# mccpu_ctrl

File: src/rtl/mccpu_ctrl.sv
// Purpose: multi-cycle FSM control unit for the MIPS-subset CPU; drives all datapath enables/selects, traps illegal encodings, counts retired instructions.
// Latency: j/jal/jr/jalr 2 cycles, beq/bne 3, ALU 4, sw 3+W, lw 4+W (W = MEM cycles, at least 1).
// Backpressure: MEM holds until mem_ready (USE_READY=1) or a fixed MEM_LAT-cycle count (USE_READY=0); enables gated off while rst is high.
module mccpu_ctrl #(
    parameter int USE_READY = 1,
    parameter int MEM_LAT   = 1,
    parameter int CNT_W     = 32
) (
    input  logic             clk,
    input  logic             rst,
    input  logic [5:0]       Op,
    input  logic [5:0]       Funct,
    input  logic             Zero,
    input  logic             mem_ready,
    output logic             PCWrite,
    output logic             IRWrite,
    output logic             RegWrite,
    output logic             MemWrite,
    output logic             MemRead,
    output logic             EXTOp,
    output logic             ALUSrc,
    output logic             ALU_A,
    output logic [3:0]       ALUOp,
    output logic [1:0]       NPCOp,
    output logic [1:0]       GPRSel,
    output logic [1:0]       WDSel,
    output logic [2:0]       state,
    output logic             illegal,
    output logic [CNT_W-1:0] retired
);
    localparam int WC_W = $clog2(MEM_LAT) + 1;
    localparam logic [WC_W-1:0] LAT_M1 = WC_W'(MEM_LAT - 1);

    localparam logic [3:0] A_NOP = 4'd0, A_ADD = 4'd1, A_SUB = 4'd2, A_AND = 4'd3,
                           A_OR  = 4'd4, A_SLT = 4'd5, A_SLTU = 4'd6, A_NOR = 4'd7,
                           A_SLL = 4'd8, A_SRL = 4'd9, A_LUI = 4'd10;

    typedef enum logic [2:0] {
        S_FETCH  = 3'd0,
        S_DECODE = 3'd1,
        S_EXEC   = 3'd2,
        S_MEM    = 3'd3,
        S_WB     = 3'd4,
        S_TRAP   = 3'd5
    } state_t;

    state_t          state_q, state_nxt;
    logic [WC_W-1:0] wcnt;
    logic            legal, is_j, is_jal, is_jr, is_jalr, is_beq, is_bne, is_lw, is_sw, is_ialu;
    logic [3:0]      d_aluop;
    logic            d_alusrc, d_alua, d_extop;
    logic            mem_done;

    assign state    = state_q;
    assign mem_done = (USE_READY != 0) ? mem_ready : (wcnt == LAT_M1);

    // Instruction decode: legality, class flags and the ALU control word used in EXEC/MEM/WB.
    always_comb begin
        legal = 1'b0; is_j = 1'b0; is_jal = 1'b0; is_jr = 1'b0; is_jalr = 1'b0;
        is_beq = 1'b0; is_bne = 1'b0; is_lw = 1'b0; is_sw = 1'b0; is_ialu = 1'b0;
        d_aluop = A_NOP; d_alusrc = 1'b0; d_alua = 1'b0; d_extop = 1'b0;
        case (Op)
            6'b000000: begin
                legal = 1'b1;
                case (Funct)
                    6'b100000, 6'b100001: d_aluop = A_ADD;
                    6'b100010, 6'b100011: d_aluop = A_SUB;
                    6'b100100: d_aluop = A_AND;
                    6'b100101: d_aluop = A_OR;
                    6'b100111: d_aluop = A_NOR;
                    6'b101010: d_aluop = A_SLT;
                    6'b101011: d_aluop = A_SLTU;
                    6'b000000: begin d_aluop = A_SLL; d_alua = 1'b1; end
                    6'b000010: begin d_aluop = A_SRL; d_alua = 1'b1; end
                    6'b000100: d_aluop = A_SLL;
                    6'b000110: d_aluop = A_SRL;
                    6'b001000: is_jr = 1'b1;
                    6'b001001: is_jalr = 1'b1;
                    default:   legal = 1'b0;
                endcase
            end
            6'b001000: begin legal = 1'b1; is_ialu = 1'b1; d_aluop = A_ADD; d_alusrc = 1'b1; d_extop = 1'b1; end
            6'b001100: begin legal = 1'b1; is_ialu = 1'b1; d_aluop = A_AND; d_alusrc = 1'b1; end
            6'b001101: begin legal = 1'b1; is_ialu = 1'b1; d_aluop = A_OR;  d_alusrc = 1'b1; end
            6'b001010: begin legal = 1'b1; is_ialu = 1'b1; d_aluop = A_SLT; d_alusrc = 1'b1; d_extop = 1'b1; end
            6'b001111: begin legal = 1'b1; is_ialu = 1'b1; d_aluop = A_LUI; d_alusrc = 1'b1; end
            6'b100011: begin legal = 1'b1; is_lw = 1'b1; d_aluop = A_ADD; d_alusrc = 1'b1; d_extop = 1'b1; end
            6'b101011: begin legal = 1'b1; is_sw = 1'b1; d_aluop = A_ADD; d_alusrc = 1'b1; d_extop = 1'b1; end
            6'b000100: begin legal = 1'b1; is_beq = 1'b1; d_aluop = A_SUB; end
            6'b000101: begin legal = 1'b1; is_bne = 1'b1; d_aluop = A_SUB; end
            6'b000010: begin legal = 1'b1; is_j = 1'b1; end
            6'b000011: begin legal = 1'b1; is_jal = 1'b1; end
            default:   legal = 1'b0;
        endcase
    end

    // Next-state and control outputs; enables are forced low while rst is asserted.
    always_comb begin
        state_nxt = state_q;
        PCWrite = 1'b0; IRWrite = 1'b0; RegWrite = 1'b0; MemWrite = 1'b0; MemRead = 1'b0;
        EXTOp = 1'b0; ALUSrc = 1'b0; ALU_A = 1'b0; ALUOp = A_NOP;
        NPCOp = 2'd0; GPRSel = 2'd0; WDSel = 2'd0; illegal = 1'b0;
        case (state_q)
            S_FETCH: begin
                IRWrite = 1'b1; PCWrite = 1'b1; NPCOp = 2'd0;
                state_nxt = S_DECODE;
            end
            S_DECODE: begin
                if (!legal) begin
                    state_nxt = S_TRAP;
                end else if (is_j || is_jal) begin
                    PCWrite = 1'b1; NPCOp = 2'd2;
                    if (is_jal) begin RegWrite = 1'b1; GPRSel = 2'd2; WDSel = 2'd2; end
                    state_nxt = S_FETCH;
                end else if (is_jr || is_jalr) begin
                    PCWrite = 1'b1; NPCOp = 2'd3;
                    if (is_jalr) begin RegWrite = 1'b1; GPRSel = 2'd0; WDSel = 2'd2; end
                    state_nxt = S_FETCH;
                end else begin
                    state_nxt = S_EXEC;
                end
            end
            S_EXEC: begin
                ALUOp = d_aluop; ALUSrc = d_alusrc; ALU_A = d_alua; EXTOp = d_extop;
                if (is_beq || is_bne) begin
                    PCWrite   = (is_beq & Zero) | (is_bne & ~Zero);
                    NPCOp     = 2'd1;
                    state_nxt = S_FETCH;
                end else if (is_lw || is_sw) begin
                    state_nxt = S_MEM;
                end else begin
                    state_nxt = S_WB;
                end
            end
            S_MEM: begin
                ALUOp = d_aluop; ALUSrc = d_alusrc; ALU_A = d_alua; EXTOp = d_extop;
                MemRead  = is_lw;
                MemWrite = is_sw;
                if (mem_done) state_nxt = is_lw ? S_WB : S_FETCH;
            end
            S_WB: begin
                ALUOp = d_aluop; ALUSrc = d_alusrc; ALU_A = d_alua; EXTOp = d_extop;
                RegWrite = 1'b1;
                if (is_lw) begin
                    WDSel = 2'd1; GPRSel = 2'd1;
                end else if (is_ialu) begin
                    WDSel = 2'd0; GPRSel = 2'd1;
                end
                state_nxt = S_FETCH;
            end
            S_TRAP: illegal = 1'b1;
            default: state_nxt = S_FETCH;
        endcase
        if (rst) begin
            PCWrite = 1'b0; IRWrite = 1'b0; RegWrite = 1'b0; MemWrite = 1'b0; MemRead = 1'b0;
        end
    end

    // State register, MEM wait counter (zero outside MEM) and retire counter.
    always_ff @(posedge clk or posedge rst) begin
        if (rst) begin
            state_q <= S_FETCH;
            wcnt    <= '0;
            retired <= '0;
        end else begin
            state_q <= state_nxt;
            wcnt    <= (state_q == S_MEM) ? wcnt + WC_W'(1) : '0;
            if (state_q != S_FETCH && state_q != S_TRAP && state_nxt == S_FETCH)
                retired <= retired + CNT_W'(1);
        end
    end
endmodule

File: config.mk
export PLATFORM = sky130hd
export DESIGN_NAME = mccpu_ctrl
export DESIGN_NICKNAME = d
export VERILOG_FILES = /design/src/rtl/mccpu_ctrl.sv
export SDC_FILE = /design/constraint.sdc
export NUM_CORES = 1
export LEC_CHECK = 0
export CAP_MARGIN = 40
export CORE_ASPECT_RATIO = 1.2
export CORE_MARGIN = 1
export CORE_UTILIZATION = 45
export CTS_BUF_LIST = sky130_fd_sc_hd__clkbuf_8
export DETAILED_ROUTE_END_ITERATION = 7
export PLACE_DENSITY_LB_ADDON = 0.25
export SLEW_MARGIN = 15
export SYNTH_ARGS = -nofsm -noshare
export SYNTH_HDL_FRONTEND = slang
export SYNTH_SLANG_ARGS = --single-unit
File: constraint.sdc
create_clock -name clk -period 1.9 [get_ports clk]
set_input_delay 0.19 -clock clk [delete_from_list [all_inputs] [get_ports clk]]
set_output_delay 0.19 -clock clk [all_outputs]
set_load 0.005 [all_outputs]
### Metal 2, mccpu_ctrl

Bar = 20 um.
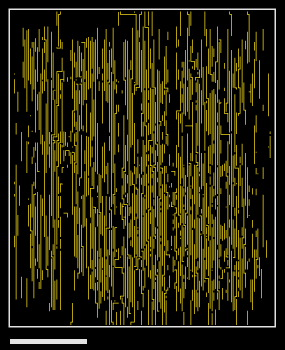
main direction: vertical
share of all routed wire: 52%
longest straight run: 41.1 um
nets with wire on the layer: 416

==> results.cfg <==
; flow metrics
[status]
status = finished with violations
violations = negative setup slack

[power_and_ir_drop]
comb_power_share = 0.189
sw_frac_of_total = 0.2583

[final_timing]
fin_ws_ns = -0.4798
finalSetupViolations = 40

[setup_path]
worstPathMaxFanout = 6
crit_start = state[1]$_DFF_PP0_
critPathLaunchType = register
crit_end = ALUOp[2]

[final_layout]
diodes = 0
fill_cells = 251
stdcell_area_um2 = 4449

[clocking]
cts_root_buf = clkbuf_8
path_clk_slew_ns = 0.08

[min_path]
whs_endpoint = retired[31]$_DFFE_PP0P_

[place]
dpl_cell_area_um2 = 3699
hpwlAfterDp_um = 5268

[floorplanning]
die-area_um2 = 5685
chipWidth_um = 69.00

[synthesis]
synth_async_sr_flop_share = 1.000
### Signal wires on met3, mccpu_ctrl

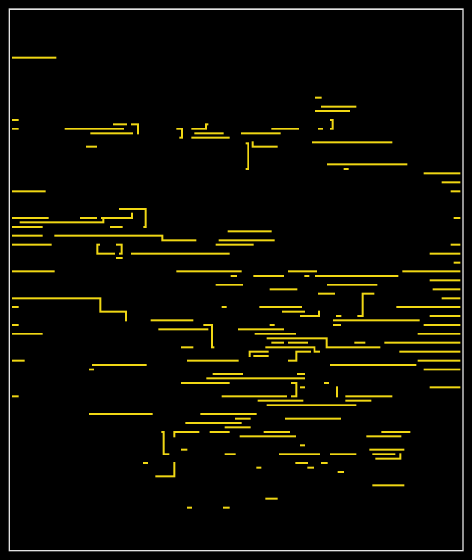
longest straight run: 16.3 um
nets with wire on the layer: 116
routed wire length: 10,400 um
via count: 3,077
met3 usage: 0.04945

## timing repair
action,4_1_cts,5_1_grt
setup buffers,12,15
cloned,1,0
resized,135,41
endpoints found under the hold margin,0,0
endpoints found under the setup margin,51,49
pin swaps,53,20
## cell type report
cell class / count / area (um2) / share of cell area
clock buffers: 5 / 68.82 / 0.01547
inverters: 7 / 26.28 / 0.005906
repair buffers: 155 / 1415 / 0.3181
clock inverters: 3 / 43.79 / 0.009843
well taps: 60 / 75.07 / 0.01687
flip-flops and latches: 35 / 877.1 / 0.1971
multi-input cells: 225 / 1943 / 0.4367

# serial_shifter

===== config.mk =====
export PLATFORM = sky130hd
export DESIGN_NAME = serial_shifter
export DESIGN_NICKNAME = d
export VERILOG_FILES = /design/src/rtl/serial_shifter.sv
export SDC_FILE = /design/constraint.sdc
export NUM_CORES = 1
export LEC_CHECK = 0
export ABC_CLOCK_PERIOD_IN_PS = 2100
export CAP_MARGIN = 20
export CORE_AREA = 2 2 69 103
export CTS_CLUSTER_DIAMETER = 100
export CTS_CLUSTER_SIZE = 25
export DETAILED_ROUTE_END_ITERATION = 12
export DIE_AREA = 0 0 71 105
export PLACE_DENSITY = 0.76
export SETUP_SLACK_MARGIN = 0.1
export SLEW_MARGIN = 20
export SYNTH_ARGS = -nofsm -noshare
export SYNTH_HDL_FRONTEND = slang
export SYNTH_SLANG_ARGS = --single-unit

===== constraint.sdc =====
create_clock -name clk -period 2.1 [get_ports clk]
set_clock_uncertainty 0.15 [all_clocks]
set_input_delay 0.315 -clock clk [delete_from_list [all_inputs] [get_ports clk]]
set_output_delay 0.315 -clock clk [all_outputs]
set_load 0.05 [all_outputs]

===== src/rtl/serial_shifter.sv =====
`default_nettype none
// ============================================================================
// Module      : serial_shifter
// Description : Iterative SLL/SRL/SRA execution unit with start/busy/done
//               handshake. Define SERIAL_SHIFTER_NIBBLE_STEP_EN to retire up
//               to four bit positions per SHIFT cycle instead of one.
// Revision    : 1.0 - initial release
// ============================================================================
module serial_shifter #(
    parameter int XLEN = 32,
    parameter int SHW  = 5
) (
    input  logic            clk,
    input  logic            rst,
    input  logic            start,
    input  logic [XLEN-1:0] operand,
    input  logic [XLEN-1:0] rd2,
    input  logic [XLEN-1:0] imm,
    input  logic            alu_src,
    input  logic [2:0]      funct3,
    input  logic            arith,
    output logic [XLEN-1:0] result,
    output logic            busy,
    output logic            done
);

    typedef enum logic [1:0] {
        S_IDLE  = 2'd0,
        S_SHIFT = 2'd1,
        S_DONE  = 2'd2
    } state_t;

    localparam logic [2:0] c_f3_sll = 3'b001;
    localparam logic [2:0] c_f3_sr  = 3'b101;

    state_t          state_q, state_d;
    logic [XLEN-1:0] result_q, result_d;
    logic [SHW-1:0]  count_q, count_d;
    logic            left_q, left_d;
    logic            arith_q, arith_d;

    logic [SHW-1:0]  w_shamt;
    logic [SHW-1:0]  w_step;
    logic            w_legal;
    logic            w_unused;

    // Only the low SHW bits of either shift source carry the amount.
    assign w_unused = ^{rd2[XLEN-1:SHW], imm[XLEN-1:SHW]};
    assign w_shamt  = alu_src ? imm[SHW-1:0] : rd2[SHW-1:0];
    assign w_legal  = (funct3 == c_f3_sll) || (funct3 == c_f3_sr);

`ifdef SERIAL_SHIFTER_NIBBLE_STEP_EN
    localparam logic [SHW-1:0] c_nibble = SHW'(4);
    assign w_step = (count_q > c_nibble) ? c_nibble : count_q;
`else
    assign w_step = SHW'(1);
`endif

    always_comb begin
        state_d  = state_q;
        result_d = result_q;
        count_d  = count_q;
        left_d   = left_q;
        arith_d  = arith_q;
        case (state_q)
            S_SHIFT: begin
                if (left_q) begin
                    result_d = result_q << w_step;
                end else if (arith_q) begin
                    result_d = $unsigned($signed(result_q) >>> w_step);
                end else begin
                    result_d = result_q >> w_step;
                end
                count_d = count_q - w_step;
                if (count_d == '0) begin
                    state_d = S_DONE;
                end
            end
            default: begin
                // IDLE and DONE both accept; DONE still shows its pulse this cycle.
                state_d = S_IDLE;
                if (start) begin
                    result_d = operand;
                    count_d  = w_legal ? w_shamt : '0;
                    left_d   = (funct3 == c_f3_sll);
                    arith_d  = arith;
                    state_d  = (count_d != '0) ? S_SHIFT : S_DONE;
                end
            end
        endcase
    end

    always_ff @(posedge clk or posedge rst) begin
        if (rst) begin
            state_q  <= S_IDLE;
            result_q <= '0;
            count_q  <= '0;
            left_q   <= 1'b0;
            arith_q  <= 1'b0;
        end else begin
            state_q  <= state_d;
            result_q <= result_d;
            count_q  <= count_d;
            left_q   <= left_d;
            arith_q  <= arith_d;
        end
    end

    assign result = result_q;
    assign busy   = (state_q == S_SHIFT);
    assign done   = (state_q == S_DONE);

endmodule
`default_nettype wire


### Gate-type map, serial_shifter

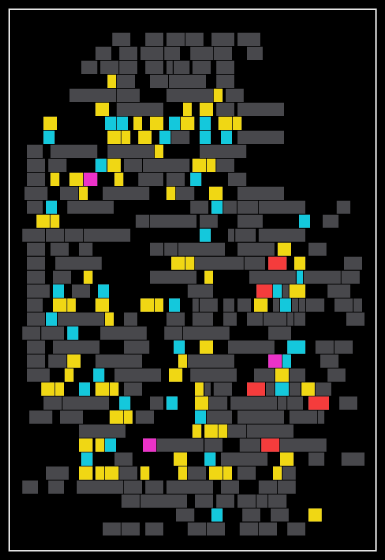
[aoi and oai cells] yellow | cells: 71
[non-inverting ao/oa cells] red | cells: 5
[and/or cells] magenta | cells: 3
[nor cells] cyan | cells: 35

==> results.cfg <==
; flow metrics
[status]
status = finished, final reports clean

[detailed_routing]
drt_pre_antenna_iters = 4
drtIter0Drc = 97

[place]
pre_cts_ws_ns = 0.02759
dpl_cell_area_um2 = 3352

[clocking]
clkLatencyLatePin_ns = 0.30
post_cts_buffers = 0

[setup_path]
r2r_cells = 5
worstPathMaxFanout = 4
critPathLaunchType = register

[final_timing]
max_slew_margin = 0.6213

[global_route]
grtUsageMet1 = 0.2135

[synthesis]
syn_nets = 349

[run]
maxCapViolCount = 0

[floorplanning]
io_pins = 138
### Sequential cells colored by netlist name, serial_shifter

Bar = 20 um.
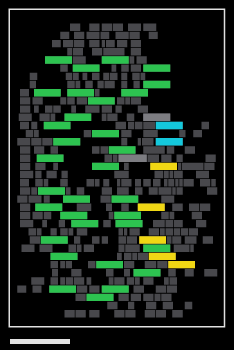
[`count_q`] yellow | placed flops: 5
[`state_q`] cyan | placed flops: 2
[`result`] green | placed flops: 32
not colored: 2
Final Util: 0.5297
Seq. pwr: 1380 uW
sequential portion of the cell area: 0.2969

[final cells by class]
class | instances | area, um2
sequential | 41 | 1027
tap | 76 | 95.09
multi-input combinational | 172 | 1289
fill | 581 | 3072
clock buffer | 6 | 72.57
inverter | 6 | 25.02
timing repair buffer | 91 | 935.9
clock inverter | 2 | 15.01
[repair_timing]
action                                  CTS  global route
gates resized                            14            15
pin swaps                                 0             0
endpoints found under the setup margin   14            15
[power breakdown]
group / switching, uW / internal [uW] / total [uW]
Clock: 282 / 234 / 516
Sequential: 313 / 1070 / 1380
Combinational: 1400 / 824 / 2220
Total: 1990 / 2130 / 4120

# dcache_mem_port

### Sequential cells colored by netlist name, dcache_mem_port

Bar = 50 um.
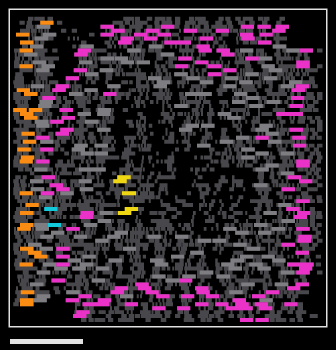
### Gate-type map, dcache_mem_port

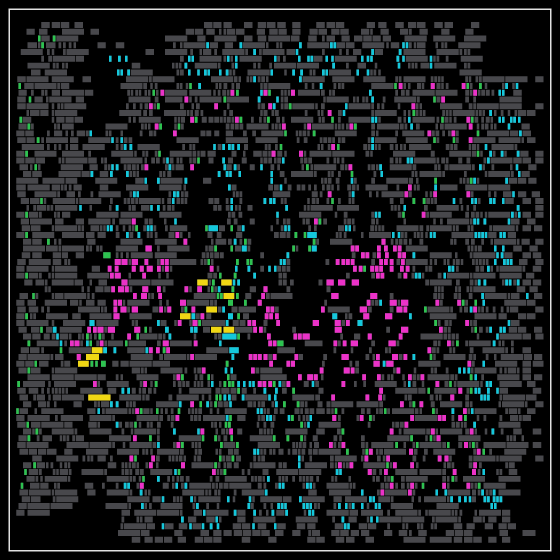
## config.mk

```make
export PLATFORM = sky130hd
export DESIGN_NAME = dcache_mem_port
export DESIGN_NICKNAME = d
export VERILOG_FILES = /design/src/rtl/dcache_mem_port.sv
export SDC_FILE = /design/constraint.sdc
export NUM_CORES = 1
export LEC_CHECK = 0
export ABC_AREA = 1
export CAP_MARGIN = 0
export CORE_MARGIN = 2
export CORE_UTILIZATION = 42
export CTS_CLUSTER_SIZE = 14
export DETAILED_ROUTE_END_ITERATION = 8
export PLACE_DENSITY = 0.67
export SKIP_CTS_REPAIR_TIMING = 1
export SYNTH_ARGS = -nofsm -noshare
export SYNTH_HDL_FRONTEND = slang
export SYNTH_SLANG_ARGS = --single-unit
```

## constraint.sdc

```tcl
create_clock -name clkIn -period 4.2 [get_ports clkIn]
set_input_delay 1.26 -clock clkIn [delete_from_list [all_inputs] [get_ports clkIn]]
set_output_delay 1.26 -clock clkIn [all_outputs]
set_load 0.01 [all_outputs]
```

## src/rtl/dcache_mem_port.sv

```systemverilog
// Memory-side port of the data cache: moves one 16-byte line between the cache
// and the byte-wide RAM bus, either as a line fill or as a line write-back.
module dcache_mem_port #(
   parameter int BLOCK_WIDTH = 4,
   parameter int BLOCK_SIZE  = 2**BLOCK_WIDTH
) (
   input  logic                    clkIn,
   input  logic                    resetIn,
   input  logic                    readyIn,
   input  logic                    missIn,
   input  logic [31:BLOCK_WIDTH]   missAddrIn,
   input  logic                    readWriteIn,
   input  logic [BLOCK_SIZE*8-1:0] writeBackIn,
   input  logic [7:0]              ramDataIn,
   output logic [31:0]             ramAddrOut,
   output logic [7:0]              ramDataOut,
   output logic                    ramWriteOut,
   output logic                    memDataValid,
   output logic [31:BLOCK_WIDTH]   memAddr,
   output logic [BLOCK_SIZE*8-1:0] memDataOut,
   output logic                    acceptWrite,
   output logic                    busy
);

   localparam int CW = BLOCK_WIDTH + 1;

   typedef enum logic [1:0] {
      IDLE  = 2'd0,
      READ  = 2'd1,
      WRITE = 2'd2,
      DONE  = 2'd3
   } state_e;

   state_e                  state_q;
   logic [CW-1:0]           cnt_q;
   logic [31:BLOCK_WIDTH]   line_addr_q;
   logic [BLOCK_SIZE*8-1:0] buf_q;
   logic [BLOCK_SIZE*8-1:0] buf_d;
   logic                    stall_q;
   logic                    mem_valid_q;
   logic                    accept_q;
   logic [31:BLOCK_WIDTH]   mem_addr_q;
   logic [BLOCK_SIZE*8-1:0] mem_data_q;
   logic [BLOCK_WIDTH-1:0]  ram_byte_s;
   logic [BLOCK_WIDTH-1:0]  cap_idx_s;

   // RAM data lags its address by one cycle, so byte cnt-1 arrives while cnt is presented
   always_comb begin
      cap_idx_s = cnt_q[BLOCK_WIDTH-1:0] - BLOCK_WIDTH'(1);
      buf_d     = buf_q;
      if (cnt_q != CW'(0)) begin
         buf_d[{cap_idx_s, 3'b000} +: 8] = ramDataIn;
      end else begin
         buf_d = buf_q;
      end
   end

   // RAM bus drive; the address parks on the last byte once cnt wraps past it
   always_comb begin
      ram_byte_s  = cnt_q[BLOCK_WIDTH] ? {BLOCK_WIDTH{1'b1}} : cnt_q[BLOCK_WIDTH-1:0];
      ramAddrOut  = 32'h0000_0000;
      ramDataOut  = 8'h00;
      ramWriteOut = 1'b0;
      case (state_q)
         READ: begin
            ramAddrOut = {line_addr_q, ram_byte_s};
         end
         WRITE: begin
            ramAddrOut  = {line_addr_q, ram_byte_s};
            ramDataOut  = buf_q[{ram_byte_s, 3'b000} +: 8];
            ramWriteOut = readyIn & ~stall_q;
         end
         default: begin
            ramWriteOut = 1'b0;
         end
      endcase
   end

   // Transfer FSM with registered completion pulses and result holding registers
   always_ff @(posedge clkIn or negedge resetIn) begin
      if (!resetIn) begin
         state_q     <= IDLE;
         cnt_q       <= CW'(0);
         line_addr_q <= '0;
         buf_q       <= '0;
         stall_q     <= 1'b0;
         mem_valid_q <= 1'b0;
         accept_q    <= 1'b0;
         mem_addr_q  <= '0;
         mem_data_q  <= '0;
      end else if (readyIn) begin
         case (state_q)
            IDLE: begin
               if (missIn) begin
                  line_addr_q <= missAddrIn;
                  cnt_q       <= CW'(0);
                  state_q     <= readWriteIn ? READ : WRITE;
                  if (!readWriteIn) begin
                     buf_q <= writeBackIn;
                  end
               end
            end
            READ: begin
               // a stall breaks the one-cycle RAM pipeline, so the line is refetched
               if (stall_q) begin
                  cnt_q   <= CW'(0);
                  stall_q <= 1'b0;
               end else begin
                  buf_q <= buf_d;
                  if (cnt_q == CW'(BLOCK_SIZE)) begin
                     state_q     <= DONE;
                     mem_valid_q <= 1'b1;
                     mem_addr_q  <= line_addr_q;
                     mem_data_q  <= buf_d;
                  end else begin
                     cnt_q <= cnt_q + CW'(1);
                  end
               end
            end
            WRITE: begin
               if (stall_q) begin
                  cnt_q   <= CW'(0);
                  stall_q <= 1'b0;
               end else begin
                  cnt_q <= cnt_q + CW'(1);
                  if (cnt_q == CW'(BLOCK_SIZE - 1)) begin
                     state_q    <= DONE;
                     accept_q   <= 1'b1;
                     mem_addr_q <= line_addr_q;
                     mem_data_q <= buf_q;
                  end
               end
            end
            DONE: begin
               state_q     <= IDLE;
               mem_valid_q <= 1'b0;
               accept_q    <= 1'b0;
            end
            default: begin
               state_q <= IDLE;
            end
         endcase
      end else if ((state_q == READ) || (state_q == WRITE)) begin
         stall_q <= 1'b1;
      end
   end

   assign memDataValid = mem_valid_q;
   assign acceptWrite  = accept_q;
   assign memAddr      = mem_addr_q;
   assign memDataOut   = mem_data_q;
   assign busy         = (state_q != IDLE);

endmodule

```

==> results.cfg <==
; flow metrics
[final_timing]
worst_pin_slew_ns = 1.083
fin_ws_ns = 0.1220
fin_crit_ns = 4.078
final-max-slew-violation-count = 0

[clocking]
cts_max_level = 2

[synthesis]
syn_inst = 2850
mux_area_frac = 0.01658
avgSynthCellArea_um2 = 6.674
synthSimpleGateAreaFrac = 0.3986
xor_area_frac = 0.0004605
syn_nets = 3030

[setup_path]
cp_slowest_stage_delay_ns = 0.59
endpoint_kind = primary output
required_ns = 2.94
r2r_start = cnt_q[0]$_DFFE_PN0P_

[status]
status = finished, final reports clean

[place]
hpwlAfterDp_um = 56340

[global_route]
grt.total_usage = 0.3274
antenna_found_initial = 1
grt_first_pass_wirelength_um = 118700

[final_layout]
diodes = 0
combGateArea_um2 = 9619
fill_cells = 4302

[power_and_ir_drop]
powerClk_uw = 3380
seq_power_uw = 5650
ir_worst_vdd_uv = 559.3

[detailed_routing]
drtIter0Drc = 2558
Notes on 'Sequential cells colored by netlist name' of dcache_mem_port above:
[`state_q`] cyan | placed flops: 2
[`cnt_q`] yellow | placed flops: 5
[`memDataOut`] magenta | placed flops: 128 | where: widely spread
[`line_addr_q`] orange | placed flops: 28
not colored: 159

Notes on 'Gate-type map' of dcache_mem_port above:
[fa/ha/maj cells] yellow | cells: 11
[inv cells] green | cells: 187 | where: widely spread
[nor cells] cyan | cells: 394 | where: widely spread
[aoi and oai cells] magenta | cells: 280

layout by cell type (no fill, tap or decap), types with 40 or more instances in the layout:
cell type and instances:
nand3_1 321, inv_1 173, clkdlybuf4s50_1 365, nand4_1 52, a21oi_1 133, o21ai_0 94, nand2_1 1069, dfrtp_1 321
clkbuf_16 40, nor2_1 379
sequential cells by signal, indices dropped and copies added, names as in the netlist:
| signal | cells |
|---|---|
| stall_q | 1 |
| state_q | 2 |
| cnt_q | 5 |
| line_addr_q | 28 |
| memDataOut | 128 |
| memAddr | 28 |
| buf_q | 128 |
| memDataValid | 1 |
| acceptWrite | 1 |

# hs_timing_gen

==> src/rtl/video_timing_pkg.sv <==
// Shared video timing types and default 640x480 constants.
// Used by the horizontal and vertical timing stages.
package video_timing_pkg;

  typedef enum logic [1:0] {
    ACTIVE,
    FRONT,
    SYNC,
    BACK
  } phase_t;

  localparam int H_ACTIVE_640 = 640;
  localparam int H_FP_640     = 16;
  localparam int H_SYNC_640   = 96;
  localparam int H_BP_640     = 48;

  function automatic int max4(
    input int a,
    input int b,
    input int c,
    input int d
  );
    int m;
    m = a;
    if (b > m) m = b;
    if (c > m) m = c;
    if (d > m) m = d;
    return m;
  endfunction

endpackage

==> src/rtl/hs_timing_gen.sv <==
// Horizontal timing generator: phases, hsync, de, x.
// Issues a one-clock line_end strobe for the vs stage.
module hs_timing_gen
  import video_timing_pkg::*;
#(
  parameter int H_ACTIVE = H_ACTIVE_640,
  parameter int H_FP     = H_FP_640,
  parameter int H_SYNC   = H_SYNC_640,
  parameter int H_BP     = H_BP_640,
  parameter int HS_POL   = 0,
  parameter int XW       = $clog2(H_ACTIVE)
) (
  input  logic          clk,
  input  logic          rst,
  input  logic          en,
  input  logic          restart,
  output logic          hsync,
  output logic          de,
  output logic [XW-1:0] x,
  output logic          line_end
);

  if (H_ACTIVE < 2 || H_FP < 1 ||
      H_SYNC < 1 || H_BP < 1) begin : g_param_err
    $error("hs_timing_gen: bad timing params");
  end

  localparam int H_MAX =
    max4(H_ACTIVE, H_FP, H_SYNC, H_BP);
  localparam int CW = $clog2(H_MAX);

  localparam logic [CW-1:0] A_LAST =
    CW'(H_ACTIVE - 1);
  localparam logic [CW-1:0] F_LAST =
    CW'(H_FP - 1);
  localparam logic [CW-1:0] S_LAST =
    CW'(H_SYNC - 1);
  localparam logic [CW-1:0] B_LAST =
    CW'(H_BP - 1);

  localparam logic HS_ON  = (HS_POL != 0);
  localparam logic HS_OFF = ~HS_ON;

  phase_t          r_phase;
  logic [CW-1:0]   r_cnt;
  phase_t          w_nxt_phase;
  phase_t          w_step_phase;
  logic [CW-1:0]   w_nxt_cnt;
  logic            w_last;
  logic            w_clr;

  assign w_clr = ~rst | restart;

  // Next position: advance cnt, step phase at its last pixel.
  always_comb begin
    w_last       = 1'b0;
    w_step_phase = ACTIVE;
    w_nxt_phase  = r_phase;
    w_nxt_cnt    = r_cnt;
    unique case (r_phase)
      ACTIVE: begin
        w_last       = (r_cnt == A_LAST);
        w_step_phase = FRONT;
      end
      FRONT: begin
        w_last       = (r_cnt == F_LAST);
        w_step_phase = SYNC;
      end
      SYNC: begin
        w_last       = (r_cnt == S_LAST);
        w_step_phase = BACK;
      end
      BACK: begin
        w_last       = (r_cnt == B_LAST);
        w_step_phase = ACTIVE;
      end
      default: begin
        w_last       = 1'b1;
        w_step_phase = ACTIVE;
      end
    endcase
    if (en) begin
      if (w_last) begin
        w_nxt_phase = w_step_phase;
        w_nxt_cnt   = '0;
      end else begin
        w_nxt_cnt   = r_cnt + 1'b1;
      end
    end
  end

  // Position register; reset and restart realign to ACTIVE/0.
  always_ff @(posedge clk) begin
    if (w_clr) begin
      r_phase <= ACTIVE;
      r_cnt   <= '0;
    end else begin
      r_phase <= w_nxt_phase;
      r_cnt   <= w_nxt_cnt;
    end
  end

  // Registered outputs describe the pixel issued on this en tick.
  always_ff @(posedge clk) begin
    if (w_clr) begin
      de       <= 1'b0;
      x        <= '0;
      hsync    <= HS_OFF;
      line_end <= 1'b0;
    end else if (en) begin
      de       <= (r_phase == ACTIVE);
      x        <= (r_phase == ACTIVE) ?
                  r_cnt[XW-1:0] : '0;
      hsync    <= (r_phase == SYNC) ?
                  HS_ON : HS_OFF;
      line_end <= (r_phase == BACK) & w_last;
    end else begin
      line_end <= 1'b0;
    end
  end

endmodule

==> config.mk <==
export PLATFORM = sky130hd
export DESIGN_NAME = hs_timing_gen
export DESIGN_NICKNAME = d
export VERILOG_FILES = /design/src/rtl/video_timing_pkg.sv /design/src/rtl/hs_timing_gen.sv
export SDC_FILE = /design/constraint.sdc
export NUM_CORES = 1
export LEC_CHECK = 0
export ABC_AREA = 1
export ABC_CLOCK_PERIOD_IN_PS = 1600
export CAP_MARGIN = 10
export CORE_MARGIN = 10
export CORE_UTILIZATION = 30
export DETAILED_ROUTE_END_ITERATION = 10
export PLACE_DENSITY = 0.62
export SETUP_SLACK_MARGIN = 0.3
export SYNTH_ARGS = -nofsm -noshare
export SYNTH_HDL_FRONTEND = slang
export SYNTH_SLANG_ARGS = --single-unit
export TNS_END_PERCENT = 1
==> constraint.sdc <==
create_clock -name clk -period 1.6 [get_ports clk]
set_input_delay 0.24 -clock clk [delete_from_list [all_inputs] [get_ports clk]]
set_output_delay 0.24 -clock clk [all_outputs]
set_load 0.02 [all_outputs]
### Sequential cells colored by netlist name, hs_timing_gen

Bar = 20 um.
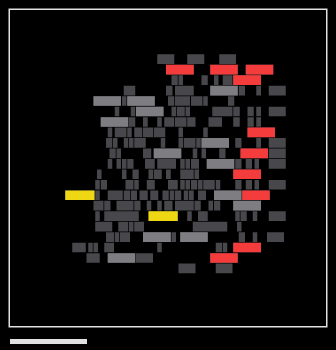
[`x`] red | placed flops: 10
[`r_phase`] yellow | placed flops: 2

==> results.cfg <==
; flow metrics
[status]
status = finished, final reports clean

[detailed_routing]
vias = 1026
highest_layer = met4
antenna_left = 0
vias_per_cell = 4.422

[place]
pre_cts_ws_ns = -0.01576
finalWeightedCongestion = 0.7959

[final_layout]
seqCellArea_um2 = 503.0
nNonClkInverters = 15
drive_gt1_frac = 0.2011
seq_cells = 25
nets = 194

[setup_path]
crit_buf_inv = 2
r2r_cells = 9
cp_cell_sequence = inv_2, ha_4, ha_4, inv_2, nand3_2, nor2_2, nand4_1, nand2_4, nor2_1
crit_slowest_cell = dfxtp_2

[synthesis]
common_cells = nand2_1 (32), dfxtp_1 (25), nor2_1 (21)
ys_ff = 25
ys_cells = 157
syn_inst = 157
flop_cell = dfxtp_1
yosys_warnings = 0
top_logic_kind = simple AND/OR/NAND/NOR gates
yosys.area_share.aoi = 0.08207
synth-edff-count = 0
synthTopCellsByArea = dfxtp_1 (43%), nand2_1 (10%), nand3_1 (6.9%), nor2_1 (6.8%), a21oi_1 (6.5%)

[clocking]
cts_max_level = 1

[min_path]
hold_depth = 3

[run]
warnings = 31
### Routing congestion, hs_timing_gen

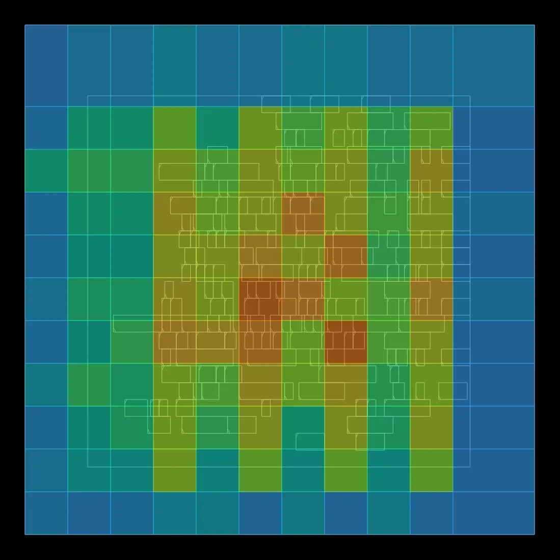
drt wl/cell: 11.35 um
gr usage total: 0.08010
layer with the highest usage: met2
GR Layer Usage met1: 0.1008

## report_power, final
group	internal [uW]	switching, uW	total (uW)
logic	27.4	37.6	65.0
registers	626	2.36	628
clock network	174	206	380
## flip-flops by register name, summed over array words and instances, names as in the netlist
signal	cells
r_cnt	10
x	10
r_phase	2
de	1
hsync	1
line_end	1
## repair_timing
action | in CTS | in global routing
gates resized | 0 | 23
gates cloned | 0 | 0
pin swaps | 0 | 2
endpoints found under the hold margin | 0 | 0
endpoints found under the setup margin | 25 | 25
## metal layers
layer,vias up,GRT usage
li1,554,-
met1,454,0.1008
met2,16,0.1301
met3,2,0.01836
met4,0,0.03061
met5,-,0

# pipe_control_unit

File: src/rtl/pipe_ctrl_pkg.sv
// Shared opcode, ALU-op and forwarding-select encodings plus the control bundle type.
// Pure definitions: no latency and no flow control.
package pipe_ctrl_pkg;

  localparam logic [3:0] OP_R    = 4'b0000;
  localparam logic [3:0] OP_ADDI = 4'b0100;
  localparam logic [3:0] OP_LW   = 4'b1000;
  localparam logic [3:0] OP_SW   = 4'b1010;

  localparam logic [1:0] ALU_ADD   = 2'b00;
  localparam logic [1:0] ALU_FUNCT = 2'b10;

  localparam logic [1:0] FWD_RF  = 2'b00;
  localparam logic [1:0] FWD_MEM = 2'b10;
  localparam logic [1:0] FWD_WB  = 2'b01;

  typedef struct packed {
    logic       reg_dst;
    logic       alu_src;
    logic       mem_read;
    logic       mem_write;
    logic       mem_to_reg;
    logic       reg_write;
    logic [1:0] alu_op;
  } ctrl_t;

  localparam int CTRL_W = $bits(ctrl_t);

endpackage

File: src/rtl/hazard_fwd_unit.sv
// RAW hazard stall and EX forwarding selects; purely combinational (0 cycles).
// Stall is the backpressure: it is asserted to the caller, which holds PC and IF/ID.
module hazard_fwd_unit
  import pipe_ctrl_pkg::*;
#(
  parameter int REG_AW     = 3,
  parameter bit ENABLE_FWD = 1'b1
) (
  input  logic [REG_AW-1:0] rs_id,
  input  logic [REG_AW-1:0] rt_id,
  input  logic              uses_rs_id,
  input  logic              uses_rt_id,
  input  logic              flush_id,
  input  logic              ex_mem_read,
  input  logic              ex_reg_write,
  input  logic [REG_AW-1:0] ex_dest,
  input  logic [REG_AW-1:0] ex_rs,
  input  logic [REG_AW-1:0] ex_rt,
  input  logic              mem_reg_write,
  input  logic [REG_AW-1:0] mem_dest,
  input  logic              wb_reg_write,
  input  logic [REG_AW-1:0] wb_dest,
  output logic              stall,
  output logic [1:0]        fwd_a,
  output logic [1:0]        fwd_b
);

  logic ex_writes, mem_writes, wb_writes;
  logic ex_hits, mem_hits, load_use;

  assign ex_writes  = ex_reg_write  && (ex_dest  != '0);
  assign mem_writes = mem_reg_write && (mem_dest != '0);
  assign wb_writes  = wb_reg_write  && (wb_dest  != '0);

  assign ex_hits  = ex_writes  && ((uses_rs_id && ex_dest == rs_id)  || (uses_rt_id && ex_dest == rt_id));
  assign mem_hits = mem_writes && ((uses_rs_id && mem_dest == rs_id) || (uses_rt_id && mem_dest == rt_id));

  // A load's data exists only after MEM, so one bubble is unavoidable even with forwarding.
  assign load_use = ex_mem_read && (ex_dest != '0) &&
                    ((ex_dest == rs_id) || (uses_rt_id && ex_dest == rt_id));

  function automatic logic [1:0] fwd_sel(input logic [REG_AW-1:0] src,
                                         input logic m_wr, input logic [REG_AW-1:0] m_dest,
                                         input logic w_wr, input logic [REG_AW-1:0] w_dest);
    if (!ENABLE_FWD || src == '0) return FWD_RF;
    if (m_wr && m_dest == src)    return FWD_MEM;
    if (w_wr && w_dest == src)    return FWD_WB;
    return FWD_RF;
  endfunction

  always_comb begin
    stall = 1'b0;
    if (!flush_id) stall = ENABLE_FWD ? load_use : (ex_hits || mem_hits);
    fwd_a = fwd_sel(ex_rs, mem_writes, mem_dest, wb_writes, wb_dest);
    fwd_b = fwd_sel(ex_rt, mem_writes, mem_dest, wb_writes, wb_dest);
  end

endmodule

File: src/rtl/pipe_control_unit.sv
// Pipeline control path: decode, ID/EX-EX/MEM-MEM/WB control registers (EX +1, MEM +2, WB +3 cycles).
// Backpressure: a hazard stall drops pc_write/ifid_write and injects a bubble into ID/EX.
module pipe_control_unit
  import pipe_ctrl_pkg::*;
#(
  parameter int OPC_W      = 4,
  parameter int REG_AW     = 3,
  parameter int ALU_OP_W   = 2,
  parameter bit ENABLE_FWD = 1'b1
) (
  input  logic                clk,
  input  logic                rst,
  input  logic [OPC_W-1:0]    opcode_id,
  input  logic [REG_AW-1:0]   rs_id,
  input  logic [REG_AW-1:0]   rt_id,
  input  logic [REG_AW-1:0]   rd_id,
  input  logic                flush_id,
  output logic                pc_write,
  output logic                ifid_write,
  output logic                stall,
  output logic                reg_dst_ex,
  output logic                alu_src_ex,
  output logic [ALU_OP_W-1:0] alu_op_ex,
  output logic [1:0]          fwd_a_ex,
  output logic [1:0]          fwd_b_ex,
  output logic                mem_read_mem,
  output logic                mem_write_mem,
  output logic [REG_AW-1:0]   wr_addr_mem,
  output logic                reg_write_wb,
  output logic                mem_to_reg_wb,
  output logic [REG_AW-1:0]   wr_addr_wb
);

  localparam ctrl_t BUBBLE = ctrl_t'({CTRL_W{1'b0}});

  ctrl_t             id_ctrl, ex_ctrl;
  logic              uses_rs_id, uses_rt_id;
  logic [REG_AW-1:0] dest_id, ex_dest, ex_rs, ex_rt;
  logic              mem_reg_write, mem_mem_to_reg;
  logic              wb_reg_write, wb_mem_to_reg;
  logic [REG_AW-1:0] mem_dest, wb_dest;
  logic              run;

  always_comb begin
    id_ctrl    = BUBBLE;
    uses_rs_id = 1'b0;
    uses_rt_id = 1'b0;
    // Any set bit above the 4-bit opcode field decodes as a NOP.
    if ((opcode_id >> 4) == '0) begin
      case (opcode_id[3:0])
        OP_R: begin
          id_ctrl.reg_dst   = 1'b1;
          id_ctrl.reg_write = 1'b1;
          id_ctrl.alu_op    = ALU_FUNCT;
          uses_rs_id        = 1'b1;
          uses_rt_id        = 1'b1;
        end
        OP_ADDI: begin
          id_ctrl.alu_src   = 1'b1;
          id_ctrl.reg_write = 1'b1;
          id_ctrl.alu_op    = ALU_ADD;
          uses_rs_id        = 1'b1;
        end
        OP_LW: begin
          id_ctrl.alu_src    = 1'b1;
          id_ctrl.mem_read   = 1'b1;
          id_ctrl.mem_to_reg = 1'b1;
          id_ctrl.reg_write  = 1'b1;
          uses_rs_id         = 1'b1;
        end
        OP_SW: begin
          id_ctrl.alu_src   = 1'b1;
          id_ctrl.mem_write = 1'b1;
          uses_rs_id        = 1'b1;
          uses_rt_id        = 1'b1;
        end
        default: ;
      endcase
    end
  end

  assign dest_id = id_ctrl.reg_dst ? rd_id : rt_id;

  hazard_fwd_unit #(
    .REG_AW     (REG_AW),
    .ENABLE_FWD (ENABLE_FWD)
  ) u_hazard (
    .rs_id         (rs_id),
    .rt_id         (rt_id),
    .uses_rs_id    (uses_rs_id),
    .uses_rt_id    (uses_rt_id),
    .flush_id      (flush_id),
    .ex_mem_read   (ex_ctrl.mem_read),
    .ex_reg_write  (ex_ctrl.reg_write),
    .ex_dest       (ex_dest),
    .ex_rs         (ex_rs),
    .ex_rt         (ex_rt),
    .mem_reg_write (mem_reg_write),
    .mem_dest      (mem_dest),
    .wb_reg_write  (wb_reg_write),
    .wb_dest       (wb_dest),
    .stall         (stall),
    .fwd_a         (fwd_a_ex),
    .fwd_b         (fwd_b_ex)
  );

  always_ff @(posedge clk or posedge rst) begin
    if (rst) begin
      run            <= 1'b0;
      ex_ctrl        <= BUBBLE;
      ex_dest        <= '0;
      ex_rs          <= '0;
      ex_rt          <= '0;
      mem_read_mem   <= 1'b0;
      mem_write_mem  <= 1'b0;
      mem_reg_write  <= 1'b0;
      mem_mem_to_reg <= 1'b0;
      mem_dest       <= '0;
      wb_reg_write   <= 1'b0;
      wb_mem_to_reg  <= 1'b0;
      wb_dest        <= '0;
    end else begin
      run <= 1'b1;
      if (stall || flush_id) begin
        ex_ctrl <= BUBBLE;
        ex_dest <= '0;
        ex_rs   <= '0;
        ex_rt   <= '0;
      end else begin
        ex_ctrl <= id_ctrl;
        ex_dest <= dest_id;
        ex_rs   <= rs_id;
        ex_rt   <= rt_id;
      end
      mem_read_mem   <= ex_ctrl.mem_read;
      mem_write_mem  <= ex_ctrl.mem_write;
      mem_reg_write  <= ex_ctrl.reg_write;
      mem_mem_to_reg <= ex_ctrl.mem_to_reg;
      mem_dest       <= ex_dest;
      wb_reg_write   <= mem_reg_write;
      wb_mem_to_reg  <= mem_mem_to_reg;
      wb_dest        <= mem_dest;
    end
  end

  assign pc_write      = run && !stall;
  assign ifid_write    = run && !stall;
  assign reg_dst_ex    = ex_ctrl.reg_dst;
  assign alu_src_ex    = ex_ctrl.alu_src;
  assign alu_op_ex     = ALU_OP_W'(ex_ctrl.alu_op);
  assign wr_addr_mem   = mem_dest;
  assign reg_write_wb  = wb_reg_write;
  assign mem_to_reg_wb = wb_mem_to_reg;
  assign wr_addr_wb    = wb_dest;

endmodule

File: config.mk
export PLATFORM = sky130hd
export DESIGN_NAME = pipe_control_unit
export DESIGN_NICKNAME = d
export VERILOG_FILES = /design/src/rtl/pipe_ctrl_pkg.sv /design/src/rtl/hazard_fwd_unit.sv /design/src/rtl/pipe_control_unit.sv
export SDC_FILE = /design/constraint.sdc
export NUM_CORES = 1
export LEC_CHECK = 0
export CAP_MARGIN = 40
export CORE_UTILIZATION = 49
export DETAILED_ROUTE_END_ITERATION = 7
export PLACE_DENSITY = 0.84
export SYNTH_ARGS = -nofsm -noshare
export SYNTH_HDL_FRONTEND = slang
export SYNTH_SLANG_ARGS = --single-unit
File: constraint.sdc
create_clock -name clk -period 3.2 [get_ports clk]
set_input_delay 0.32 -clock clk [delete_from_list [all_inputs] [get_ports clk]]
set_output_delay 0.32 -clock clk [all_outputs]
set_load 0.02 [all_outputs]
==> results.cfg <==
; flow metrics
[clocking]
path_clk_slew_ns = 0.12
post_cts_buffers = 0
clkLatencyLatePin_ns = 0.30

[global_route]
grt_overflow = 0
grt_use_met2 = 0.3750
grt_pass1_vias = 918

[final_timing]
final-max-slew-violation-count = 0
fin_skew_ns = 0.001583

[status]
status = finished, final reports clean

[setup_path]
required_ns = 2.88

[power_and_ir_drop]
comb_power_share = 0.175
seqPwrFrac = 0.610

[detailed_routing]
drt_pre_antenna_iters = 4

[final_layout]
seq_share = 0.4072
seqCellArea_um2 = 650.6
drive_gt1_frac = 0.08451

[place]
post-place-cells = 167
==> how the worst min path moves through the flow <==
stage	endpoint	slack, ns	cells past startpoint
after floorplan	mem_reg_write$_DFF_PP0_	0.33	0
after global placement	mem_reg_write$_DFF_PP0_	0.33	0
after detailed placement	mem_reg_write$_DFF_PP0_	0.34	0
after CTS	reg_write_wb$_DFF_PP0_	0.20	2
after global routing	mem_to_reg_wb$_DFF_PP0_	0.22	2
final	wr_addr_wb[0]$_DFF_PP0_	0.21	2
### Signal wires on met3, pipe_control_unit

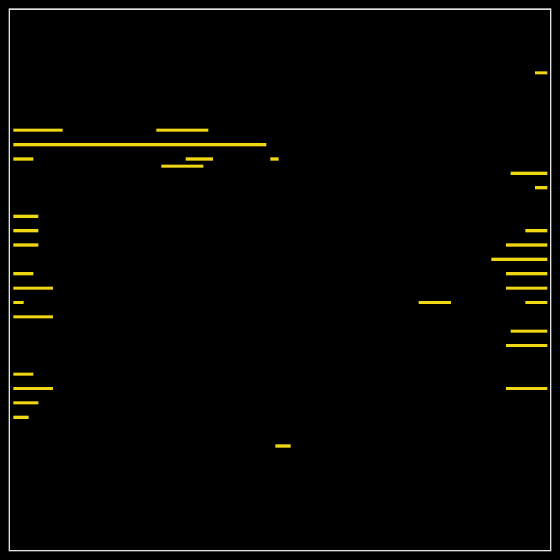
longest straight run: 23.7 um
wire length on this layer: 103 um


# data_fifo

### Signal wires on met3, data_fifo

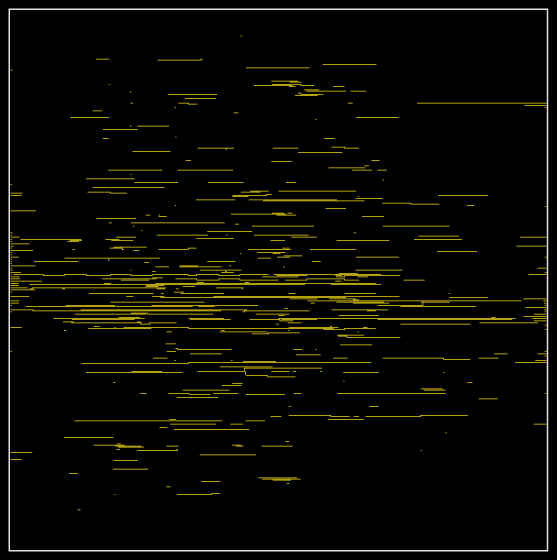
### Sequential cells colored by netlist name, data_fifo

Bar = 100 um.
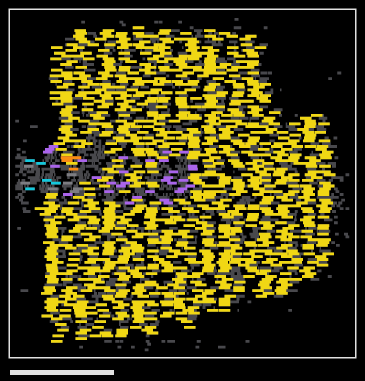
### Routing congestion, data_fifo

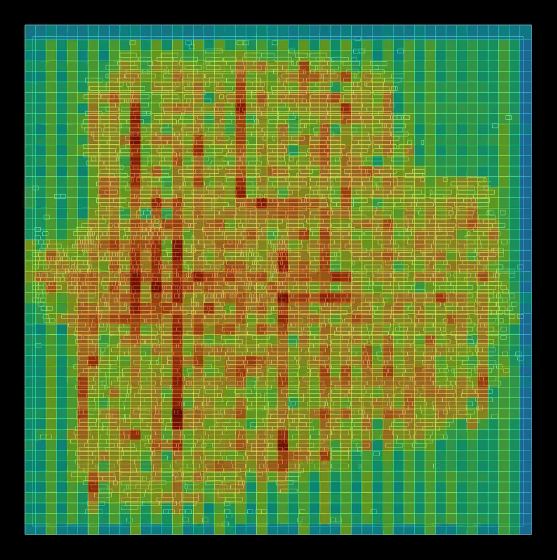
### src/rtl/ascon_pack.sv
// ascon_pack: shared types for the data FIFO and its half-word packer.
package ascon_pack;
    typedef logic [63:0] u64_t;
    typedef enum logic {EMPTY_HALF = 1'b0, UPPER_HELD = 1'b1} pend_t;
endpackage

### src/rtl/data_fifo_word_packer.sv
// word_packer: assembles 32-bit bus writes into big-endian 64-bit entries.
module word_packer
    import ascon_pack::*;
(
    input  logic        clk,
    input  logic        rst_n,
    input  logic        flush_i,
    input  logic        wr_en_i,
    input  logic [31:0] wr_data_i,
    input  logic        wr_last_i,
    input  logic        full_i,
    output logic        commit_o,
    output u64_t        commit_data_o,
    output pend_t       pend_o
);
    logic [31:0] held_q, held_d;
    pend_t       pend_q, pend_d;
    logic        accept;

    // Writes arriving while the FIFO is full leave the holding state untouched.
    assign accept = wr_en_i & ~full_i & ~flush_i;
    assign pend_o = pend_q;

    always_comb begin
        held_d        = held_q;
        pend_d        = pend_q;
        commit_o      = 1'b0;
        commit_data_o = '0;
        if (flush_i) begin
            held_d = '0;
            pend_d = EMPTY_HALF;
        end else if (accept) begin
            if (pend_q == UPPER_HELD) begin
                commit_o      = 1'b1;
                commit_data_o = {held_q, wr_data_i};
                pend_d        = EMPTY_HALF;
            end else if (wr_last_i) begin
                commit_o      = 1'b1;
                commit_data_o = {wr_data_i, 32'h0};
            end else begin
                held_d = wr_data_i;
                pend_d = UPPER_HELD;
            end
        end
    end

    always_ff @(posedge clk or negedge rst_n) begin
        if (!rst_n) begin
            held_q <= '0;
            pend_q <= EMPTY_HALF;
        end else begin
            held_q <= held_d;
            pend_q <= pend_d;
        end
    end
endmodule

### src/rtl/data_fifo.sv
// data_fifo: 64-bit first-word-fall-through FIFO fed by 32-bit bus writes,
// with sticky overflow/underflow flags and a synchronous flush.
module data_fifo
    import ascon_pack::*;
#(
    parameter int DEPTH_AW = 4
) (
    input  logic                clk,
    input  logic                rst_n,
    input  logic                flush_i,
    input  logic                wr_en_i,
    input  logic [31:0]         wr_data_i,
    input  logic                wr_last_i,
    input  logic                pop_i,
    output u64_t                data_o,
    output logic                empty_o,
    output logic                full_o,
    output logic [DEPTH_AW:0]   count_o,
    output logic                ovf_err_o,
    output logic                unf_err_o
);
    localparam int DEPTH = 1 << DEPTH_AW;

    u64_t                mem [DEPTH];
    logic [DEPTH_AW-1:0] wr_ptr_q, wr_ptr_d, rd_ptr_q, rd_ptr_d;
    logic [DEPTH_AW:0]   count_q, count_d;
    logic                ovf_q, ovf_d, unf_q, unf_d;
    logic                commit, pop_ok;
    u64_t                commit_data;
    pend_t               pend;

    word_packer u_pack (
        .clk           (clk),
        .rst_n         (rst_n),
        .flush_i       (flush_i),
        .wr_en_i       (wr_en_i),
        .wr_data_i     (wr_data_i),
        .wr_last_i     (wr_last_i),
        .full_i        (full_o),
        .commit_o      (commit),
        .commit_data_o (commit_data),
        .pend_o        (pend)
    );

    assign empty_o   = count_q == '0;
    assign full_o    = count_q == (DEPTH_AW+1)'(DEPTH);
    assign count_o   = count_q;
    assign ovf_err_o = ovf_q;
    assign unf_err_o = unf_q;
    assign data_o    = empty_o ? '0 : mem[rd_ptr_q];
    assign pop_ok    = pop_i & ~empty_o;

    always_comb begin
        wr_ptr_d = '0;
        rd_ptr_d = '0;
        count_d  = '0;
        ovf_d    = 1'b0;
        unf_d    = 1'b0;
        if (!flush_i) begin
            wr_ptr_d = wr_ptr_q + DEPTH_AW'(commit);
            rd_ptr_d = rd_ptr_q + DEPTH_AW'(pop_ok);
            count_d  = count_q + (DEPTH_AW+1)'(commit) - (DEPTH_AW+1)'(pop_ok);
            ovf_d    = ovf_q | (wr_en_i & full_o);
            unf_d    = unf_q | (pop_i & empty_o);
        end
    end

    always_ff @(posedge clk or negedge rst_n) begin
        if (!rst_n) begin
            wr_ptr_q <= '0;
            rd_ptr_q <= '0;
            count_q  <= '0;
            ovf_q    <= 1'b0;
            unf_q    <= 1'b0;
        end else begin
            wr_ptr_q <= wr_ptr_d;
            rd_ptr_q <= rd_ptr_d;
            count_q  <= count_d;
            ovf_q    <= ovf_d;
            unf_q    <= unf_d;
        end
    end

    always_ff @(posedge clk) begin
        if (commit) mem[wr_ptr_q] <= commit_data;
    end
endmodule
### config.mk
export PLATFORM = sky130hd
export DESIGN_NAME = data_fifo
export DESIGN_NICKNAME = d
export VERILOG_FILES = /design/src/rtl/ascon_pack.sv /design/src/rtl/data_fifo_word_packer.sv /design/src/rtl/data_fifo.sv
export SDC_FILE = /design/constraint.sdc
export NUM_CORES = 1
export LEC_CHECK = 0
export CAP_MARGIN = 20
export CORE_AREA = 5 5 327 329
export DETAILED_ROUTE_END_ITERATION = 6
export DIE_AREA = 0 0 332 334
export SYNTH_ARGS = -nofsm -noshare
export SYNTH_HDL_FRONTEND = slang
export SYNTH_SLANG_ARGS = --single-unit
export TNS_END_PERCENT = 20
### constraint.sdc
create_clock -name clk -period 8.5 [get_ports clk]
set_input_delay 1.275 -clock clk [delete_from_list [all_inputs] [get_ports clk]]
set_output_delay 1.275 -clock clk [all_outputs]
set_load 0.005 [all_outputs]
==> results.cfg <==
; flow metrics
[final_layout]
clk_share = 0.07197
finalNonFillerCells = 3564
nonClkBufAreaFrac = 0.03691
largest_register_ffs = 1024
clkbuf_count = 156
seq_cells = 1072
diodes = 0

[place]
pre_cts_ws_ns = 3.319

[run]
warnings = 35

[setup_path]
path_class = register to primary output

[synthesis]
synth_seq_share = 0.7783
synth_area_um2 = 41050
avgSynthCellArea_um2 = 21.43
syn_nets = 1965
yosys-stat-area_um2 = 41050

[clocking]
cts_root_buf = clkbuf_16

[global_route]
antenna_found_initial = 5

[status]
status = finished, final reports clean
Notes on 'Signal wires on met3' of data_fifo above:
longest straight run: 170 um
wire length on this layer: 7,580 um
nets with wire on the layer: 212
share of all routed wire: 7.7%
routed wire length: 98,690 um
via count: 19,987
met3 usage: 0.04146

Notes on 'Sequential cells colored by netlist name' of data_fifo above:
[`u_pack.held_q`] purple | placed flops: 32
[`rd_ptr_q`] orange | placed flops: 4 | where: middle left
[`mem`] yellow | placed flops: 1,024 | where: widely spread
[`count_o`] cyan | placed flops: 5 | where: middle left
not colored: 7
Final Util: 0.4612
sequential portion of the cell area: 0.6714
Seq. pwr: 5900 uW
Flop area: 31,960 um2

Notes on 'Routing congestion' of data_fifo above:
gr usage total: 0.1768
drt wl/cell: 27.69 um
layer with the highest usage: met2
global routing met2 resource utilization: 0.2807

[worst max-delay path, cell delays in order (launching register included)]
cell	delay (ns)
dfrtp_1	0.38
inv_1	0.08
ha_1	0.20
nor4b_2	0.15
buf_4	0.19
nor3b_2	0.20
buf_4	0.48
buf_4	0.62
a22oi_1	0.21
nand2_1	0.24
clkdlybuf4s50_1	0.55
[power breakdown]
part / leakage [uW] / switching (uW) / internal [uW]
sequential: 0.00948 / 78.8 / 5820
combinational: 0.00340 / 1230 / 1260
clock: 0.00168 / 1890 / 2660
total: 0.0146 / 3190 / 9740

# in_mux_stream

**src/rtl/in_mux_stream.sv**
```systemverilog
// in_mux_stream
// -------------
// Flow-controlled input distributor for the systolic array west edge.
// Accepts one activation word per valid/ready handshake, latches the
// weight-precision mode with it, and emits 1, 2 or 4 registered beats of
// 2-bit bricks laid out the way the BitFusion fusion units expect.
//
// Ports
//   clk              clock
//   RST              synchronous active-high reset
//   weight_bitwidth  one-hot mode (001 = 2b, 010 = 4b, 100 = 8b), sampled on accept
//   in_valid         upstream word valid
//   in_ready         block can accept a word this cycle
//   data_in          activation word (DATA_W bits, DATA_W multiple of 32)
//   out_valid        out_data holds a valid beat
//   out_ready        downstream consumes the beat this cycle
//   out_data         fused brick beat
//   out_last         beat is the last one of its word
//   out_beat         index of the beat within its word
//   err_mode         sticky flag: a word was accepted with a non-one-hot mode
module in_mux_stream #(
  parameter int DATA_W = 32
) (
  input  logic              clk,
  input  logic              RST,
  input  logic [2:0]        weight_bitwidth,
  input  logic              in_valid,
  output logic              in_ready,
  input  logic [DATA_W-1:0] data_in,
  output logic              out_valid,
  input  logic              out_ready,
  output logic [DATA_W-1:0] out_data,
  output logic              out_last,
  output logic [1:0]        out_beat,
  output logic              err_mode
);

  localparam int G = DATA_W / 32;

  typedef enum logic {IDLE, BUSY} state_t;

  state_t            state, state_d;
  logic [1:0]        ptr, ptr_d;
  logic [DATA_W-1:0] word_q, word_d;
  logic [2:0]        mode_q, mode_d;

  logic              valid_d;
  logic [DATA_W-1:0] data_d;
  logic              last_d;
  logic [1:0]        beat_d;
  logic              err_d;

  logic              advance;
  logic              accept;

  // Number of beats a word produces in a given mode; illegal modes emit
  // a single (zero) beat.
  function automatic logic [2:0] beats_of(input logic [2:0] mode);
    case (mode)
      3'b100:  beats_of = 3'd4;
      3'b010:  beats_of = 3'd2;
      default: beats_of = 3'd1;
    endcase
  endfunction

  function automatic logic is_legal(input logic [2:0] mode);
    is_legal = (mode == 3'b001) || (mode == 3'b010) || (mode == 3'b100);
  endfunction

  // Build beat p of a word. In 8-bit mode each slot takes one byte and
  // replicates every brick four times; in 4-bit mode each slot takes a
  // byte pair and interleaves their bricks, each replicated twice.
  // 4-bit mode only ever has beats 0/1, so only p[0] is used there.
  function automatic logic [DATA_W-1:0] beat_data(input logic [DATA_W-1:0] word,
                                                  input logic [2:0]        mode,
                                                  input logic [1:0]        p);
    logic [DATA_W-1:0] res;
    logic [7:0]        a;
    logic [7:0]        c;
    res = '0;
    a   = '0;
    c   = '0;
    case (mode)
      3'b100: begin
        for (int j = 0; j < G; j++) begin
          a = word[8*(int'(p)*G + j) +: 8];
          res[32*j +: 32] = {{4{a[7:6]}}, {4{a[5:4]}}, {4{a[3:2]}}, {4{a[1:0]}}};
        end
      end
      3'b010: begin
        for (int j = 0; j < G; j++) begin
          a = word[8*(int'(p[0])*2*G + 2*j) +: 8];
          c = word[8*(int'(p[0])*2*G + 2*j + 1) +: 8];
          res[32*j +: 32] = {{2{c[7:6]}}, {2{a[7:6]}}, {2{c[5:4]}}, {2{a[5:4]}},
                             {2{c[3:2]}}, {2{a[3:2]}}, {2{c[1:0]}}, {2{a[1:0]}}};
        end
      end
      3'b001:  res = word;
      default: res = '0;
    endcase
    beat_data = res;
  endfunction

  // The output register can take a new beat when empty or being consumed.
  // in_ready follows out_ready combinationally so a new word can replace
  // the final beat of the previous one without a bubble.
  assign advance  = !out_valid || out_ready;
  assign in_ready = advance && (state == IDLE) && !RST;
  assign accept   = in_valid && in_ready;

  // Next-state and next-output logic. Priority: a new word (only possible
  // in IDLE), then the next pending beat of the held word, then draining
  // the output register. Data, last and beat index hold when draining.
  always_comb begin
    state_d = state;
    ptr_d   = ptr;
    word_d  = word_q;
    mode_d  = mode_q;
    valid_d = out_valid;
    data_d  = out_data;
    last_d  = out_last;
    beat_d  = out_beat;
    err_d   = err_mode;

    if (accept) begin
      valid_d = 1'b1;
      data_d  = beat_data(data_in, weight_bitwidth, 2'd0);
      beat_d  = 2'd0;
      last_d  = (beats_of(weight_bitwidth) == 3'd1);
      if (!is_legal(weight_bitwidth)) begin
        err_d = 1'b1;
      end
      if (beats_of(weight_bitwidth) != 3'd1) begin
        word_d  = data_in;
        mode_d  = weight_bitwidth;
        ptr_d   = 2'd1;
        state_d = BUSY;
      end
    end else if ((state == BUSY) && advance) begin
      valid_d = 1'b1;
      data_d  = beat_data(word_q, mode_q, ptr);
      beat_d  = ptr;
      last_d  = ({1'b0, ptr} == (beats_of(mode_q) - 3'd1));
      if ({1'b0, ptr} == (beats_of(mode_q) - 3'd1)) begin
        state_d = IDLE;
        ptr_d   = 2'd0;
      end else begin
        ptr_d = ptr + 2'd1;
      end
    end else if (advance) begin
      valid_d = 1'b0;
    end
  end

  // State and output registers with synchronous reset; reset drops any
  // pending beats of an in-flight word.
  always_ff @(posedge clk) begin
    if (RST) begin
      state     <= IDLE;
      ptr       <= 2'd0;
      word_q    <= '0;
      mode_q    <= 3'd0;
      out_valid <= 1'b0;
      out_data  <= '0;
      out_last  <= 1'b0;
      out_beat  <= 2'd0;
      err_mode  <= 1'b0;
    end else begin
      state     <= state_d;
      ptr       <= ptr_d;
      word_q    <= word_d;
      mode_q    <= mode_d;
      out_valid <= valid_d;
      out_data  <= data_d;
      out_last  <= last_d;
      out_beat  <= beat_d;
      err_mode  <= err_d;
    end
  end

endmodule

```
**config.mk**
```make
export PLATFORM = sky130hd
export DESIGN_NAME = in_mux_stream
export DESIGN_NICKNAME = d
export VERILOG_FILES = /design/src/rtl/in_mux_stream.sv
export SDC_FILE = /design/constraint.sdc
export NUM_CORES = 1
export LEC_CHECK = 0
export CORE_ASPECT_RATIO = 1.2
export CORE_UTILIZATION = 50
export DETAILED_ROUTE_END_ITERATION = 6
export GPL_TIMING_DRIVEN = 1
export PLACE_DENSITY = 0.82
export SLEW_MARGIN = 20
export SYNTH_ARGS = -nofsm -noshare
export SYNTH_HDL_FRONTEND = slang
export SYNTH_SLANG_ARGS = --single-unit
```
**constraint.sdc**
```tcl
create_clock -name clk -period 4.7 [get_ports clk]
set_input_delay 0.94 -clock clk [delete_from_list [all_inputs] [get_ports clk]]
set_output_delay 0.94 -clock clk [all_outputs]
set_load 0.005 [all_outputs]
```
### Gate-type map, in_mux_stream

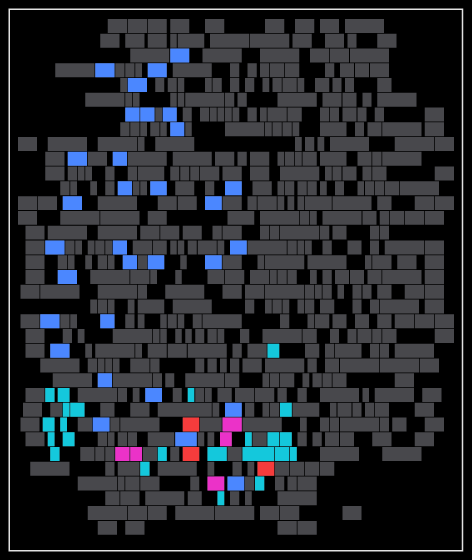
[nor cells] cyan | cells: 23
[and/or cells] magenta | cells: 5 | where: bottom center
[xor and xnor cells] red | cells: 3
[non-inverting ao/oa cells] blue | cells: 31
final std cells w/o fill: 650
most numerous logic cell after layout: nand2_1
Comb area share: 0.4621

### Signal wires on met3, in_mux_stream

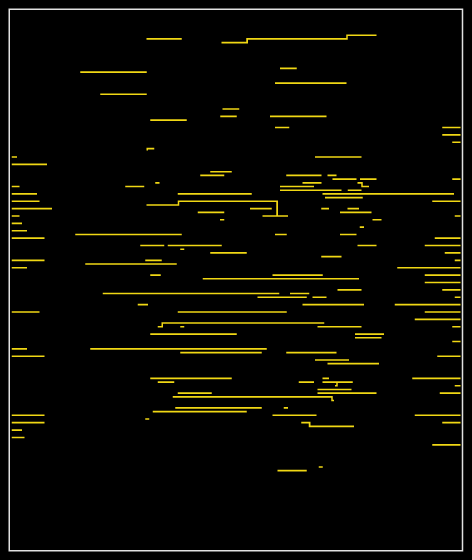
longest straight run: 32.2 um
wire length on this layer: 903 um

==> results.cfg <==
; flow metrics
[final_layout]
buffers_excl_clock = 87
mostFrequentLayoutCells = nand2_1 (95), clkdlybuf4s50_1 (76), dfxtp_1 (75), a21oi_1 (67), o21ai_0 (53)
nets = 593
clk_share = 0.03274
utilization = 0.6384

[final_timing]
hold_viol = 0
fin_ws_ns = 1.597
finalSetupViolations = 0
max_freq_mhz = 322.3
rsz0062_at_grt = no
final-max-slew-violation-count = 0

[detailed_routing]
drc_errors = 0

[floorplanning]
row_count = 35

[run]
maxCapViolCount = 0

[clocking]
post_cts_buffers = 0
cts_sinks = 75

[setup_path]
cp_slowest_stage_delay_ns = 0.52
critPathTopFamily = buffers and inverters
critPathLaunchType = primary input

[synthesis]
synthMostInstantiatedCell = nand2_1
synthTopCellsByArea = dfxtp_1 (38%), nand2_1 (9.0%), a21oi_1 (8.5%), mux2i_1 (8.3%), a22oi_1 (8.0%)
yosys_warnings = 0

[power_and_ir_drop]
internal_power_uw = 944.2

[status]
status = finished, final reports clean

[place]
post-place-cells = 635

[min_path]
hold_path.class = register to register
==> worst paths after layout <==
path,endpoint,slack [ns],depth (start not counted)
worst max-delay path,in_ready,1.60,3
worst min-delay path,out_beat[0]$_SDFFE_PP0P_,0.48,2
worst max register to register,out_data[24]$_SDFFE_PP0P_,2.37,5
worst min register to register,out_beat[0]$_SDFFE_PP0P_,0.48,2
==> cell families (layout without fill, tap and decap cells) <==
logic type      count (synthesis)  after routing  synth area share
simple gates                  134            134            0.1494
buf+inv                        46            105           0.05211
xor+xnor                        3              3          0.006634
flops                          75             75            0.3790
mux                            34             34           0.08623
compound gates                207            207            0.3266

# uart_rx

`config.mk`:
```
export PLATFORM = sky130hd
export DESIGN_NAME = uart_rx
export DESIGN_NICKNAME = d
export VERILOG_FILES = /design/src/rtl/uart_pkg.sv /design/src/rtl/uart_sync2.sv /design/src/rtl/uart_rx.sv
export SDC_FILE = /design/constraint.sdc
export NUM_CORES = 1
export LEC_CHECK = 0
export ABC_AREA = 1
export CAP_MARGIN = 20
export CORE_ASPECT_RATIO = 1.25
export CORE_UTILIZATION = 60
export CTS_CLUSTER_DIAMETER = 120
export DETAILED_ROUTE_END_ITERATION = 8
export PLACE_DENSITY = 0.81
export SLEW_MARGIN = 5
export SYNTH_ARGS = -nofsm -noshare
export SYNTH_HDL_FRONTEND = slang
export SYNTH_SLANG_ARGS = --single-unit
```
`constraint.sdc`:
```
create_clock -name clk -period 3.9 [get_ports clk]
set_input_delay 0.78 -clock clk [delete_from_list [all_inputs] [get_ports clk]]
set_output_delay 0.78 -clock clk [all_outputs]
set_load 0.1 [all_outputs]
```
`src/rtl/uart_pkg.sv`:
```
// Shared UART definitions, used by both the receiver and the transmitter.
//   OVERSAMPLE   : s_tick strobes per bit period
//   MID_SAMPLE   : tick count (from the start-bit edge) that lands mid start bit
//   uart_state_t : FSM state encoding; StParity exists only when the build
//                  macro UART_RX_PARITY_EN is defined
`timescale 1ns/1ps
package uart_pkg;

   localparam int unsigned OVERSAMPLE = 16;
   localparam int unsigned MID_SAMPLE = 7;

   typedef enum logic [2:0] {
      StIdle,
      StStart,
      StData,
`ifdef UART_RX_PARITY_EN
      StParity,
`endif
      StStop
   } uart_state_t;

endpackage

```
`src/rtl/uart_sync2.sv`:
```
// Two-flop synchronizer for the asynchronous serial line.
// Ports:
//   clk   : clock
//   reset : synchronous active-high reset; both flops load 1 (line idle)
//   in    : asynchronous input
//   out   : synchronized output
`timescale 1ns/1ps
module uart_sync2 (
   input  logic clk,
   input  logic reset,
   input  logic in,
   output logic out
);

   logic r_meta;
   logic r_sync;

   always_ff @(posedge clk) begin
      if (reset) begin
         r_meta <= 1'b1;
         r_sync <= 1'b1;
      end else begin
         r_meta <= in;
         r_sync <= r_meta;
      end
   end

   assign out = r_sync;

endmodule

```
`src/rtl/uart_rx.sv`:
```
// UART receiver with 16x oversampling.
// Build option: define UART_RX_PARITY_EN to add a parity bit between the data
// bits and the stop bit, plus the parity_err output.
// Ports:
//   clk          : clock
//   reset        : synchronous active-high reset
//   s_tick       : one-clk strobe at 16x the baud rate
//   rx           : asynchronous serial input, idles high
//   dout         : received data, right-justified, upper bits zero
//   rx_done_tick : one-clk pulse when a frame completes
//   frame_err    : stop bit was sampled low in the last frame
//   parity_err   : parity mismatch in the last frame (parity build only)
`timescale 1ns/1ps
module uart_rx
   import uart_pkg::*;
#(
   parameter int unsigned DBIT       = 8,
   parameter int unsigned SB_TICK    = 16,
   parameter bit          PARITY_ODD = 1'b0
) (
   input  logic       clk,
   input  logic       reset,
   input  logic       s_tick,
   input  logic       rx,
   output logic [7:0] dout,
   output logic       rx_done_tick,
   output logic       frame_err
`ifdef UART_RX_PARITY_EN
   ,
   output logic       parity_err
`endif
);

   localparam int unsigned SBW = (SB_TICK > 1) ? $clog2(SB_TICK) : 1;

   uart_state_t    r_state;
   logic [3:0]     r_s;
   logic [2:0]     r_n;
   logic [7:0]     r_b;
   logic [SBW-1:0] r_sb_cnt;
   logic [7:0]     r_dout;
   logic           r_done;
   logic           r_ferr;
   // Cleared after a frame whose stop bit was low, so a line held low (break)
   // yields one frame only; set again once the line is seen high.
   logic           r_armed;
   logic           w_rx_s;
   logic [7:0]     w_data;

   uart_sync2 u_sync (
      .clk   (clk),
      .reset (reset),
      .in    (rx),
      .out   (w_rx_s)
   );

   // Bits arrive LSB first into the MSB, so short words sit at the top of r_b.
   assign w_data = r_b >> (8 - DBIT);

`ifdef UART_RX_PARITY_EN
   logic r_pbit;
   logic r_perr;
`else
   logic w_unused_parity_odd;
   assign w_unused_parity_odd = PARITY_ODD;
`endif

   always_ff @(posedge clk) begin
      if (reset) begin
         r_state  <= StIdle;
         r_s      <= '0;
         r_n      <= '0;
         r_b      <= '0;
         r_sb_cnt <= '0;
         r_dout   <= '0;
         r_done   <= 1'b0;
         r_ferr   <= 1'b0;
         r_armed  <= 1'b1;
`ifdef UART_RX_PARITY_EN
         r_pbit   <= 1'b0;
         r_perr   <= 1'b0;
`endif
      end else begin
         r_done <= 1'b0;
         unique case (r_state)
            StIdle: begin
               if (w_rx_s) begin
                  r_armed <= 1'b1;
               end else if (r_armed) begin
                  r_state <= StStart;
                  r_s     <= '0;
               end
            end
            StStart: begin
               if (s_tick) begin
                  if (r_s == 4'(MID_SAMPLE)) begin
                     if (!w_rx_s) begin
                        r_state <= StData;
                        r_s     <= '0;
                        r_n     <= '0;
                     end else begin
                        r_state <= StIdle;  // glitch, not a start bit
                     end
                  end else begin
                     r_s <= r_s + 4'd1;
                  end
               end
            end
            StData: begin
               if (s_tick) begin
                  if (r_s == 4'(OVERSAMPLE - 1)) begin
                     r_s <= '0;
                     r_b <= {w_rx_s, r_b[7:1]};
                     if (r_n == 3'(DBIT - 1)) begin
                        r_sb_cnt <= '0;
`ifdef UART_RX_PARITY_EN
                        r_state  <= StParity;
`else
                        r_state  <= StStop;
`endif
                     end else begin
                        r_n <= r_n + 3'd1;
                     end
                  end else begin
                     r_s <= r_s + 4'd1;
                  end
               end
            end
`ifdef UART_RX_PARITY_EN
            StParity: begin
               if (s_tick) begin
                  if (r_s == 4'(OVERSAMPLE - 1)) begin
                     r_pbit   <= w_rx_s;
                     r_s      <= '0;
                     r_sb_cnt <= '0;
                     r_state  <= StStop;
                  end else begin
                     r_s <= r_s + 4'd1;
                  end
               end
            end
`endif
            StStop: begin
               if (s_tick) begin
                  if (r_sb_cnt == SBW'(SB_TICK - 1)) begin
                     r_state <= StIdle;
                     r_done  <= 1'b1;
                     r_dout  <= w_data;
                     r_ferr  <= ~w_rx_s;
`ifdef UART_RX_PARITY_EN
                     r_perr  <= (^w_data) ^ r_pbit ^ PARITY_ODD;
`endif
                     if (!w_rx_s) begin
                        r_armed <= 1'b0;
                     end
                  end else begin
                     r_sb_cnt <= r_sb_cnt + 1'b1;
                  end
               end
            end
            default: r_state <= StIdle;
         endcase
      end
   end

   assign dout         = r_dout;
   assign rx_done_tick = r_done;
   assign frame_err    = r_ferr;
`ifdef UART_RX_PARITY_EN
   assign parity_err   = r_perr;
`endif

endmodule
```
==> results.cfg <==
; flow metrics
[status]
status = finished, final reports clean

[final_timing]
finalCritPeriodShare = 0.6665
rsz0062_at_grt = no
final-max-slew-violation-count = 0
finalSetupViolations = 0

[final_layout]
nonClkBufAreaFrac = 0.06718
area_growth_pct = 12.66
nNonClkInverters = 22
buffers_excl_clock = 13

[synthesis]
yosys-stat-area_um2 = 1719

[setup_path]
worstPathMaxFanout = 2
endpoint_kind = primary output
critPathLaunchType = register

[detailed_routing]
routed_wl_um = 3201
wl_met2_um = 1591
drtIter0Drc = 27

[run]
warnings = 32

[power_and_ir_drop]
power_uw = 701.5

[global_route]
grt_use_met2 = 0.4363
grt_first_pass_wirelength_um = 5602

[clocking]
clkLatencyLatePin_ns = 0.34

[floorplanning]
core_um2 = 2706
io_pins = 14
[worst max path at each step]
stage,from,to,slack (ns),cells after the start
2_1_floorplan,dout[0]$_SDFFE_PP0P_,dout[0],2.20,0
3_3_place_gp,reset,r_b[7]$_SDFFE_PP0P_,1.60,4
3_5_place_dp,reset,r_b[2]$_SDFFE_PP0P_,1.57,4
4_1_cts,dout[4]$_SDFFE_PP0P_,dout[4],1.28,1
5_1_grt,frame_err$_SDFFE_PP0P_,frame_err,1.23,1
6_report,dout[4]$_SDFFE_PP0P_,dout[4],1.30,1
### Sequential cells colored by netlist name, uart_rx

Bar = 10 um.
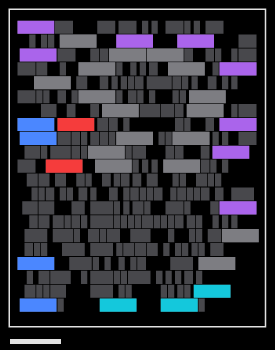
[`r_state`] red | placed flops: 2
[`r_n`] cyan | placed flops: 3
[`r_sb_cnt`] blue | placed flops: 4
[`dout`] purple | placed flops: 8
not colored: 17


# riscv_hazard_controller_flat

## config.mk

```make
export PLATFORM = sky130hd
export DESIGN_NAME = riscv_hazard_controller_flat
export DESIGN_NICKNAME = d
export VERILOG_FILES = /design/src/rtl/riscv_pipe_pkg.sv /design/src/rtl/riscv_hazard_controller_if.sv /design/src/rtl/riscv_fwd_select.sv /design/src/rtl/riscv_hazard_controller.sv /design/src/flat_wrapper.sv
export SDC_FILE = /design/constraint.sdc
export NUM_CORES = 1
export LEC_CHECK = 0
export CAP_MARGIN = 20
export CORE_MARGIN = 1.5
export CORE_UTILIZATION = 45
export CTS_CLUSTER_DIAMETER = 50
export CTS_CLUSTER_SIZE = 40
export DETAILED_ROUTE_END_ITERATION = 12
export HOLD_SLACK_MARGIN = 0.15
export PLACE_DENSITY_LB_ADDON = 0.05
export SYNTH_ARGS = -nofsm -noshare
export SYNTH_HDL_FRONTEND = slang
export SYNTH_HIERARCHICAL = 1
export SYNTH_SLANG_ARGS = --single-unit
```

## constraint.sdc

```tcl
create_clock -name clk -period 2.1 [get_ports clk]
set_input_delay 0.42 -clock clk [delete_from_list [all_inputs] [get_ports clk]]
set_output_delay 0.42 -clock clk [all_outputs]
set_load 0.01 [all_outputs]
```

## src/rtl/riscv_pipe_pkg.sv

```systemverilog
// riscv_pipe_pkg: shared types for the RV32I pipeline hazard logic.
// Forward-select codes, sequencer states and the shadow stage record.
package riscv_pipe_pkg;

  localparam logic [1:0] FWD_REGFILE = 2'b10;
  localparam logic [1:0] FWD_MEM     = 2'b01;
  localparam logic [1:0] FWD_WB      = 2'b00;

  typedef enum logic {
    RUN,
    MEM_WAIT
  } hz_state_e;

  typedef struct packed {
    logic       valid;
    logic [4:0] rs1;
    logic [4:0] rs2;
    logic [4:0] rd;
    logic       regwrite;
    logic       is_load;
    logic       is_mem;
  } shadow_t;

endpackage

```

## src/rtl/riscv_hazard_controller_if.sv

```systemverilog
// riscv_hazard_controller_if: pipeline <-> hazard sequencer bundle.
// Perf counter wires exist only with HAZARD_PERF_CNT_EN defined.
interface riscv_hazard_controller_if;

  logic       id_valid;
  logic [4:0] id_rs1;
  logic [4:0] id_rs2;
  logic [4:0] id_rd;
  logic       id_regwrite;
  logic       id_is_load;
  logic       id_is_mem;
  logic       ex_branch_taken;
  logic       dmem_ready;

  logic       stall_if;
  logic       stall_id;
  logic       stall_ex;
  logic       stall_mem;
  logic       bubble_ex;
  logic       flush_if_id;
  logic       bubble_wb;
  logic [1:0] forwardA;
  logic [1:0] forwardB;
  logic       mem_timeout_err;

`ifdef HAZARD_PERF_CNT_EN
  logic [31:0] perf_lu_stalls;
  logic [31:0] perf_mem_wait_cycles;
  logic [31:0] perf_flushes;
`endif

  modport master (
    output id_valid, id_rs1, id_rs2, id_rd,
    output id_regwrite, id_is_load, id_is_mem,
    output ex_branch_taken, dmem_ready,
`ifdef HAZARD_PERF_CNT_EN
    input  perf_lu_stalls, perf_mem_wait_cycles,
    input  perf_flushes,
`endif
    input  stall_if, stall_id, stall_ex, stall_mem,
    input  bubble_ex, flush_if_id, bubble_wb,
    input  forwardA, forwardB, mem_timeout_err
  );

  modport slave (
    input  id_valid, id_rs1, id_rs2, id_rd,
    input  id_regwrite, id_is_load, id_is_mem,
    input  ex_branch_taken, dmem_ready,
`ifdef HAZARD_PERF_CNT_EN
    output perf_lu_stalls, perf_mem_wait_cycles,
    output perf_flushes,
`endif
    output stall_if, stall_id, stall_ex, stall_mem,
    output bubble_ex, flush_if_id, bubble_wb,
    output forwardA, forwardB, mem_timeout_err
  );

endinterface

```

## src/rtl/riscv_fwd_select.sv

```systemverilog
// riscv_fwd_select: EX operand bypass select for one source register.
// MEM result wins over WB result; x0 never bypasses.
module riscv_fwd_select
  import riscv_pipe_pkg::*;
(
  input  logic [4:0] i_rs,
  input  logic       i_mem_fwd,
  input  logic [4:0] i_mem_rd,
  input  logic       i_wb_fwd,
  input  logic [4:0] i_wb_rd,
  output logic [1:0] o_sel
);

  logic w_mem_hit;
  logic w_wb_hit;

  assign w_mem_hit = i_mem_fwd
                   & (i_mem_rd != 5'd0)
                   & (i_mem_rd == i_rs);
  assign w_wb_hit  = i_wb_fwd
                   & (i_wb_rd != 5'd0)
                   & (i_wb_rd == i_rs)
                   & ~w_mem_hit;

  always_comb begin
    o_sel = FWD_REGFILE;
    unique case (1'b1)
      w_mem_hit: o_sel = FWD_MEM;
      w_wb_hit:  o_sel = FWD_WB;
      default:   o_sel = FWD_REGFILE;
    endcase
  end

endmodule

```

## src/rtl/riscv_hazard_controller.sv

```systemverilog
// riscv_hazard_controller: stall/flush/forward sequencer for 5-stage RV32I.
// Define HAZARD_PERF_CNT_EN to add the three 32-bit perf counters.
module riscv_hazard_controller
  import riscv_pipe_pkg::*;
#(
  parameter int MEM_TIMEOUT = 16,
  parameter int CNT_W       = 8
) (
  input  logic clk,
  input  logic rst,
  riscv_hazard_controller_if.slave hz
);

  shadow_t          r_ex;
  shadow_t          r_mem;
  shadow_t          r_wb;
  shadow_t          w_id;
  hz_state_e        r_state;
  logic [CNT_W-1:0] r_cnt;
  logic [CNT_W-1:0] w_cnt_nxt;
  logic             r_err;

  logic       w_load_use;
  logic       w_mem_wait;
  logic       w_br_act;
  logic       w_lu_act;
  logic       w_stall_fe;
  logic       w_freeze;
  logic       w_bex;
  logic       w_mem_fwd;
  logic       w_wb_fwd;
  logic [1:0] w_fwd_a;
  logic [1:0] w_fwd_b;
  logic       w_unused;

  assign w_id = '{
    valid:    hz.id_valid,
    rs1:      hz.id_rs1,
    rs2:      hz.id_rs2,
    rd:       hz.id_rd,
    regwrite: hz.id_regwrite,
    is_load:  hz.id_is_load,
    is_mem:   hz.id_is_mem
  };

  assign w_load_use = r_ex.valid & r_ex.is_load
                    & r_ex.regwrite
                    & (r_ex.rd != 5'd0)
                    & hz.id_valid
                    & ((r_ex.rd == hz.id_rs1)
                     | (r_ex.rd == hz.id_rs2));

  assign w_mem_wait = r_mem.valid & r_mem.is_mem
                    & ~hz.dmem_ready;

  // Memory freeze outranks branch, branch outranks load-use.
  assign w_br_act = hz.ex_branch_taken & ~w_mem_wait;
  assign w_lu_act = w_load_use & ~hz.ex_branch_taken
                  & ~w_mem_wait;

  always_comb begin
    w_stall_fe = 1'b0;
    w_freeze   = 1'b0;
    w_bex      = 1'b0;
    unique case (1'b1)
      w_mem_wait: begin
        w_stall_fe = 1'b1;
        w_freeze   = 1'b1;
      end
      w_br_act: w_bex = 1'b1;
      w_lu_act: begin
        w_stall_fe = 1'b1;
        w_bex      = 1'b1;
      end
      default: ;
    endcase
  end

  assign hz.stall_if        = w_stall_fe;
  assign hz.stall_id        = w_stall_fe;
  assign hz.stall_ex        = w_freeze;
  assign hz.stall_mem       = w_freeze;
  assign hz.bubble_wb       = w_freeze;
  assign hz.bubble_ex       = w_bex;
  assign hz.flush_if_id     = w_br_act;
  assign hz.mem_timeout_err = r_err;

  always_ff @(posedge clk or posedge rst) begin
    if (rst) begin
      r_ex  <= '0;
      r_mem <= '0;
      r_wb  <= '0;
    end else if (w_mem_wait) begin
      r_wb <= '0;
    end else begin
      r_ex  <= w_bex ? '0 : w_id;
      r_mem <= r_ex;
      r_wb  <= r_mem;
    end
  end

  assign w_mem_fwd = r_mem.valid & r_mem.regwrite
                   & ~r_mem.is_load;
  assign w_wb_fwd  = r_wb.valid & r_wb.regwrite;
  assign w_unused  = ^{r_wb.rs1, r_wb.rs2,
                       r_wb.is_load, r_wb.is_mem};

  riscv_fwd_select u_fwd_a (
    .i_rs      (r_ex.rs1),
    .i_mem_fwd (w_mem_fwd),
    .i_mem_rd  (r_mem.rd),
    .i_wb_fwd  (w_wb_fwd),
    .i_wb_rd   (r_wb.rd),
    .o_sel     (w_fwd_a)
  );

  riscv_fwd_select u_fwd_b (
    .i_rs      (r_ex.rs2),
    .i_mem_fwd (w_mem_fwd),
    .i_mem_rd  (r_mem.rd),
    .i_wb_fwd  (w_wb_fwd),
    .i_wb_rd   (r_wb.rd),
    .o_sel     (w_fwd_b)
  );

  assign hz.forwardA = w_fwd_a;
  assign hz.forwardB = w_fwd_b;

  assign w_cnt_nxt = (r_cnt == '1) ? r_cnt
                                   : r_cnt + 1'b1;

  always_ff @(posedge clk or posedge rst) begin
    if (rst) begin
      r_state <= RUN;
      r_cnt   <= '0;
      r_err   <= 1'b0;
    end else begin
      unique case (r_state)
        RUN: begin
          if (w_mem_wait) begin
            r_state <= MEM_WAIT;
            r_cnt   <= CNT_W'(1);
          end
        end
        MEM_WAIT: begin
          if (!w_mem_wait) begin
            r_state <= RUN;
            r_cnt   <= '0;
          end else begin
            r_cnt <= w_cnt_nxt;
            if (w_cnt_nxt >= CNT_W'(MEM_TIMEOUT))
              r_err <= 1'b1;
          end
        end
        default: r_state <= RUN;
      endcase
    end
  end

`ifdef HAZARD_PERF_CNT_EN
  logic [31:0] r_pf_lu;
  logic [31:0] r_pf_mw;
  logic [31:0] r_pf_fl;

  always_ff @(posedge clk or posedge rst) begin
    if (rst) begin
      r_pf_lu <= '0;
      r_pf_mw <= '0;
      r_pf_fl <= '0;
    end else begin
      if (w_lu_act)   r_pf_lu <= r_pf_lu + 32'd1;
      if (w_mem_wait) r_pf_mw <= r_pf_mw + 32'd1;
      if (w_br_act)   r_pf_fl <= r_pf_fl + 32'd1;
    end
  end

  assign hz.perf_lu_stalls       = r_pf_lu;
  assign hz.perf_mem_wait_cycles = r_pf_mw;
  assign hz.perf_flushes         = r_pf_fl;
`endif

endmodule

```

## src/flat_wrapper.sv

```systemverilog
// flat-port wrapper written by rule: the top's interface ports become plain ports
module riscv_hazard_controller_flat import riscv_pipe_pkg::*;
#(
  parameter int MEM_TIMEOUT = 16,
  parameter int CNT_W       = 8
)
  (clk, rst, hz_id_valid, hz_id_rs1, hz_id_rs2, hz_id_rd, hz_id_regwrite, hz_id_is_load, hz_id_is_mem, hz_ex_branch_taken, hz_dmem_ready, hz_stall_if, hz_stall_id, hz_stall_ex, hz_stall_mem, hz_bubble_ex, hz_flush_if_id, hz_bubble_wb, hz_forwardA, hz_forwardB, hz_mem_timeout_err);
  riscv_hazard_controller_if hz_i ();
  input  logic clk;
  input  logic rst;
  input wire logic [$bits(hz_i.id_valid)-1:0] hz_id_valid;
  input wire logic [$bits(hz_i.id_rs1)-1:0] hz_id_rs1;
  input wire logic [$bits(hz_i.id_rs2)-1:0] hz_id_rs2;
  input wire logic [$bits(hz_i.id_rd)-1:0] hz_id_rd;
  input wire logic [$bits(hz_i.id_regwrite)-1:0] hz_id_regwrite;
  input wire logic [$bits(hz_i.id_is_load)-1:0] hz_id_is_load;
  input wire logic [$bits(hz_i.id_is_mem)-1:0] hz_id_is_mem;
  input wire logic [$bits(hz_i.ex_branch_taken)-1:0] hz_ex_branch_taken;
  input wire logic [$bits(hz_i.dmem_ready)-1:0] hz_dmem_ready;
  output wire logic [$bits(hz_i.stall_if)-1:0] hz_stall_if;
  output wire logic [$bits(hz_i.stall_id)-1:0] hz_stall_id;
  output wire logic [$bits(hz_i.stall_ex)-1:0] hz_stall_ex;
  output wire logic [$bits(hz_i.stall_mem)-1:0] hz_stall_mem;
  output wire logic [$bits(hz_i.bubble_ex)-1:0] hz_bubble_ex;
  output wire logic [$bits(hz_i.flush_if_id)-1:0] hz_flush_if_id;
  output wire logic [$bits(hz_i.bubble_wb)-1:0] hz_bubble_wb;
  output wire logic [$bits(hz_i.forwardA)-1:0] hz_forwardA;
  output wire logic [$bits(hz_i.forwardB)-1:0] hz_forwardB;
  output wire logic [$bits(hz_i.mem_timeout_err)-1:0] hz_mem_timeout_err;
  assign hz_i.id_valid = hz_id_valid;
  assign hz_i.id_rs1 = hz_id_rs1;
  assign hz_i.id_rs2 = hz_id_rs2;
  assign hz_i.id_rd = hz_id_rd;
  assign hz_i.id_regwrite = hz_id_regwrite;
  assign hz_i.id_is_load = hz_id_is_load;
  assign hz_i.id_is_mem = hz_id_is_mem;
  assign hz_i.ex_branch_taken = hz_ex_branch_taken;
  assign hz_i.dmem_ready = hz_dmem_ready;
  assign hz_stall_if = hz_i.stall_if;
  assign hz_stall_id = hz_i.stall_id;
  assign hz_stall_ex = hz_i.stall_ex;
  assign hz_stall_mem = hz_i.stall_mem;
  assign hz_bubble_ex = hz_i.bubble_ex;
  assign hz_flush_if_id = hz_i.flush_if_id;
  assign hz_bubble_wb = hz_i.bubble_wb;
  assign hz_forwardA = hz_i.forwardA;
  assign hz_forwardB = hz_i.forwardB;
  assign hz_mem_timeout_err = hz_i.mem_timeout_err;
  riscv_hazard_controller #(.MEM_TIMEOUT(MEM_TIMEOUT), .CNT_W(CNT_W)) u_core (.clk(clk), .rst(rst), .hz(hz_i));
endmodule
```

### Metal 2, riscv_hazard_controller_flat

Bar = 20 um.
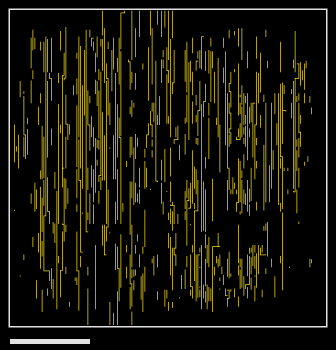
longest straight run: 50.7 um
main direction: vertical
wire length on this layer: 3,140 um
share of all routed wire: 48%

==> results.cfg <==
; flow metrics
[status]
status = finished with violations
violations = negative setup slack

[final_layout]
logic_gates = 195
nets = 356
buffers_excl_clock = 79
clkbuf_count = 5
utilization = 0.6229

[final_timing]
finalSetupViolations = 4
worst_pin_slew_ns = 0.4201
totalNegativeSetupSlack_ns = -0.3619
fin_ws_ns = -0.1071
rsz0062_at_grt = yes

[setup_path]
critPathLaunchType = register
cp.depth = 6
cp_cell_sequence = buf_4, xor2_1, nor3_2, a22oi_2, o21ai_1, buf_2

[synthesis]
top_area_cell = dfrtp_1
common_cells = dfrtp_1 (45), nand2_1 (34), nor3b_1 (19)
synth_async_sr_flop_share = 1.000
synth_seq_share = 0.4300
synthTopCellsByArea = dfrtp_1 (43%), xor2_1 (5.7%), nor3b_1 (5.4%), a22o_1 (5.4%), a21o_2 (5.0%)
yosys-stat-area_um2 = 2619
ys_ff = 45
top_cell_area_share = 0.4300
yosys_warnings = 6

[place]
dpl_cell_area_um2 = 3224

[global_route]
grt.total_usage = 0.2272

[run]
maxCapViolCount = 0

[detailed_routing]
drt_pre_antenna_iters = 4
logic make-up (layout without fill, tap and decap cells):
kind of cell             after synthesis  count (layout)  synth area share
adder cells (fa/ha/maj)                1               1          0.004777
flip-flops                            45              45            0.4300
buffers and inverters                 23              93           0.04396
AND/OR/NAND/NOR                       94              94            0.1921
multiplexers                           3               3           0.01147
XOR/XNOR                              28              28           0.09364
AND-OR/OR-AND                         69              69            0.2241
power by group through the flow:
stage	Sequential, uW	Clock [uW]	Combinational, uW
finish	1220	561	949
global route	1250	604	1040
global placement	1230	0	799
CTS	1220	573	923
floorplan	1180	0	542
detailed placement	1230	0	813

# uart_dump_engine_flat

[src/rtl/uart_mon_pkg.sv]
// Shared types and constants for the UART monitor datapath.
package uart_mon_pkg;

  localparam int unsigned CH_W   = 3;
  localparam int unsigned DATA_W = 32;

  localparam logic OP_READ = 1'b0;
  localparam logic OP_FILL = 1'b1;

  typedef enum logic [3:0] {
    ST_IDLE,
    ST_FILL,
    ST_ADDR,
    ST_RD,
    ST_CAP,
    ST_WORD,
    ST_SEP,
    ST_CR,
    ST_LF,
    ST_ERR
  } state_e;

  localparam logic [7:0] ASC_CR    = 8'h0D;
  localparam logic [7:0] ASC_LF    = 8'h0A;
  localparam logic [7:0] ASC_SP    = 8'h20;
  localparam logic [7:0] ASC_COLON = 8'h3A;
  localparam logic [7:0] ASC_QM    = 8'h3F;
  localparam logic [7:0] ASC_ZERO  = 8'h30;
  // 'a' minus 10, so that nibble 10 maps to 'a'
  localparam logic [7:0] ASC_A_M10 = 8'h57;

endpackage

[src/rtl/uart_dump_engine_if.sv]
// Command bus from the monitor command parser into the dump engine.
interface uart_dump_engine_if #(
  parameter int unsigned AW = 12
);
  import uart_mon_pkg::*;

  logic              cmd_valid;
  logic              cmd_ready;
  logic              cmd_op;
  logic [CH_W-1:0]   cmd_ch;
  logic [AW-1:0]     cmd_sadr;
  logic [AW-1:0]     cmd_eadr;
  logic [DATA_W-1:0] cmd_wdata;

  modport master (
    output cmd_valid, cmd_op, cmd_ch, cmd_sadr, cmd_eadr, cmd_wdata,
    input  cmd_ready
  );

  modport slave (
    input  cmd_valid, cmd_op, cmd_ch, cmd_sadr, cmd_eadr, cmd_wdata,
    output cmd_ready
  );

endinterface

[src/rtl/uart_hexchar.sv]
// Nibble to lowercase ASCII hex digit.
module uart_hexchar
  import uart_mon_pkg::*;
(
  input  logic [3:0] nib_i,
  output logic [7:0] asc_o
);

  // '0'..'9' below ten, 'a'..'f' above
  always_comb begin
    asc_o = (nib_i < 4'd10) ? (ASC_ZERO + 8'(nib_i)) : (ASC_A_M10 + 8'(nib_i));
  end

endmodule

[src/rtl/uart_dump_engine.sv]
// Multi-channel RAM dump/fill engine streaming ASCII hex lines to the UART.
module uart_dump_engine
  import uart_mon_pkg::*;
#(
  parameter int unsigned NCH = 2,
  parameter int unsigned AW  = 12,
  parameter int unsigned WPL = 4
) (
  input  logic                  clk,
  input  logic                  rst_n,
  uart_dump_engine_if.slave     cmd,
  input  logic                  stop_req,
  output logic [NCH*AW-1:0]     ram_radr,
  input  logic [NCH*DATA_W-1:0] ram_rdata,
  output logic [NCH*AW-1:0]     ram_wadr,
  output logic [NCH*DATA_W-1:0] ram_wdata,
  output logic [NCH-1:0]        ram_wen,
  output logic [NCH-1:0]        read_sel,
  output logic [7:0]            send_char,
  output logic                  send_en,
  input  logic                  tx_fifo_full,
  output logic                  busy
);

  state_e            state_q, state_d;
  logic              op_q, op_d;
  logic [CH_W-1:0]   ch_q, ch_d;
  logic [AW-1:0]     cur_q, cur_d;
  logic [AW-1:0]     eadr_q, eadr_d;
  logic [DATA_W-1:0] wdata_q, wdata_d;
  logic [DATA_W-1:0] word_q, word_d;
  logic [3:0]        dig_q, dig_d;
  logic [3:0]        widx_q, widx_d;
  logic              more_q, more_d;
  logic              stop_q, stop_d;

  logic              emit;
  logic              rd_state;
  logic              abort;
  logic [DATA_W-1:0] rdata_sel;
  logic [DATA_W-1:0] nib_src;
  logic [3:0]        nib;
  logic [7:0]        hex_asc;

  assign busy          = (state_q != ST_IDLE);
  assign cmd.cmd_ready = (state_q == ST_IDLE) && rst_n;
  assign emit          = (state_q == ST_ADDR) || (state_q == ST_WORD) || (state_q == ST_SEP) ||
                         (state_q == ST_CR)   || (state_q == ST_LF)   || (state_q == ST_ERR);
  assign send_en       = emit && !tx_fifo_full;
  assign rd_state      = (state_q == ST_ADDR) || (state_q == ST_RD) || (state_q == ST_CAP) ||
                         (state_q == ST_WORD) || (state_q == ST_SEP);
  assign abort         = stop_req || stop_q;

  // Read data of the selected channel
  always_comb begin
    rdata_sel = '0;
    for (int k = 0; k < NCH; k++) begin
      if (ch_q == CH_W'(k)) rdata_sel = ram_rdata[k*DATA_W +: DATA_W];
    end
  end

  // Current hex digit: byte address in ADDR, captured word in WORD, MSB nibble first
  always_comb begin
    nib_src = (state_q == ST_WORD) ? word_q : DATA_W'({cur_q, 2'b00});
    nib     = 4'(nib_src >> {3'(3'd7 - dig_q[2:0]), 2'b00});
  end

  uart_hexchar u_hex (
    .nib_i (nib),
    .asc_o (hex_asc)
  );

  // Character presented in each emitting state
  always_comb begin
    send_char = 8'h00;
    case (state_q)
      ST_ADDR: begin
        if (dig_q == 4'd8)      send_char = ASC_COLON;
        else if (dig_q == 4'd9) send_char = ASC_SP;
        else                    send_char = hex_asc;
      end
      ST_WORD: send_char = hex_asc;
      ST_SEP:  send_char = ASC_SP;
      ST_CR:   send_char = ASC_CR;
      ST_LF:   send_char = ASC_LF;
      ST_ERR:  send_char = ASC_QM;
      default: send_char = 8'h00;
    endcase
  end

  // Per-channel port slicing; only the target channel is ever non-zero
  for (genvar k = 0; k < NCH; k++) begin : g_ch
    logic tgt;
    assign tgt                             = busy && (ch_q == CH_W'(k));
    assign read_sel[k]                     = tgt;
    assign ram_radr[k*AW +: AW]            = (tgt && op_q == OP_READ) ? cur_q : '0;
    assign ram_wen[k]                      = tgt && (state_q == ST_FILL) && !stop_req;
    assign ram_wadr[k*AW +: AW]            = (tgt && state_q == ST_FILL) ? cur_q : '0;
    assign ram_wdata[k*DATA_W +: DATA_W]   = (tgt && state_q == ST_FILL) ? wdata_q : '0;
  end

  // Next-state and datapath updates
  always_comb begin
    state_d = state_q;
    op_d    = op_q;
    ch_d    = ch_q;
    cur_d   = cur_q;
    eadr_d  = eadr_q;
    wdata_d = wdata_q;
    word_d  = word_q;
    dig_d   = dig_q;
    widx_d  = widx_q;
    more_d  = more_q;
    stop_d  = stop_q;

    // Hold an abort seen while a character is stalled
    if (rd_state && stop_req) stop_d = 1'b1;

    case (state_q)
      ST_IDLE: begin
        stop_d = 1'b0;
        more_d = 1'b0;
        if (cmd.cmd_valid) begin
          op_d    = cmd.cmd_op;
          ch_d    = cmd.cmd_ch;
          cur_d   = cmd.cmd_sadr;
          eadr_d  = (cmd.cmd_eadr < cmd.cmd_sadr) ? cmd.cmd_sadr : cmd.cmd_eadr;
          wdata_d = cmd.cmd_wdata;
          dig_d   = 4'd0;
          widx_d  = 4'd0;
          if (32'(cmd.cmd_ch) >= NCH)   state_d = ST_ERR;
          else if (cmd.cmd_op == OP_FILL) state_d = ST_FILL;
          else                            state_d = ST_ADDR;
        end
      end
      ST_FILL: begin
        if (stop_req || cur_q == eadr_q) state_d = ST_IDLE;
        else                             cur_d   = cur_q + AW'(1);
      end
      ST_ADDR: begin
        if (send_en) begin
          if (abort) state_d = ST_CR;
          else if (dig_q == 4'd9) begin
            dig_d   = 4'd0;
            state_d = ST_RD;
          end else dig_d = dig_q + 4'd1;
        end
      end
      ST_RD: state_d = abort ? ST_CR : ST_CAP;
      ST_CAP: begin
        if (abort) state_d = ST_CR;
        else begin
          word_d  = rdata_sel;
          dig_d   = 4'd0;
          state_d = ST_WORD;
        end
      end
      ST_WORD: begin
        if (send_en) begin
          if (abort) state_d = ST_CR;
          else if (dig_q != 4'd7) dig_d = dig_q + 4'd1;
          else begin
            dig_d = 4'd0;
            // end-of-range test precedes the increment so eadr all-ones never wraps
            if (cur_q == eadr_q) state_d = ST_CR;
            else begin
              cur_d = cur_q + AW'(1);
              if (widx_q == 4'(WPL - 1)) begin
                widx_d  = 4'd0;
                more_d  = 1'b1;
                state_d = ST_CR;
              end else begin
                widx_d  = widx_q + 4'd1;
                state_d = ST_SEP;
              end
            end
          end
        end
      end
      ST_SEP: if (send_en) state_d = abort ? ST_CR : ST_RD;
      ST_CR:  if (send_en) state_d = ST_LF;
      ST_LF: begin
        if (send_en) begin
          stop_d = 1'b0;
          if (more_q) begin
            more_d  = 1'b0;
            dig_d   = 4'd0;
            state_d = ST_ADDR;
          end else state_d = ST_IDLE;
        end
      end
      ST_ERR: if (send_en) state_d = ST_CR;
      default: state_d = ST_IDLE;
    endcase
  end

  // State and datapath registers
  always_ff @(posedge clk or negedge rst_n) begin
    if (!rst_n) begin
      state_q <= ST_IDLE;
      op_q    <= OP_READ;
      ch_q    <= '0;
      cur_q   <= '0;
      eadr_q  <= '0;
      wdata_q <= '0;
      word_q  <= '0;
      dig_q   <= '0;
      widx_q  <= '0;
      more_q  <= 1'b0;
      stop_q  <= 1'b0;
    end else begin
      state_q <= state_d;
      op_q    <= op_d;
      ch_q    <= ch_d;
      cur_q   <= cur_d;
      eadr_q  <= eadr_d;
      wdata_q <= wdata_d;
      word_q  <= word_d;
      dig_q   <= dig_d;
      widx_q  <= widx_d;
      more_q  <= more_d;
      stop_q  <= stop_d;
    end
  end

endmodule

[src/flat_wrapper.sv]
// flat-port wrapper written by rule: the top's interface ports become plain ports
module uart_dump_engine_flat import uart_mon_pkg::*;
#(
  parameter int unsigned NCH = 2,
  parameter int unsigned AW  = 12,
  parameter int unsigned WPL = 4
)
  (clk, rst_n, stop_req, ram_radr, ram_rdata, ram_wadr, ram_wdata, ram_wen, read_sel, send_char, send_en, tx_fifo_full, busy, cmd_cmd_valid, cmd_cmd_op, cmd_cmd_ch, cmd_cmd_sadr, cmd_cmd_eadr, cmd_cmd_wdata, cmd_cmd_ready);
  uart_dump_engine_if #(.AW(AW)) cmd_i ();
  input  logic clk;
  input  logic rst_n;
  input  logic stop_req;
  output logic [NCH*AW-1:0] ram_radr;
  input  logic [NCH*DATA_W-1:0] ram_rdata;
  output logic [NCH*AW-1:0] ram_wadr;
  output logic [NCH*DATA_W-1:0] ram_wdata;
  output logic [NCH-1:0] ram_wen;
  output logic [NCH-1:0] read_sel;
  output logic [7:0] send_char;
  output logic send_en;
  input  logic tx_fifo_full;
  output logic busy;
  input wire logic [$bits(cmd_i.cmd_valid)-1:0] cmd_cmd_valid;
  input wire logic [$bits(cmd_i.cmd_op)-1:0] cmd_cmd_op;
  input wire logic [$bits(cmd_i.cmd_ch)-1:0] cmd_cmd_ch;
  input wire logic [$bits(cmd_i.cmd_sadr)-1:0] cmd_cmd_sadr;
  input wire logic [$bits(cmd_i.cmd_eadr)-1:0] cmd_cmd_eadr;
  input wire logic [$bits(cmd_i.cmd_wdata)-1:0] cmd_cmd_wdata;
  output wire logic [$bits(cmd_i.cmd_ready)-1:0] cmd_cmd_ready;
  assign cmd_i.cmd_valid = cmd_cmd_valid;
  assign cmd_i.cmd_op = cmd_cmd_op;
  assign cmd_i.cmd_ch = cmd_cmd_ch;
  assign cmd_i.cmd_sadr = cmd_cmd_sadr;
  assign cmd_i.cmd_eadr = cmd_cmd_eadr;
  assign cmd_i.cmd_wdata = cmd_cmd_wdata;
  assign cmd_cmd_ready = cmd_i.cmd_ready;
  uart_dump_engine #(.NCH(NCH), .AW(AW), .WPL(WPL)) u_core (.clk(clk), .rst_n(rst_n), .cmd(cmd_i), .stop_req(stop_req), .ram_radr(ram_radr), .ram_rdata(ram_rdata), .ram_wadr(ram_wadr), .ram_wdata(ram_wdata), .ram_wen(ram_wen), .read_sel(read_sel), .send_char(send_char), .send_en(send_en), .tx_fifo_full(tx_fifo_full), .busy(busy));
endmodule
[config.mk]
export PLATFORM = sky130hd
export DESIGN_NAME = uart_dump_engine_flat
export DESIGN_NICKNAME = d
export VERILOG_FILES = /design/src/rtl/uart_mon_pkg.sv /design/src/rtl/uart_dump_engine_if.sv /design/src/rtl/uart_hexchar.sv /design/src/rtl/uart_dump_engine.sv /design/src/flat_wrapper.sv
export SDC_FILE = /design/constraint.sdc
export NUM_CORES = 1
export LEC_CHECK = 0
export ABC_AREA = 1
export CORE_ASPECT_RATIO = 1.25
export CORE_MARGIN = 1
export CORE_UTILIZATION = 46
export CTS_BUF_LIST = sky130_fd_sc_hd__clkbuf_16
export CTS_CLUSTER_SIZE = 25
export DETAILED_ROUTE_END_ITERATION = 16
export GPL_TIMING_DRIVEN = 0
export HOLD_SLACK_MARGIN = 0.05
export PLACE_DENSITY = 0.85
export SLEW_MARGIN = 20
export SYNTH_ARGS = -nofsm -noshare
export SYNTH_HDL_FRONTEND = slang
export SYNTH_SLANG_ARGS = --single-unit
[constraint.sdc]
create_clock -name clk -period 2.6 [get_ports clk]
set_input_delay 0.39 -clock clk [delete_from_list [all_inputs] [get_ports clk]]
set_output_delay 0.39 -clock clk [all_outputs]
set_load 0.01 [all_outputs]
### Routing congestion, uart_dump_engine_flat

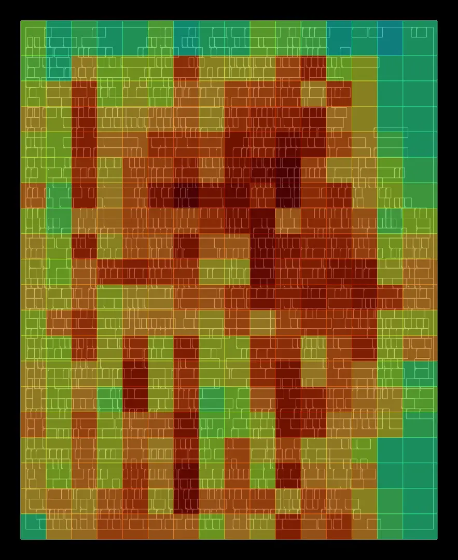
GR Layer Usage met1: 0.3735
Final Util: 0.6944
drt wl/cell: 17.56 um

==> results.cfg <==
; flow metrics
[power_and_ir_drop]
maxPowerGroup = combinational logic

[global_route]
grt_busiest_layer = met2

[final_timing]
hold_viol = 0
fin_ws_ns = -0.3445
max_slew_margin = 0.5356
rsz0062_at_grt = yes
final-max-slew-violation-count = 0
finalSetupViolations = 6

[setup_path]
r2r_cells = 10
crit_slowest_cell = dfrtp_2
r2r_slack_ns = 0.31

[final_layout]
drive_gt1_frac = 0.2031
comb_area_frac = 0.3765
clk_share = 0.02880
layout_top_cell = nand2_1

[detailed_routing]
drtIter0Drc = 593

[synthesis]
yosys.area_share.aoi = 0.1463

[status]
status = finished with violations
violations = negative setup slack

[clocking]
post_cts_buffers = 33
cts_sinks = 106
ctsResizeCount = 466

[floorplanning]
chipWidth_um = 112.8
### Metal 2, uart_dump_engine_flat

Bar = 20 um.
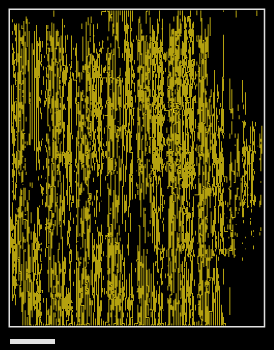
wire length on this layer: 13,700 um
main direction: vertical

sequential cells by signal (all words and copies together), names as in the netlist:
signal,flops
u_core.dig_q,4
u_core.stop_q,1
u_core.more_q,1
u_core.cur_q,12
u_core.widx_q,4
u_core.wdata_q,32
u_core.ch_q,3
u_core.state_q,4
u_core.word_q,32
u_core.eadr_q,12
u_core.op_q,1
worst max-delay path: cells and delay by family, from the launching register on:
family | cells | cell delay (ns)
flip-flops | 1 | 0.44
adder cells (fa/ha/maj) | 1 | 0.17
AND/OR/NAND/NOR | 8 | 0.71
buffers and inverters | 6 | 0.58
AND-OR/OR-AND | 2 | 0.31

# vram_rect_filler_flat

### Metal 2, vram_rect_filler_flat

Bar = 20 um.
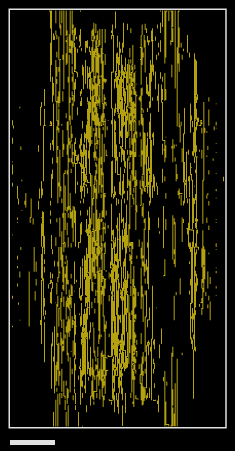
### src/rtl/vram_rect_filler_if.sv
// rtl/vram_rect_filler_if.sv - command and memory-write signals of the rectangle filler
interface vram_rect_filler_if;
  logic        cmd_valid;
  logic        cmd_ready;
  logic        cmd_clear;
  logic [9:0]  cmd_x0;
  logic [9:0]  cmd_x1;
  logic [8:0]  cmd_y0;
  logic [8:0]  cmd_y1;
  logic [11:0] cmd_color;
  logic        stall;
  logic        we;
  logic [18:0] waddr;
  logic [11:0] wdata;
  logic        busy;
  logic        done;

  modport master (
    output cmd_valid, cmd_clear, cmd_x0, cmd_x1, cmd_y0, cmd_y1, cmd_color, stall,
    input  cmd_ready, we, waddr, wdata, busy, done
  );

  modport slave (
    input  cmd_valid, cmd_clear, cmd_x0, cmd_x1, cmd_y0, cmd_y1, cmd_color, stall,
    output cmd_ready, we, waddr, wdata, busy, done
  );
endinterface

### src/rtl/vram_rect_filler.sv
// rtl/vram_rect_filler.sv - fills clipped rectangles or the whole frame memory in raster order
module vram_rect_filler #(
  parameter int H_RES = 640,
  parameter int V_RES = 480
) (
  input logic          clk,
  input logic          rst,
  vram_rect_filler_if.slave bus
);
  localparam logic [9:0] X_MAX = 10'(H_RES - 1);
  localparam logic [8:0] Y_MAX = 9'(V_RES - 1);

  typedef enum logic [1:0] {IDLE, CLIP, FILL, DONE} state_t;

  state_t      r_state;
  logic        r_clear;
  logic [9:0]  r_x0, r_x1, r_xl, r_xh, r_x;
  logic [8:0]  r_y0, r_y1, r_yh, r_y;
  logic [11:0] r_color;
  logic        r_fin;
  logic        r_we;
  logic [18:0] r_waddr;
  logic [11:0] r_wdata;

  logic [9:0]  w_xl, w_xh;
  logic [8:0]  w_yl, w_yh;
  logic        w_empty;

  assign w_xl    = (r_x0 < r_x1) ? r_x0 : r_x1;
  assign w_xh    = (r_x0 < r_x1) ? r_x1 : r_x0;
  assign w_yl    = (r_y0 < r_y1) ? r_y0 : r_y1;
  assign w_yh    = (r_y0 < r_y1) ? r_y1 : r_y0;
  assign w_empty = (w_xl > X_MAX) || (w_yl > Y_MAX);

  always_ff @(posedge clk) begin
    if (rst) begin
      r_state <= IDLE;
      r_clear <= 1'b0;
      r_x0    <= '0;
      r_x1    <= '0;
      r_y0    <= '0;
      r_y1    <= '0;
      r_color <= '0;
      r_xl    <= '0;
      r_xh    <= '0;
      r_yh    <= '0;
      r_x     <= '0;
      r_y     <= '0;
      r_fin   <= 1'b0;
      r_we    <= 1'b0;
      r_waddr <= '0;
      r_wdata <= '0;
    end else begin
      case (r_state)
        IDLE: begin
          r_we <= 1'b0;
          if (bus.cmd_valid) begin
            r_clear <= bus.cmd_clear;
            r_x0    <= bus.cmd_x0;
            r_x1    <= bus.cmd_x1;
            r_y0    <= bus.cmd_y0;
            r_y1    <= bus.cmd_y1;
            r_color <= bus.cmd_color;
            r_state <= CLIP;
          end
        end
        CLIP: begin
          if (r_clear) begin
            r_xl  <= '0;
            r_xh  <= X_MAX;
            r_yh  <= Y_MAX;
            r_x   <= '0;
            r_y   <= '0;
            r_fin <= 1'b0;
          end else begin
            r_xl  <= w_xl;
            r_xh  <= (w_xh > X_MAX) ? X_MAX : w_xh;
            r_yh  <= (w_yh > Y_MAX) ? Y_MAX : w_yh;
            r_x   <= w_xl;
            r_y   <= w_yl;
            r_fin <= w_empty;
          end
          r_state <= FILL;
        end
        FILL: begin
          // r_fin gives the last write one cycle to land before done is raised
          if (r_fin) begin
            r_we    <= 1'b0;
            r_state <= DONE;
          end else if (bus.stall) begin
            r_we <= 1'b0;
          end else begin
            r_we    <= 1'b1;
            r_waddr <= {r_x, r_y};
            r_wdata <= r_color;
            if (r_x == r_xh) begin
              if (r_y == r_yh) begin
                r_fin <= 1'b1;
              end else begin
                r_x <= r_xl;
                r_y <= r_y + 9'd1;
              end
            end else begin
              r_x <= r_x + 10'd1;
            end
          end
        end
        DONE: begin
          r_we    <= 1'b0;
          r_state <= IDLE;
        end
        default: r_state <= IDLE;
      endcase
    end
  end

  assign bus.cmd_ready = (r_state == IDLE);
  assign bus.busy      = (r_state != IDLE);
  assign bus.done      = (r_state == DONE);
  assign bus.we        = r_we;
  assign bus.waddr     = r_waddr;
  assign bus.wdata     = r_wdata;
endmodule

### src/flat_wrapper.sv
// flat-port wrapper written by rule: the top's interface ports become plain ports
module vram_rect_filler_flat 
#(
  parameter int H_RES = 640,
  parameter int V_RES = 480
)
  (clk, rst, bus_cmd_valid, bus_cmd_clear, bus_cmd_x0, bus_cmd_x1, bus_cmd_y0, bus_cmd_y1, bus_cmd_color, bus_stall, bus_cmd_ready, bus_we, bus_waddr, bus_wdata, bus_busy, bus_done);
  vram_rect_filler_if bus_i ();
  input logic clk;
  input logic rst;
  input wire logic [$bits(bus_i.cmd_valid)-1:0] bus_cmd_valid;
  input wire logic [$bits(bus_i.cmd_clear)-1:0] bus_cmd_clear;
  input wire logic [$bits(bus_i.cmd_x0)-1:0] bus_cmd_x0;
  input wire logic [$bits(bus_i.cmd_x1)-1:0] bus_cmd_x1;
  input wire logic [$bits(bus_i.cmd_y0)-1:0] bus_cmd_y0;
  input wire logic [$bits(bus_i.cmd_y1)-1:0] bus_cmd_y1;
  input wire logic [$bits(bus_i.cmd_color)-1:0] bus_cmd_color;
  input wire logic [$bits(bus_i.stall)-1:0] bus_stall;
  output wire logic [$bits(bus_i.cmd_ready)-1:0] bus_cmd_ready;
  output wire logic [$bits(bus_i.we)-1:0] bus_we;
  output wire logic [$bits(bus_i.waddr)-1:0] bus_waddr;
  output wire logic [$bits(bus_i.wdata)-1:0] bus_wdata;
  output wire logic [$bits(bus_i.busy)-1:0] bus_busy;
  output wire logic [$bits(bus_i.done)-1:0] bus_done;
  assign bus_i.cmd_valid = bus_cmd_valid;
  assign bus_i.cmd_clear = bus_cmd_clear;
  assign bus_i.cmd_x0 = bus_cmd_x0;
  assign bus_i.cmd_x1 = bus_cmd_x1;
  assign bus_i.cmd_y0 = bus_cmd_y0;
  assign bus_i.cmd_y1 = bus_cmd_y1;
  assign bus_i.cmd_color = bus_cmd_color;
  assign bus_i.stall = bus_stall;
  assign bus_cmd_ready = bus_i.cmd_ready;
  assign bus_we = bus_i.we;
  assign bus_waddr = bus_i.waddr;
  assign bus_wdata = bus_i.wdata;
  assign bus_busy = bus_i.busy;
  assign bus_done = bus_i.done;
  vram_rect_filler #(.H_RES(H_RES), .V_RES(V_RES)) u_core (.clk(clk), .rst(rst), .bus(bus_i));
endmodule
### config.mk
export PLATFORM = sky130hd
export DESIGN_NAME = vram_rect_filler_flat
export DESIGN_NICKNAME = d
export VERILOG_FILES = /design/src/rtl/vram_rect_filler_if.sv /design/src/rtl/vram_rect_filler.sv /design/src/flat_wrapper.sv
export SDC_FILE = /design/constraint.sdc
export NUM_CORES = 1
export LEC_CHECK = 0
export CAP_MARGIN = 20
export CORE_ASPECT_RATIO = 2
export CORE_MARGIN = 3
export CORE_UTILIZATION = 40
export DETAILED_ROUTE_END_ITERATION = 16
export GPL_ROUTABILITY_DRIVEN = 0
export PLACE_DENSITY = 0.7
export SLEW_MARGIN = 20
export SYNTH_ARGS = -nofsm -noshare
export SYNTH_HDL_FRONTEND = slang
export SYNTH_SLANG_ARGS = --single-unit
### constraint.sdc
create_clock -name clk -period 4.6 [get_ports clk]
set_clock_uncertainty 0.2 [all_clocks]
set_input_delay 0.69 -clock clk [delete_from_list [all_inputs] [get_ports clk]]
set_output_delay 0.69 -clock clk [all_outputs]
set_load 0.01 [all_outputs]
==> results.cfg <==
; flow metrics
[final_layout]
area_growth_pct = 23.65
diodes = 0

[global_route]
grt_max_degree = 85

[detailed_routing]
vias_per_cell = 5.241
highest_layer = met4

[synthesis]
ys_types = 52
synthSimpleGateAreaFrac = 0.2190
top_logic_kind = simple AND/OR/NAND/NOR gates
common_cells = nand2_1 (185), dfxtp_1 (134), a21oi_1 (100)

[floorplanning]
well_tap_count = 201
core_um2 = 15860

[final_timing]
finalCritPeriodShare = 0.7165

[setup_path]
cp_cell_sequence = inv_1, ha_1, a211oi_1, nor2_1, nor4_4, buf_4, mux2_2, a221oi_1, nor3_1

[status]
status = finished, final reports clean

[power_and_ir_drop]
power_uw = 5240
About 'Metal 2' of vram_rect_filler_flat:
nets with wire on the layer: 718
share of all routed wire: 51%
main direction: vertical
global routing met2 resource utilization: 0.3174
via count: 5,671
routed wire length: 16,290 um

==> worst paths after layout <==
kind	to	slack [ns]	cells after the start
setup / recovery	u_core.r_x[9]$_SDFFE_PP0P_	1.30	9
hold / removal	u_core.bus.wdata[9]$_SDFFE_PP0P_	0.25	2
setup reg to reg	u_core.r_x[9]$_SDFFE_PP0P_	1.30	9
hold reg to reg	u_core.bus.wdata[9]$_SDFFE_PP0P_	0.25	2

# s2p_sync_ctrl_flat

`src/rtl/s2p_sync_ctrl_if.sv`:
```
// Serial receive bus: bit-serial input, byte-parallel output and lock status.
interface s2p_sync_ctrl_if;
    logic       data_in;
    logic [7:0] data_out;
    logic       valid_out;
    logic       active;
    logic [1:0] state_out;

    modport master (
        output data_in,
        input  data_out,
        input  valid_out,
        input  active,
        input  state_out
    );

    modport slave (
        input  data_in,
        output data_out,
        output valid_out,
        output active,
        output state_out
    );
endinterface

```
`src/rtl/s2p_sync_ctrl.sv`:
```
// Comma-based byte alignment and lock controller for the serial receive path.
// Shifts MSB first on clk_32f, locks after LOCK_COUNT aligned commas.
module s2p_sync_ctrl #(
    parameter logic [7:0] COMMA      = 8'hBC,
    parameter int         LOCK_COUNT = 4,
    parameter int         MAX_GAP    = 16
) (
    input  logic                 clk_32f,
    input  logic                 reset,
    s2p_sync_ctrl_if.slave       bus
);

    typedef enum logic [1:0] {
        SEARCH = 2'd0,
        ALIGN  = 2'd1,
        LOCKED = 2'd2
    } state_t;

    localparam logic [3:0] LOCK_N = 4'(LOCK_COUNT);
    localparam logic [7:0] GAP_N  = 8'(MAX_GAP);

    state_t     state_q, state_d;
    logic [7:0] sr_q, sr_d;
    logic [2:0] bit_cnt_q, bit_cnt_d;
    logic [3:0] bc_cnt_q, bc_cnt_d;
    logic [7:0] gap_cnt_q, gap_cnt_d;
    logic [7:0] data_q, data_d;
    logic       valid_q, valid_d;
    logic       active_q, active_d;

    logic [7:0] cand;
    logic       is_comma;
    logic       boundary;
    logic [3:0] bc_inc;
    logic [7:0] gap_inc;

    always_comb begin
        cand     = {sr_q[6:0], bus.data_in};
        is_comma = (cand == COMMA);
        boundary = (bit_cnt_q == 3'd7);
        bc_inc   = (bc_cnt_q == 4'hF) ? 4'hF : bc_cnt_q + 4'd1;
        gap_inc  = gap_cnt_q + 8'd1;

        state_d   = state_q;
        sr_d      = cand;
        bit_cnt_d = (state_q == SEARCH) ? bit_cnt_q : bit_cnt_q + 3'd1;
        bc_cnt_d  = bc_cnt_q;
        gap_cnt_d = gap_cnt_q;
        data_d    = data_q;
        valid_d   = 1'b0;
        active_d  = active_q;

        unique case (state_q)
            SEARCH: begin
                active_d = 1'b0;
                if (is_comma) begin
                    bit_cnt_d = 3'd0;
                    bc_cnt_d  = 4'd1;
                    if (LOCK_N == 4'd1) begin
                        state_d   = LOCKED;
                        active_d  = 1'b1;
                        gap_cnt_d = 8'd0;
                    end else begin
                        state_d = ALIGN;
                    end
                end
            end
            ALIGN: begin
                if (boundary) begin
                    if (is_comma) begin
                        bc_cnt_d = bc_inc;
                        if (bc_inc == LOCK_N) begin
                            state_d   = LOCKED;
                            active_d  = 1'b1;
                            gap_cnt_d = 8'd0;
                        end
                    end else begin
                        state_d  = SEARCH;
                        bc_cnt_d = 4'd0;
                    end
                end
            end
            LOCKED: begin
                if (boundary) begin
                    if (is_comma) begin
                        gap_cnt_d = 8'd0;
                    end else begin
                        data_d    = cand;
                        valid_d   = 1'b1;
                        gap_cnt_d = gap_inc;
                        // The byte that exhausts the gap budget is still delivered.
                        if (gap_inc == GAP_N) begin
                            state_d  = SEARCH;
                            active_d = 1'b0;
                            bc_cnt_d = 4'd0;
                        end
                    end
                end
            end
            default: begin
                state_d  = SEARCH;
                active_d = 1'b0;
            end
        endcase
    end

    always_ff @(posedge clk_32f) begin
        if (reset) begin
            state_q   <= SEARCH;
            sr_q      <= 8'd0;
            bit_cnt_q <= 3'd0;
            bc_cnt_q  <= 4'd0;
            gap_cnt_q <= 8'd0;
            data_q    <= 8'd0;
            valid_q   <= 1'b0;
            active_q  <= 1'b0;
        end else begin
            state_q   <= state_d;
            sr_q      <= sr_d;
            bit_cnt_q <= bit_cnt_d;
            bc_cnt_q  <= bc_cnt_d;
            gap_cnt_q <= gap_cnt_d;
            data_q    <= data_d;
            valid_q   <= valid_d;
            active_q  <= active_d;
        end
    end

    assign bus.data_out  = data_q;
    assign bus.valid_out = valid_q;
    assign bus.active    = active_q;
    assign bus.state_out = state_q;

endmodule
```
`src/flat_wrapper.sv`:
```
// flat-port wrapper written by rule: the top's interface ports become plain ports
module s2p_sync_ctrl_flat 
#(
    parameter logic [7:0] COMMA      = 8'hBC,
    parameter int         LOCK_COUNT = 4,
    parameter int         MAX_GAP    = 16
)
  (clk_32f, reset, bus_data_in, bus_data_out, bus_valid_out, bus_active, bus_state_out);
  s2p_sync_ctrl_if bus_i ();
  input  logic clk_32f;
  input  logic reset;
  input wire logic [$bits(bus_i.data_in)-1:0] bus_data_in;
  output wire logic [$bits(bus_i.data_out)-1:0] bus_data_out;
  output wire logic [$bits(bus_i.valid_out)-1:0] bus_valid_out;
  output wire logic [$bits(bus_i.active)-1:0] bus_active;
  output wire logic [$bits(bus_i.state_out)-1:0] bus_state_out;
  assign bus_i.data_in = bus_data_in;
  assign bus_data_out = bus_i.data_out;
  assign bus_valid_out = bus_i.valid_out;
  assign bus_active = bus_i.active;
  assign bus_state_out = bus_i.state_out;
  s2p_sync_ctrl #(.COMMA(COMMA), .LOCK_COUNT(LOCK_COUNT), .MAX_GAP(MAX_GAP)) u_core (.clk_32f(clk_32f), .reset(reset), .bus(bus_i));
endmodule
```
`config.mk`:
```
export PLATFORM = sky130hd
export DESIGN_NAME = s2p_sync_ctrl_flat
export DESIGN_NICKNAME = d
export VERILOG_FILES = /design/src/rtl/s2p_sync_ctrl_if.sv /design/src/rtl/s2p_sync_ctrl.sv /design/src/flat_wrapper.sv
export SDC_FILE = /design/constraint.sdc
export NUM_CORES = 1
export LEC_CHECK = 0
export CAP_MARGIN = 20
export CORE_MARGIN = 2
export CORE_UTILIZATION = 56
export DETAILED_ROUTE_END_ITERATION = 7
export GPL_ROUTABILITY_DRIVEN = 0
export GPL_TIMING_DRIVEN = 0
export HOLD_SLACK_MARGIN = 0.1
export PLACE_DENSITY = 0.78
export SETUP_SLACK_MARGIN = 0.3
export SLEW_MARGIN = 10
export SYNTH_ARGS = -nofsm -noshare
export SYNTH_HDL_FRONTEND = slang
export SYNTH_SLANG_ARGS = --single-unit
```
`constraint.sdc`:
```
create_clock -name clk_32f -period 2.4 [get_ports clk_32f]
set_input_delay 0.24 -clock clk_32f [delete_from_list [all_inputs] [get_ports clk_32f]]
set_output_delay 0.24 -clock clk_32f [all_outputs]
set_load 0.02 [all_outputs]
```
### Gate-type map, s2p_sync_ctrl_flat

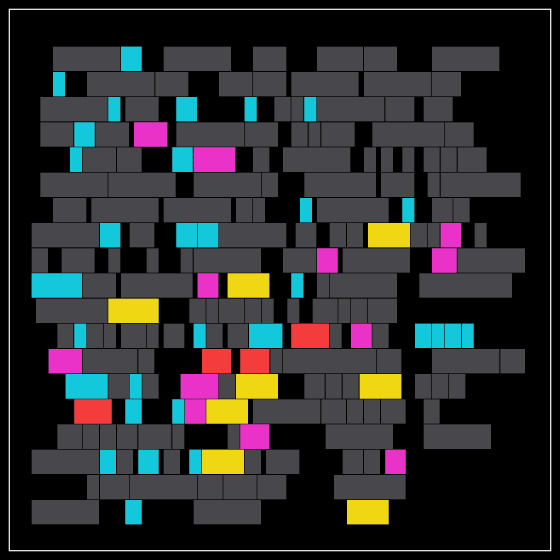
[nor cells] cyan | cells: 31 | where: widely spread
[non-inverting ao/oa cells] red | cells: 4
[fa/ha/maj cells] yellow | cells: 8
[and/or cells] magenta | cells: 12

[cells by family (layout without fill, tap and decap cells)]
group                      after synthesis  count (layout)  share of synthesized area
AOI/OAI and AO/OA                       39              39                     0.1802
adders and majority gates                8               8                    0.06056
muxes                                    6               6                    0.03634
DFF                                     34              34                     0.4118
and+or+nand+nor                         80              80                     0.2748
buffers and inverters                   12              33                    0.03104
xor gates and xnor gates                 1               1                   0.005300
[through the flow]
step                      power [uW]  hold WS (ns)
after floorplan                633.6        0.3682
final                          977.5        0.1823
after detailed placement       652.0        0.4474
after global placement         649.3        0.4488
after global routing            1018        0.1893
after CTS                      979.5        0.1736
==> results.cfg <==
; flow metrics
[status]
status = finished, final reports clean

[final_timing]
finalCritPeriodShare = 0.8331

[floorplanning]
fp-utilization = 0.5942

[setup_path]
cp.arrival_ns = 2.25
crit_end = u_core.bus.state_out[1]$_SDFFE_PP0P_
required_ns = 2.65

[synthesis]
top_cell_area_share = 0.4118
synth_seq_share = 0.4118
common_cells = dfxtp_1 (34), nand2_1 (16), nand3_1 (15), nor2_1 (15), a21oi_1 (14)

[power_and_ir_drop]
ir_worst_vdd_uv = 384.0
netSwitchingPower_uw = 239.1
clkPwrFrac = 0.342

[clocking]
path_clk_slew_ns = 0.11

[final_layout]
stdcell_area_um2 = 1928
diodes = 0

[global_route]
grt_max_degree = 12


==> notes/layouts.md <==
Pictures saved along the way, in no particular order.

Metal 2.
shot_01.png
Bar = 20 um.
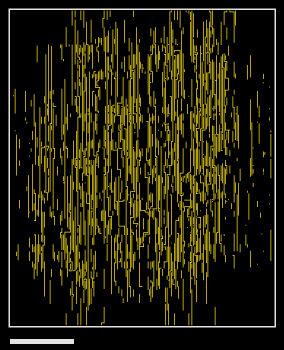
shot_02.png
Bar = 100 um.
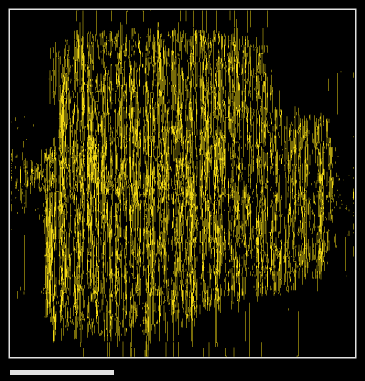
shot_03.png
Bar = 20 um.
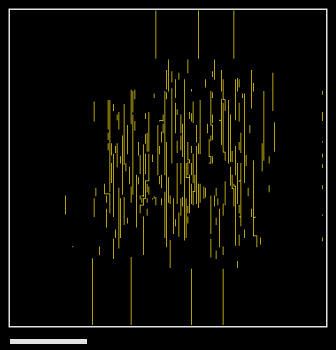
shot_04.png
Bar = 20 um.
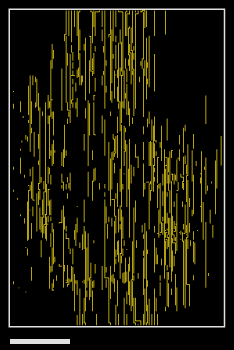
shot_05.png
Bar = 10 um.
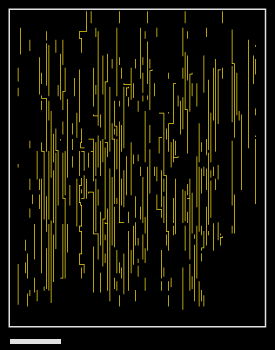
shot_06.png
Bar = 20 um.
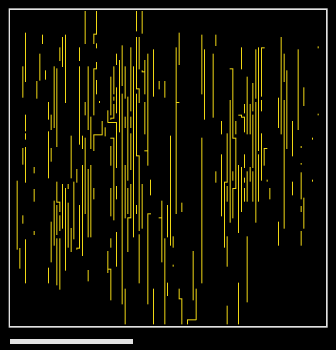
- largest die: shot_02.png
- smallest die: shot_06.png
shot_04.png is serial_shifter.
shot_01.png is in_mux_stream.
shot_06.png is pipe_control_unit.
shot_03.png is hs_timing_gen.
shot_05.png is uart_rx.
shot_02.png is data_fifo.


==> layout pictures side by side <==
Routing congestion.
panel A
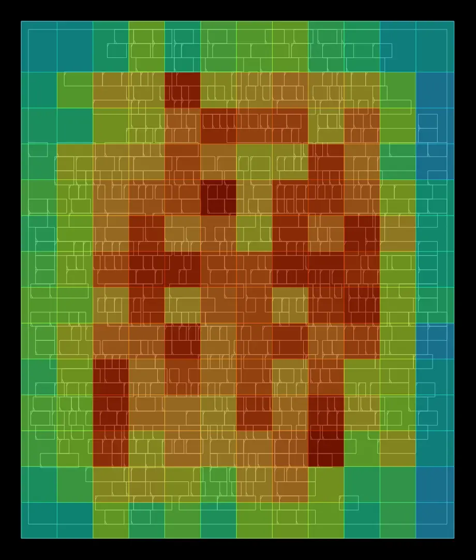
panel B
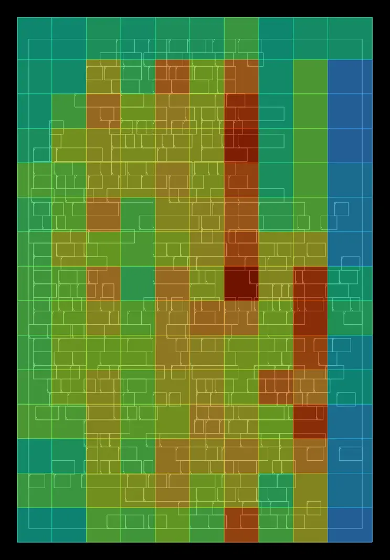
panel C
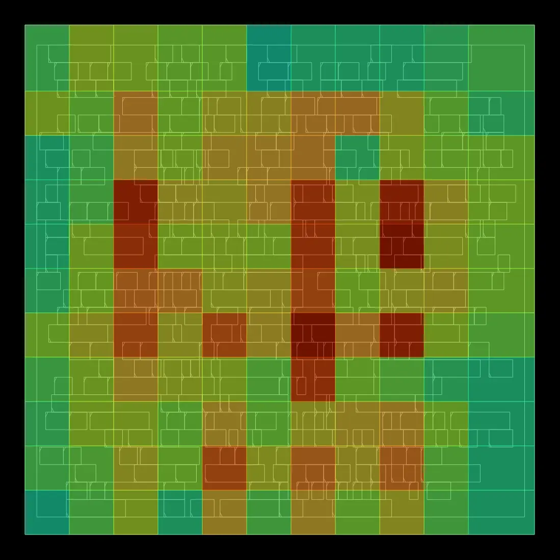
panel D
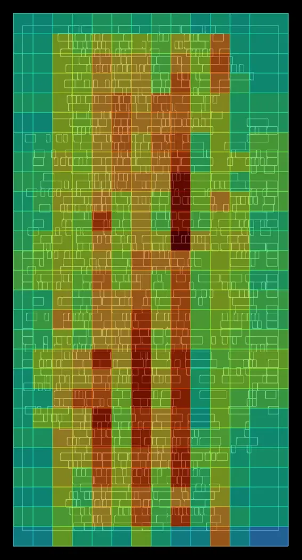
panel E
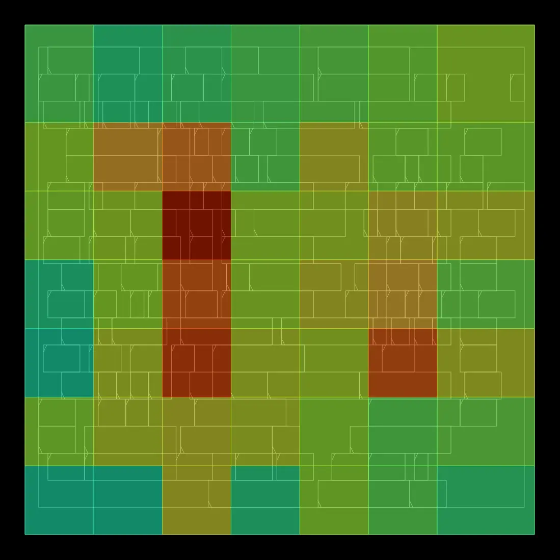
panel F
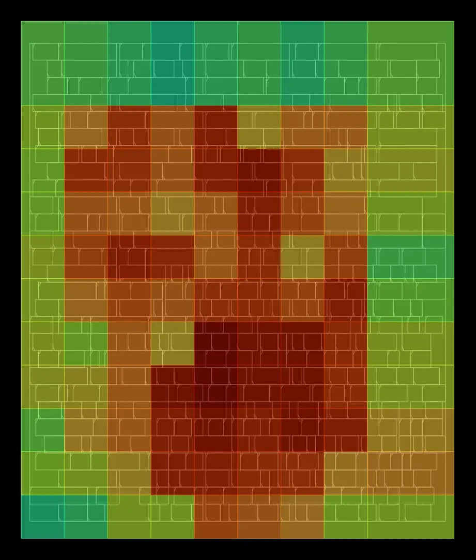
- pipe_control_unit = panel E
- vram_rect_filler_flat = panel D
- serial_shifter = panel B
- riscv_hazard_controller_flat = panel C
- in_mux_stream = panel A
- mccpu_ctrl = panel F
- most wire per cell: panel F
- highest utilization: panel F

Power figures rest on the tool's default switching activity, not on a simulated workload.
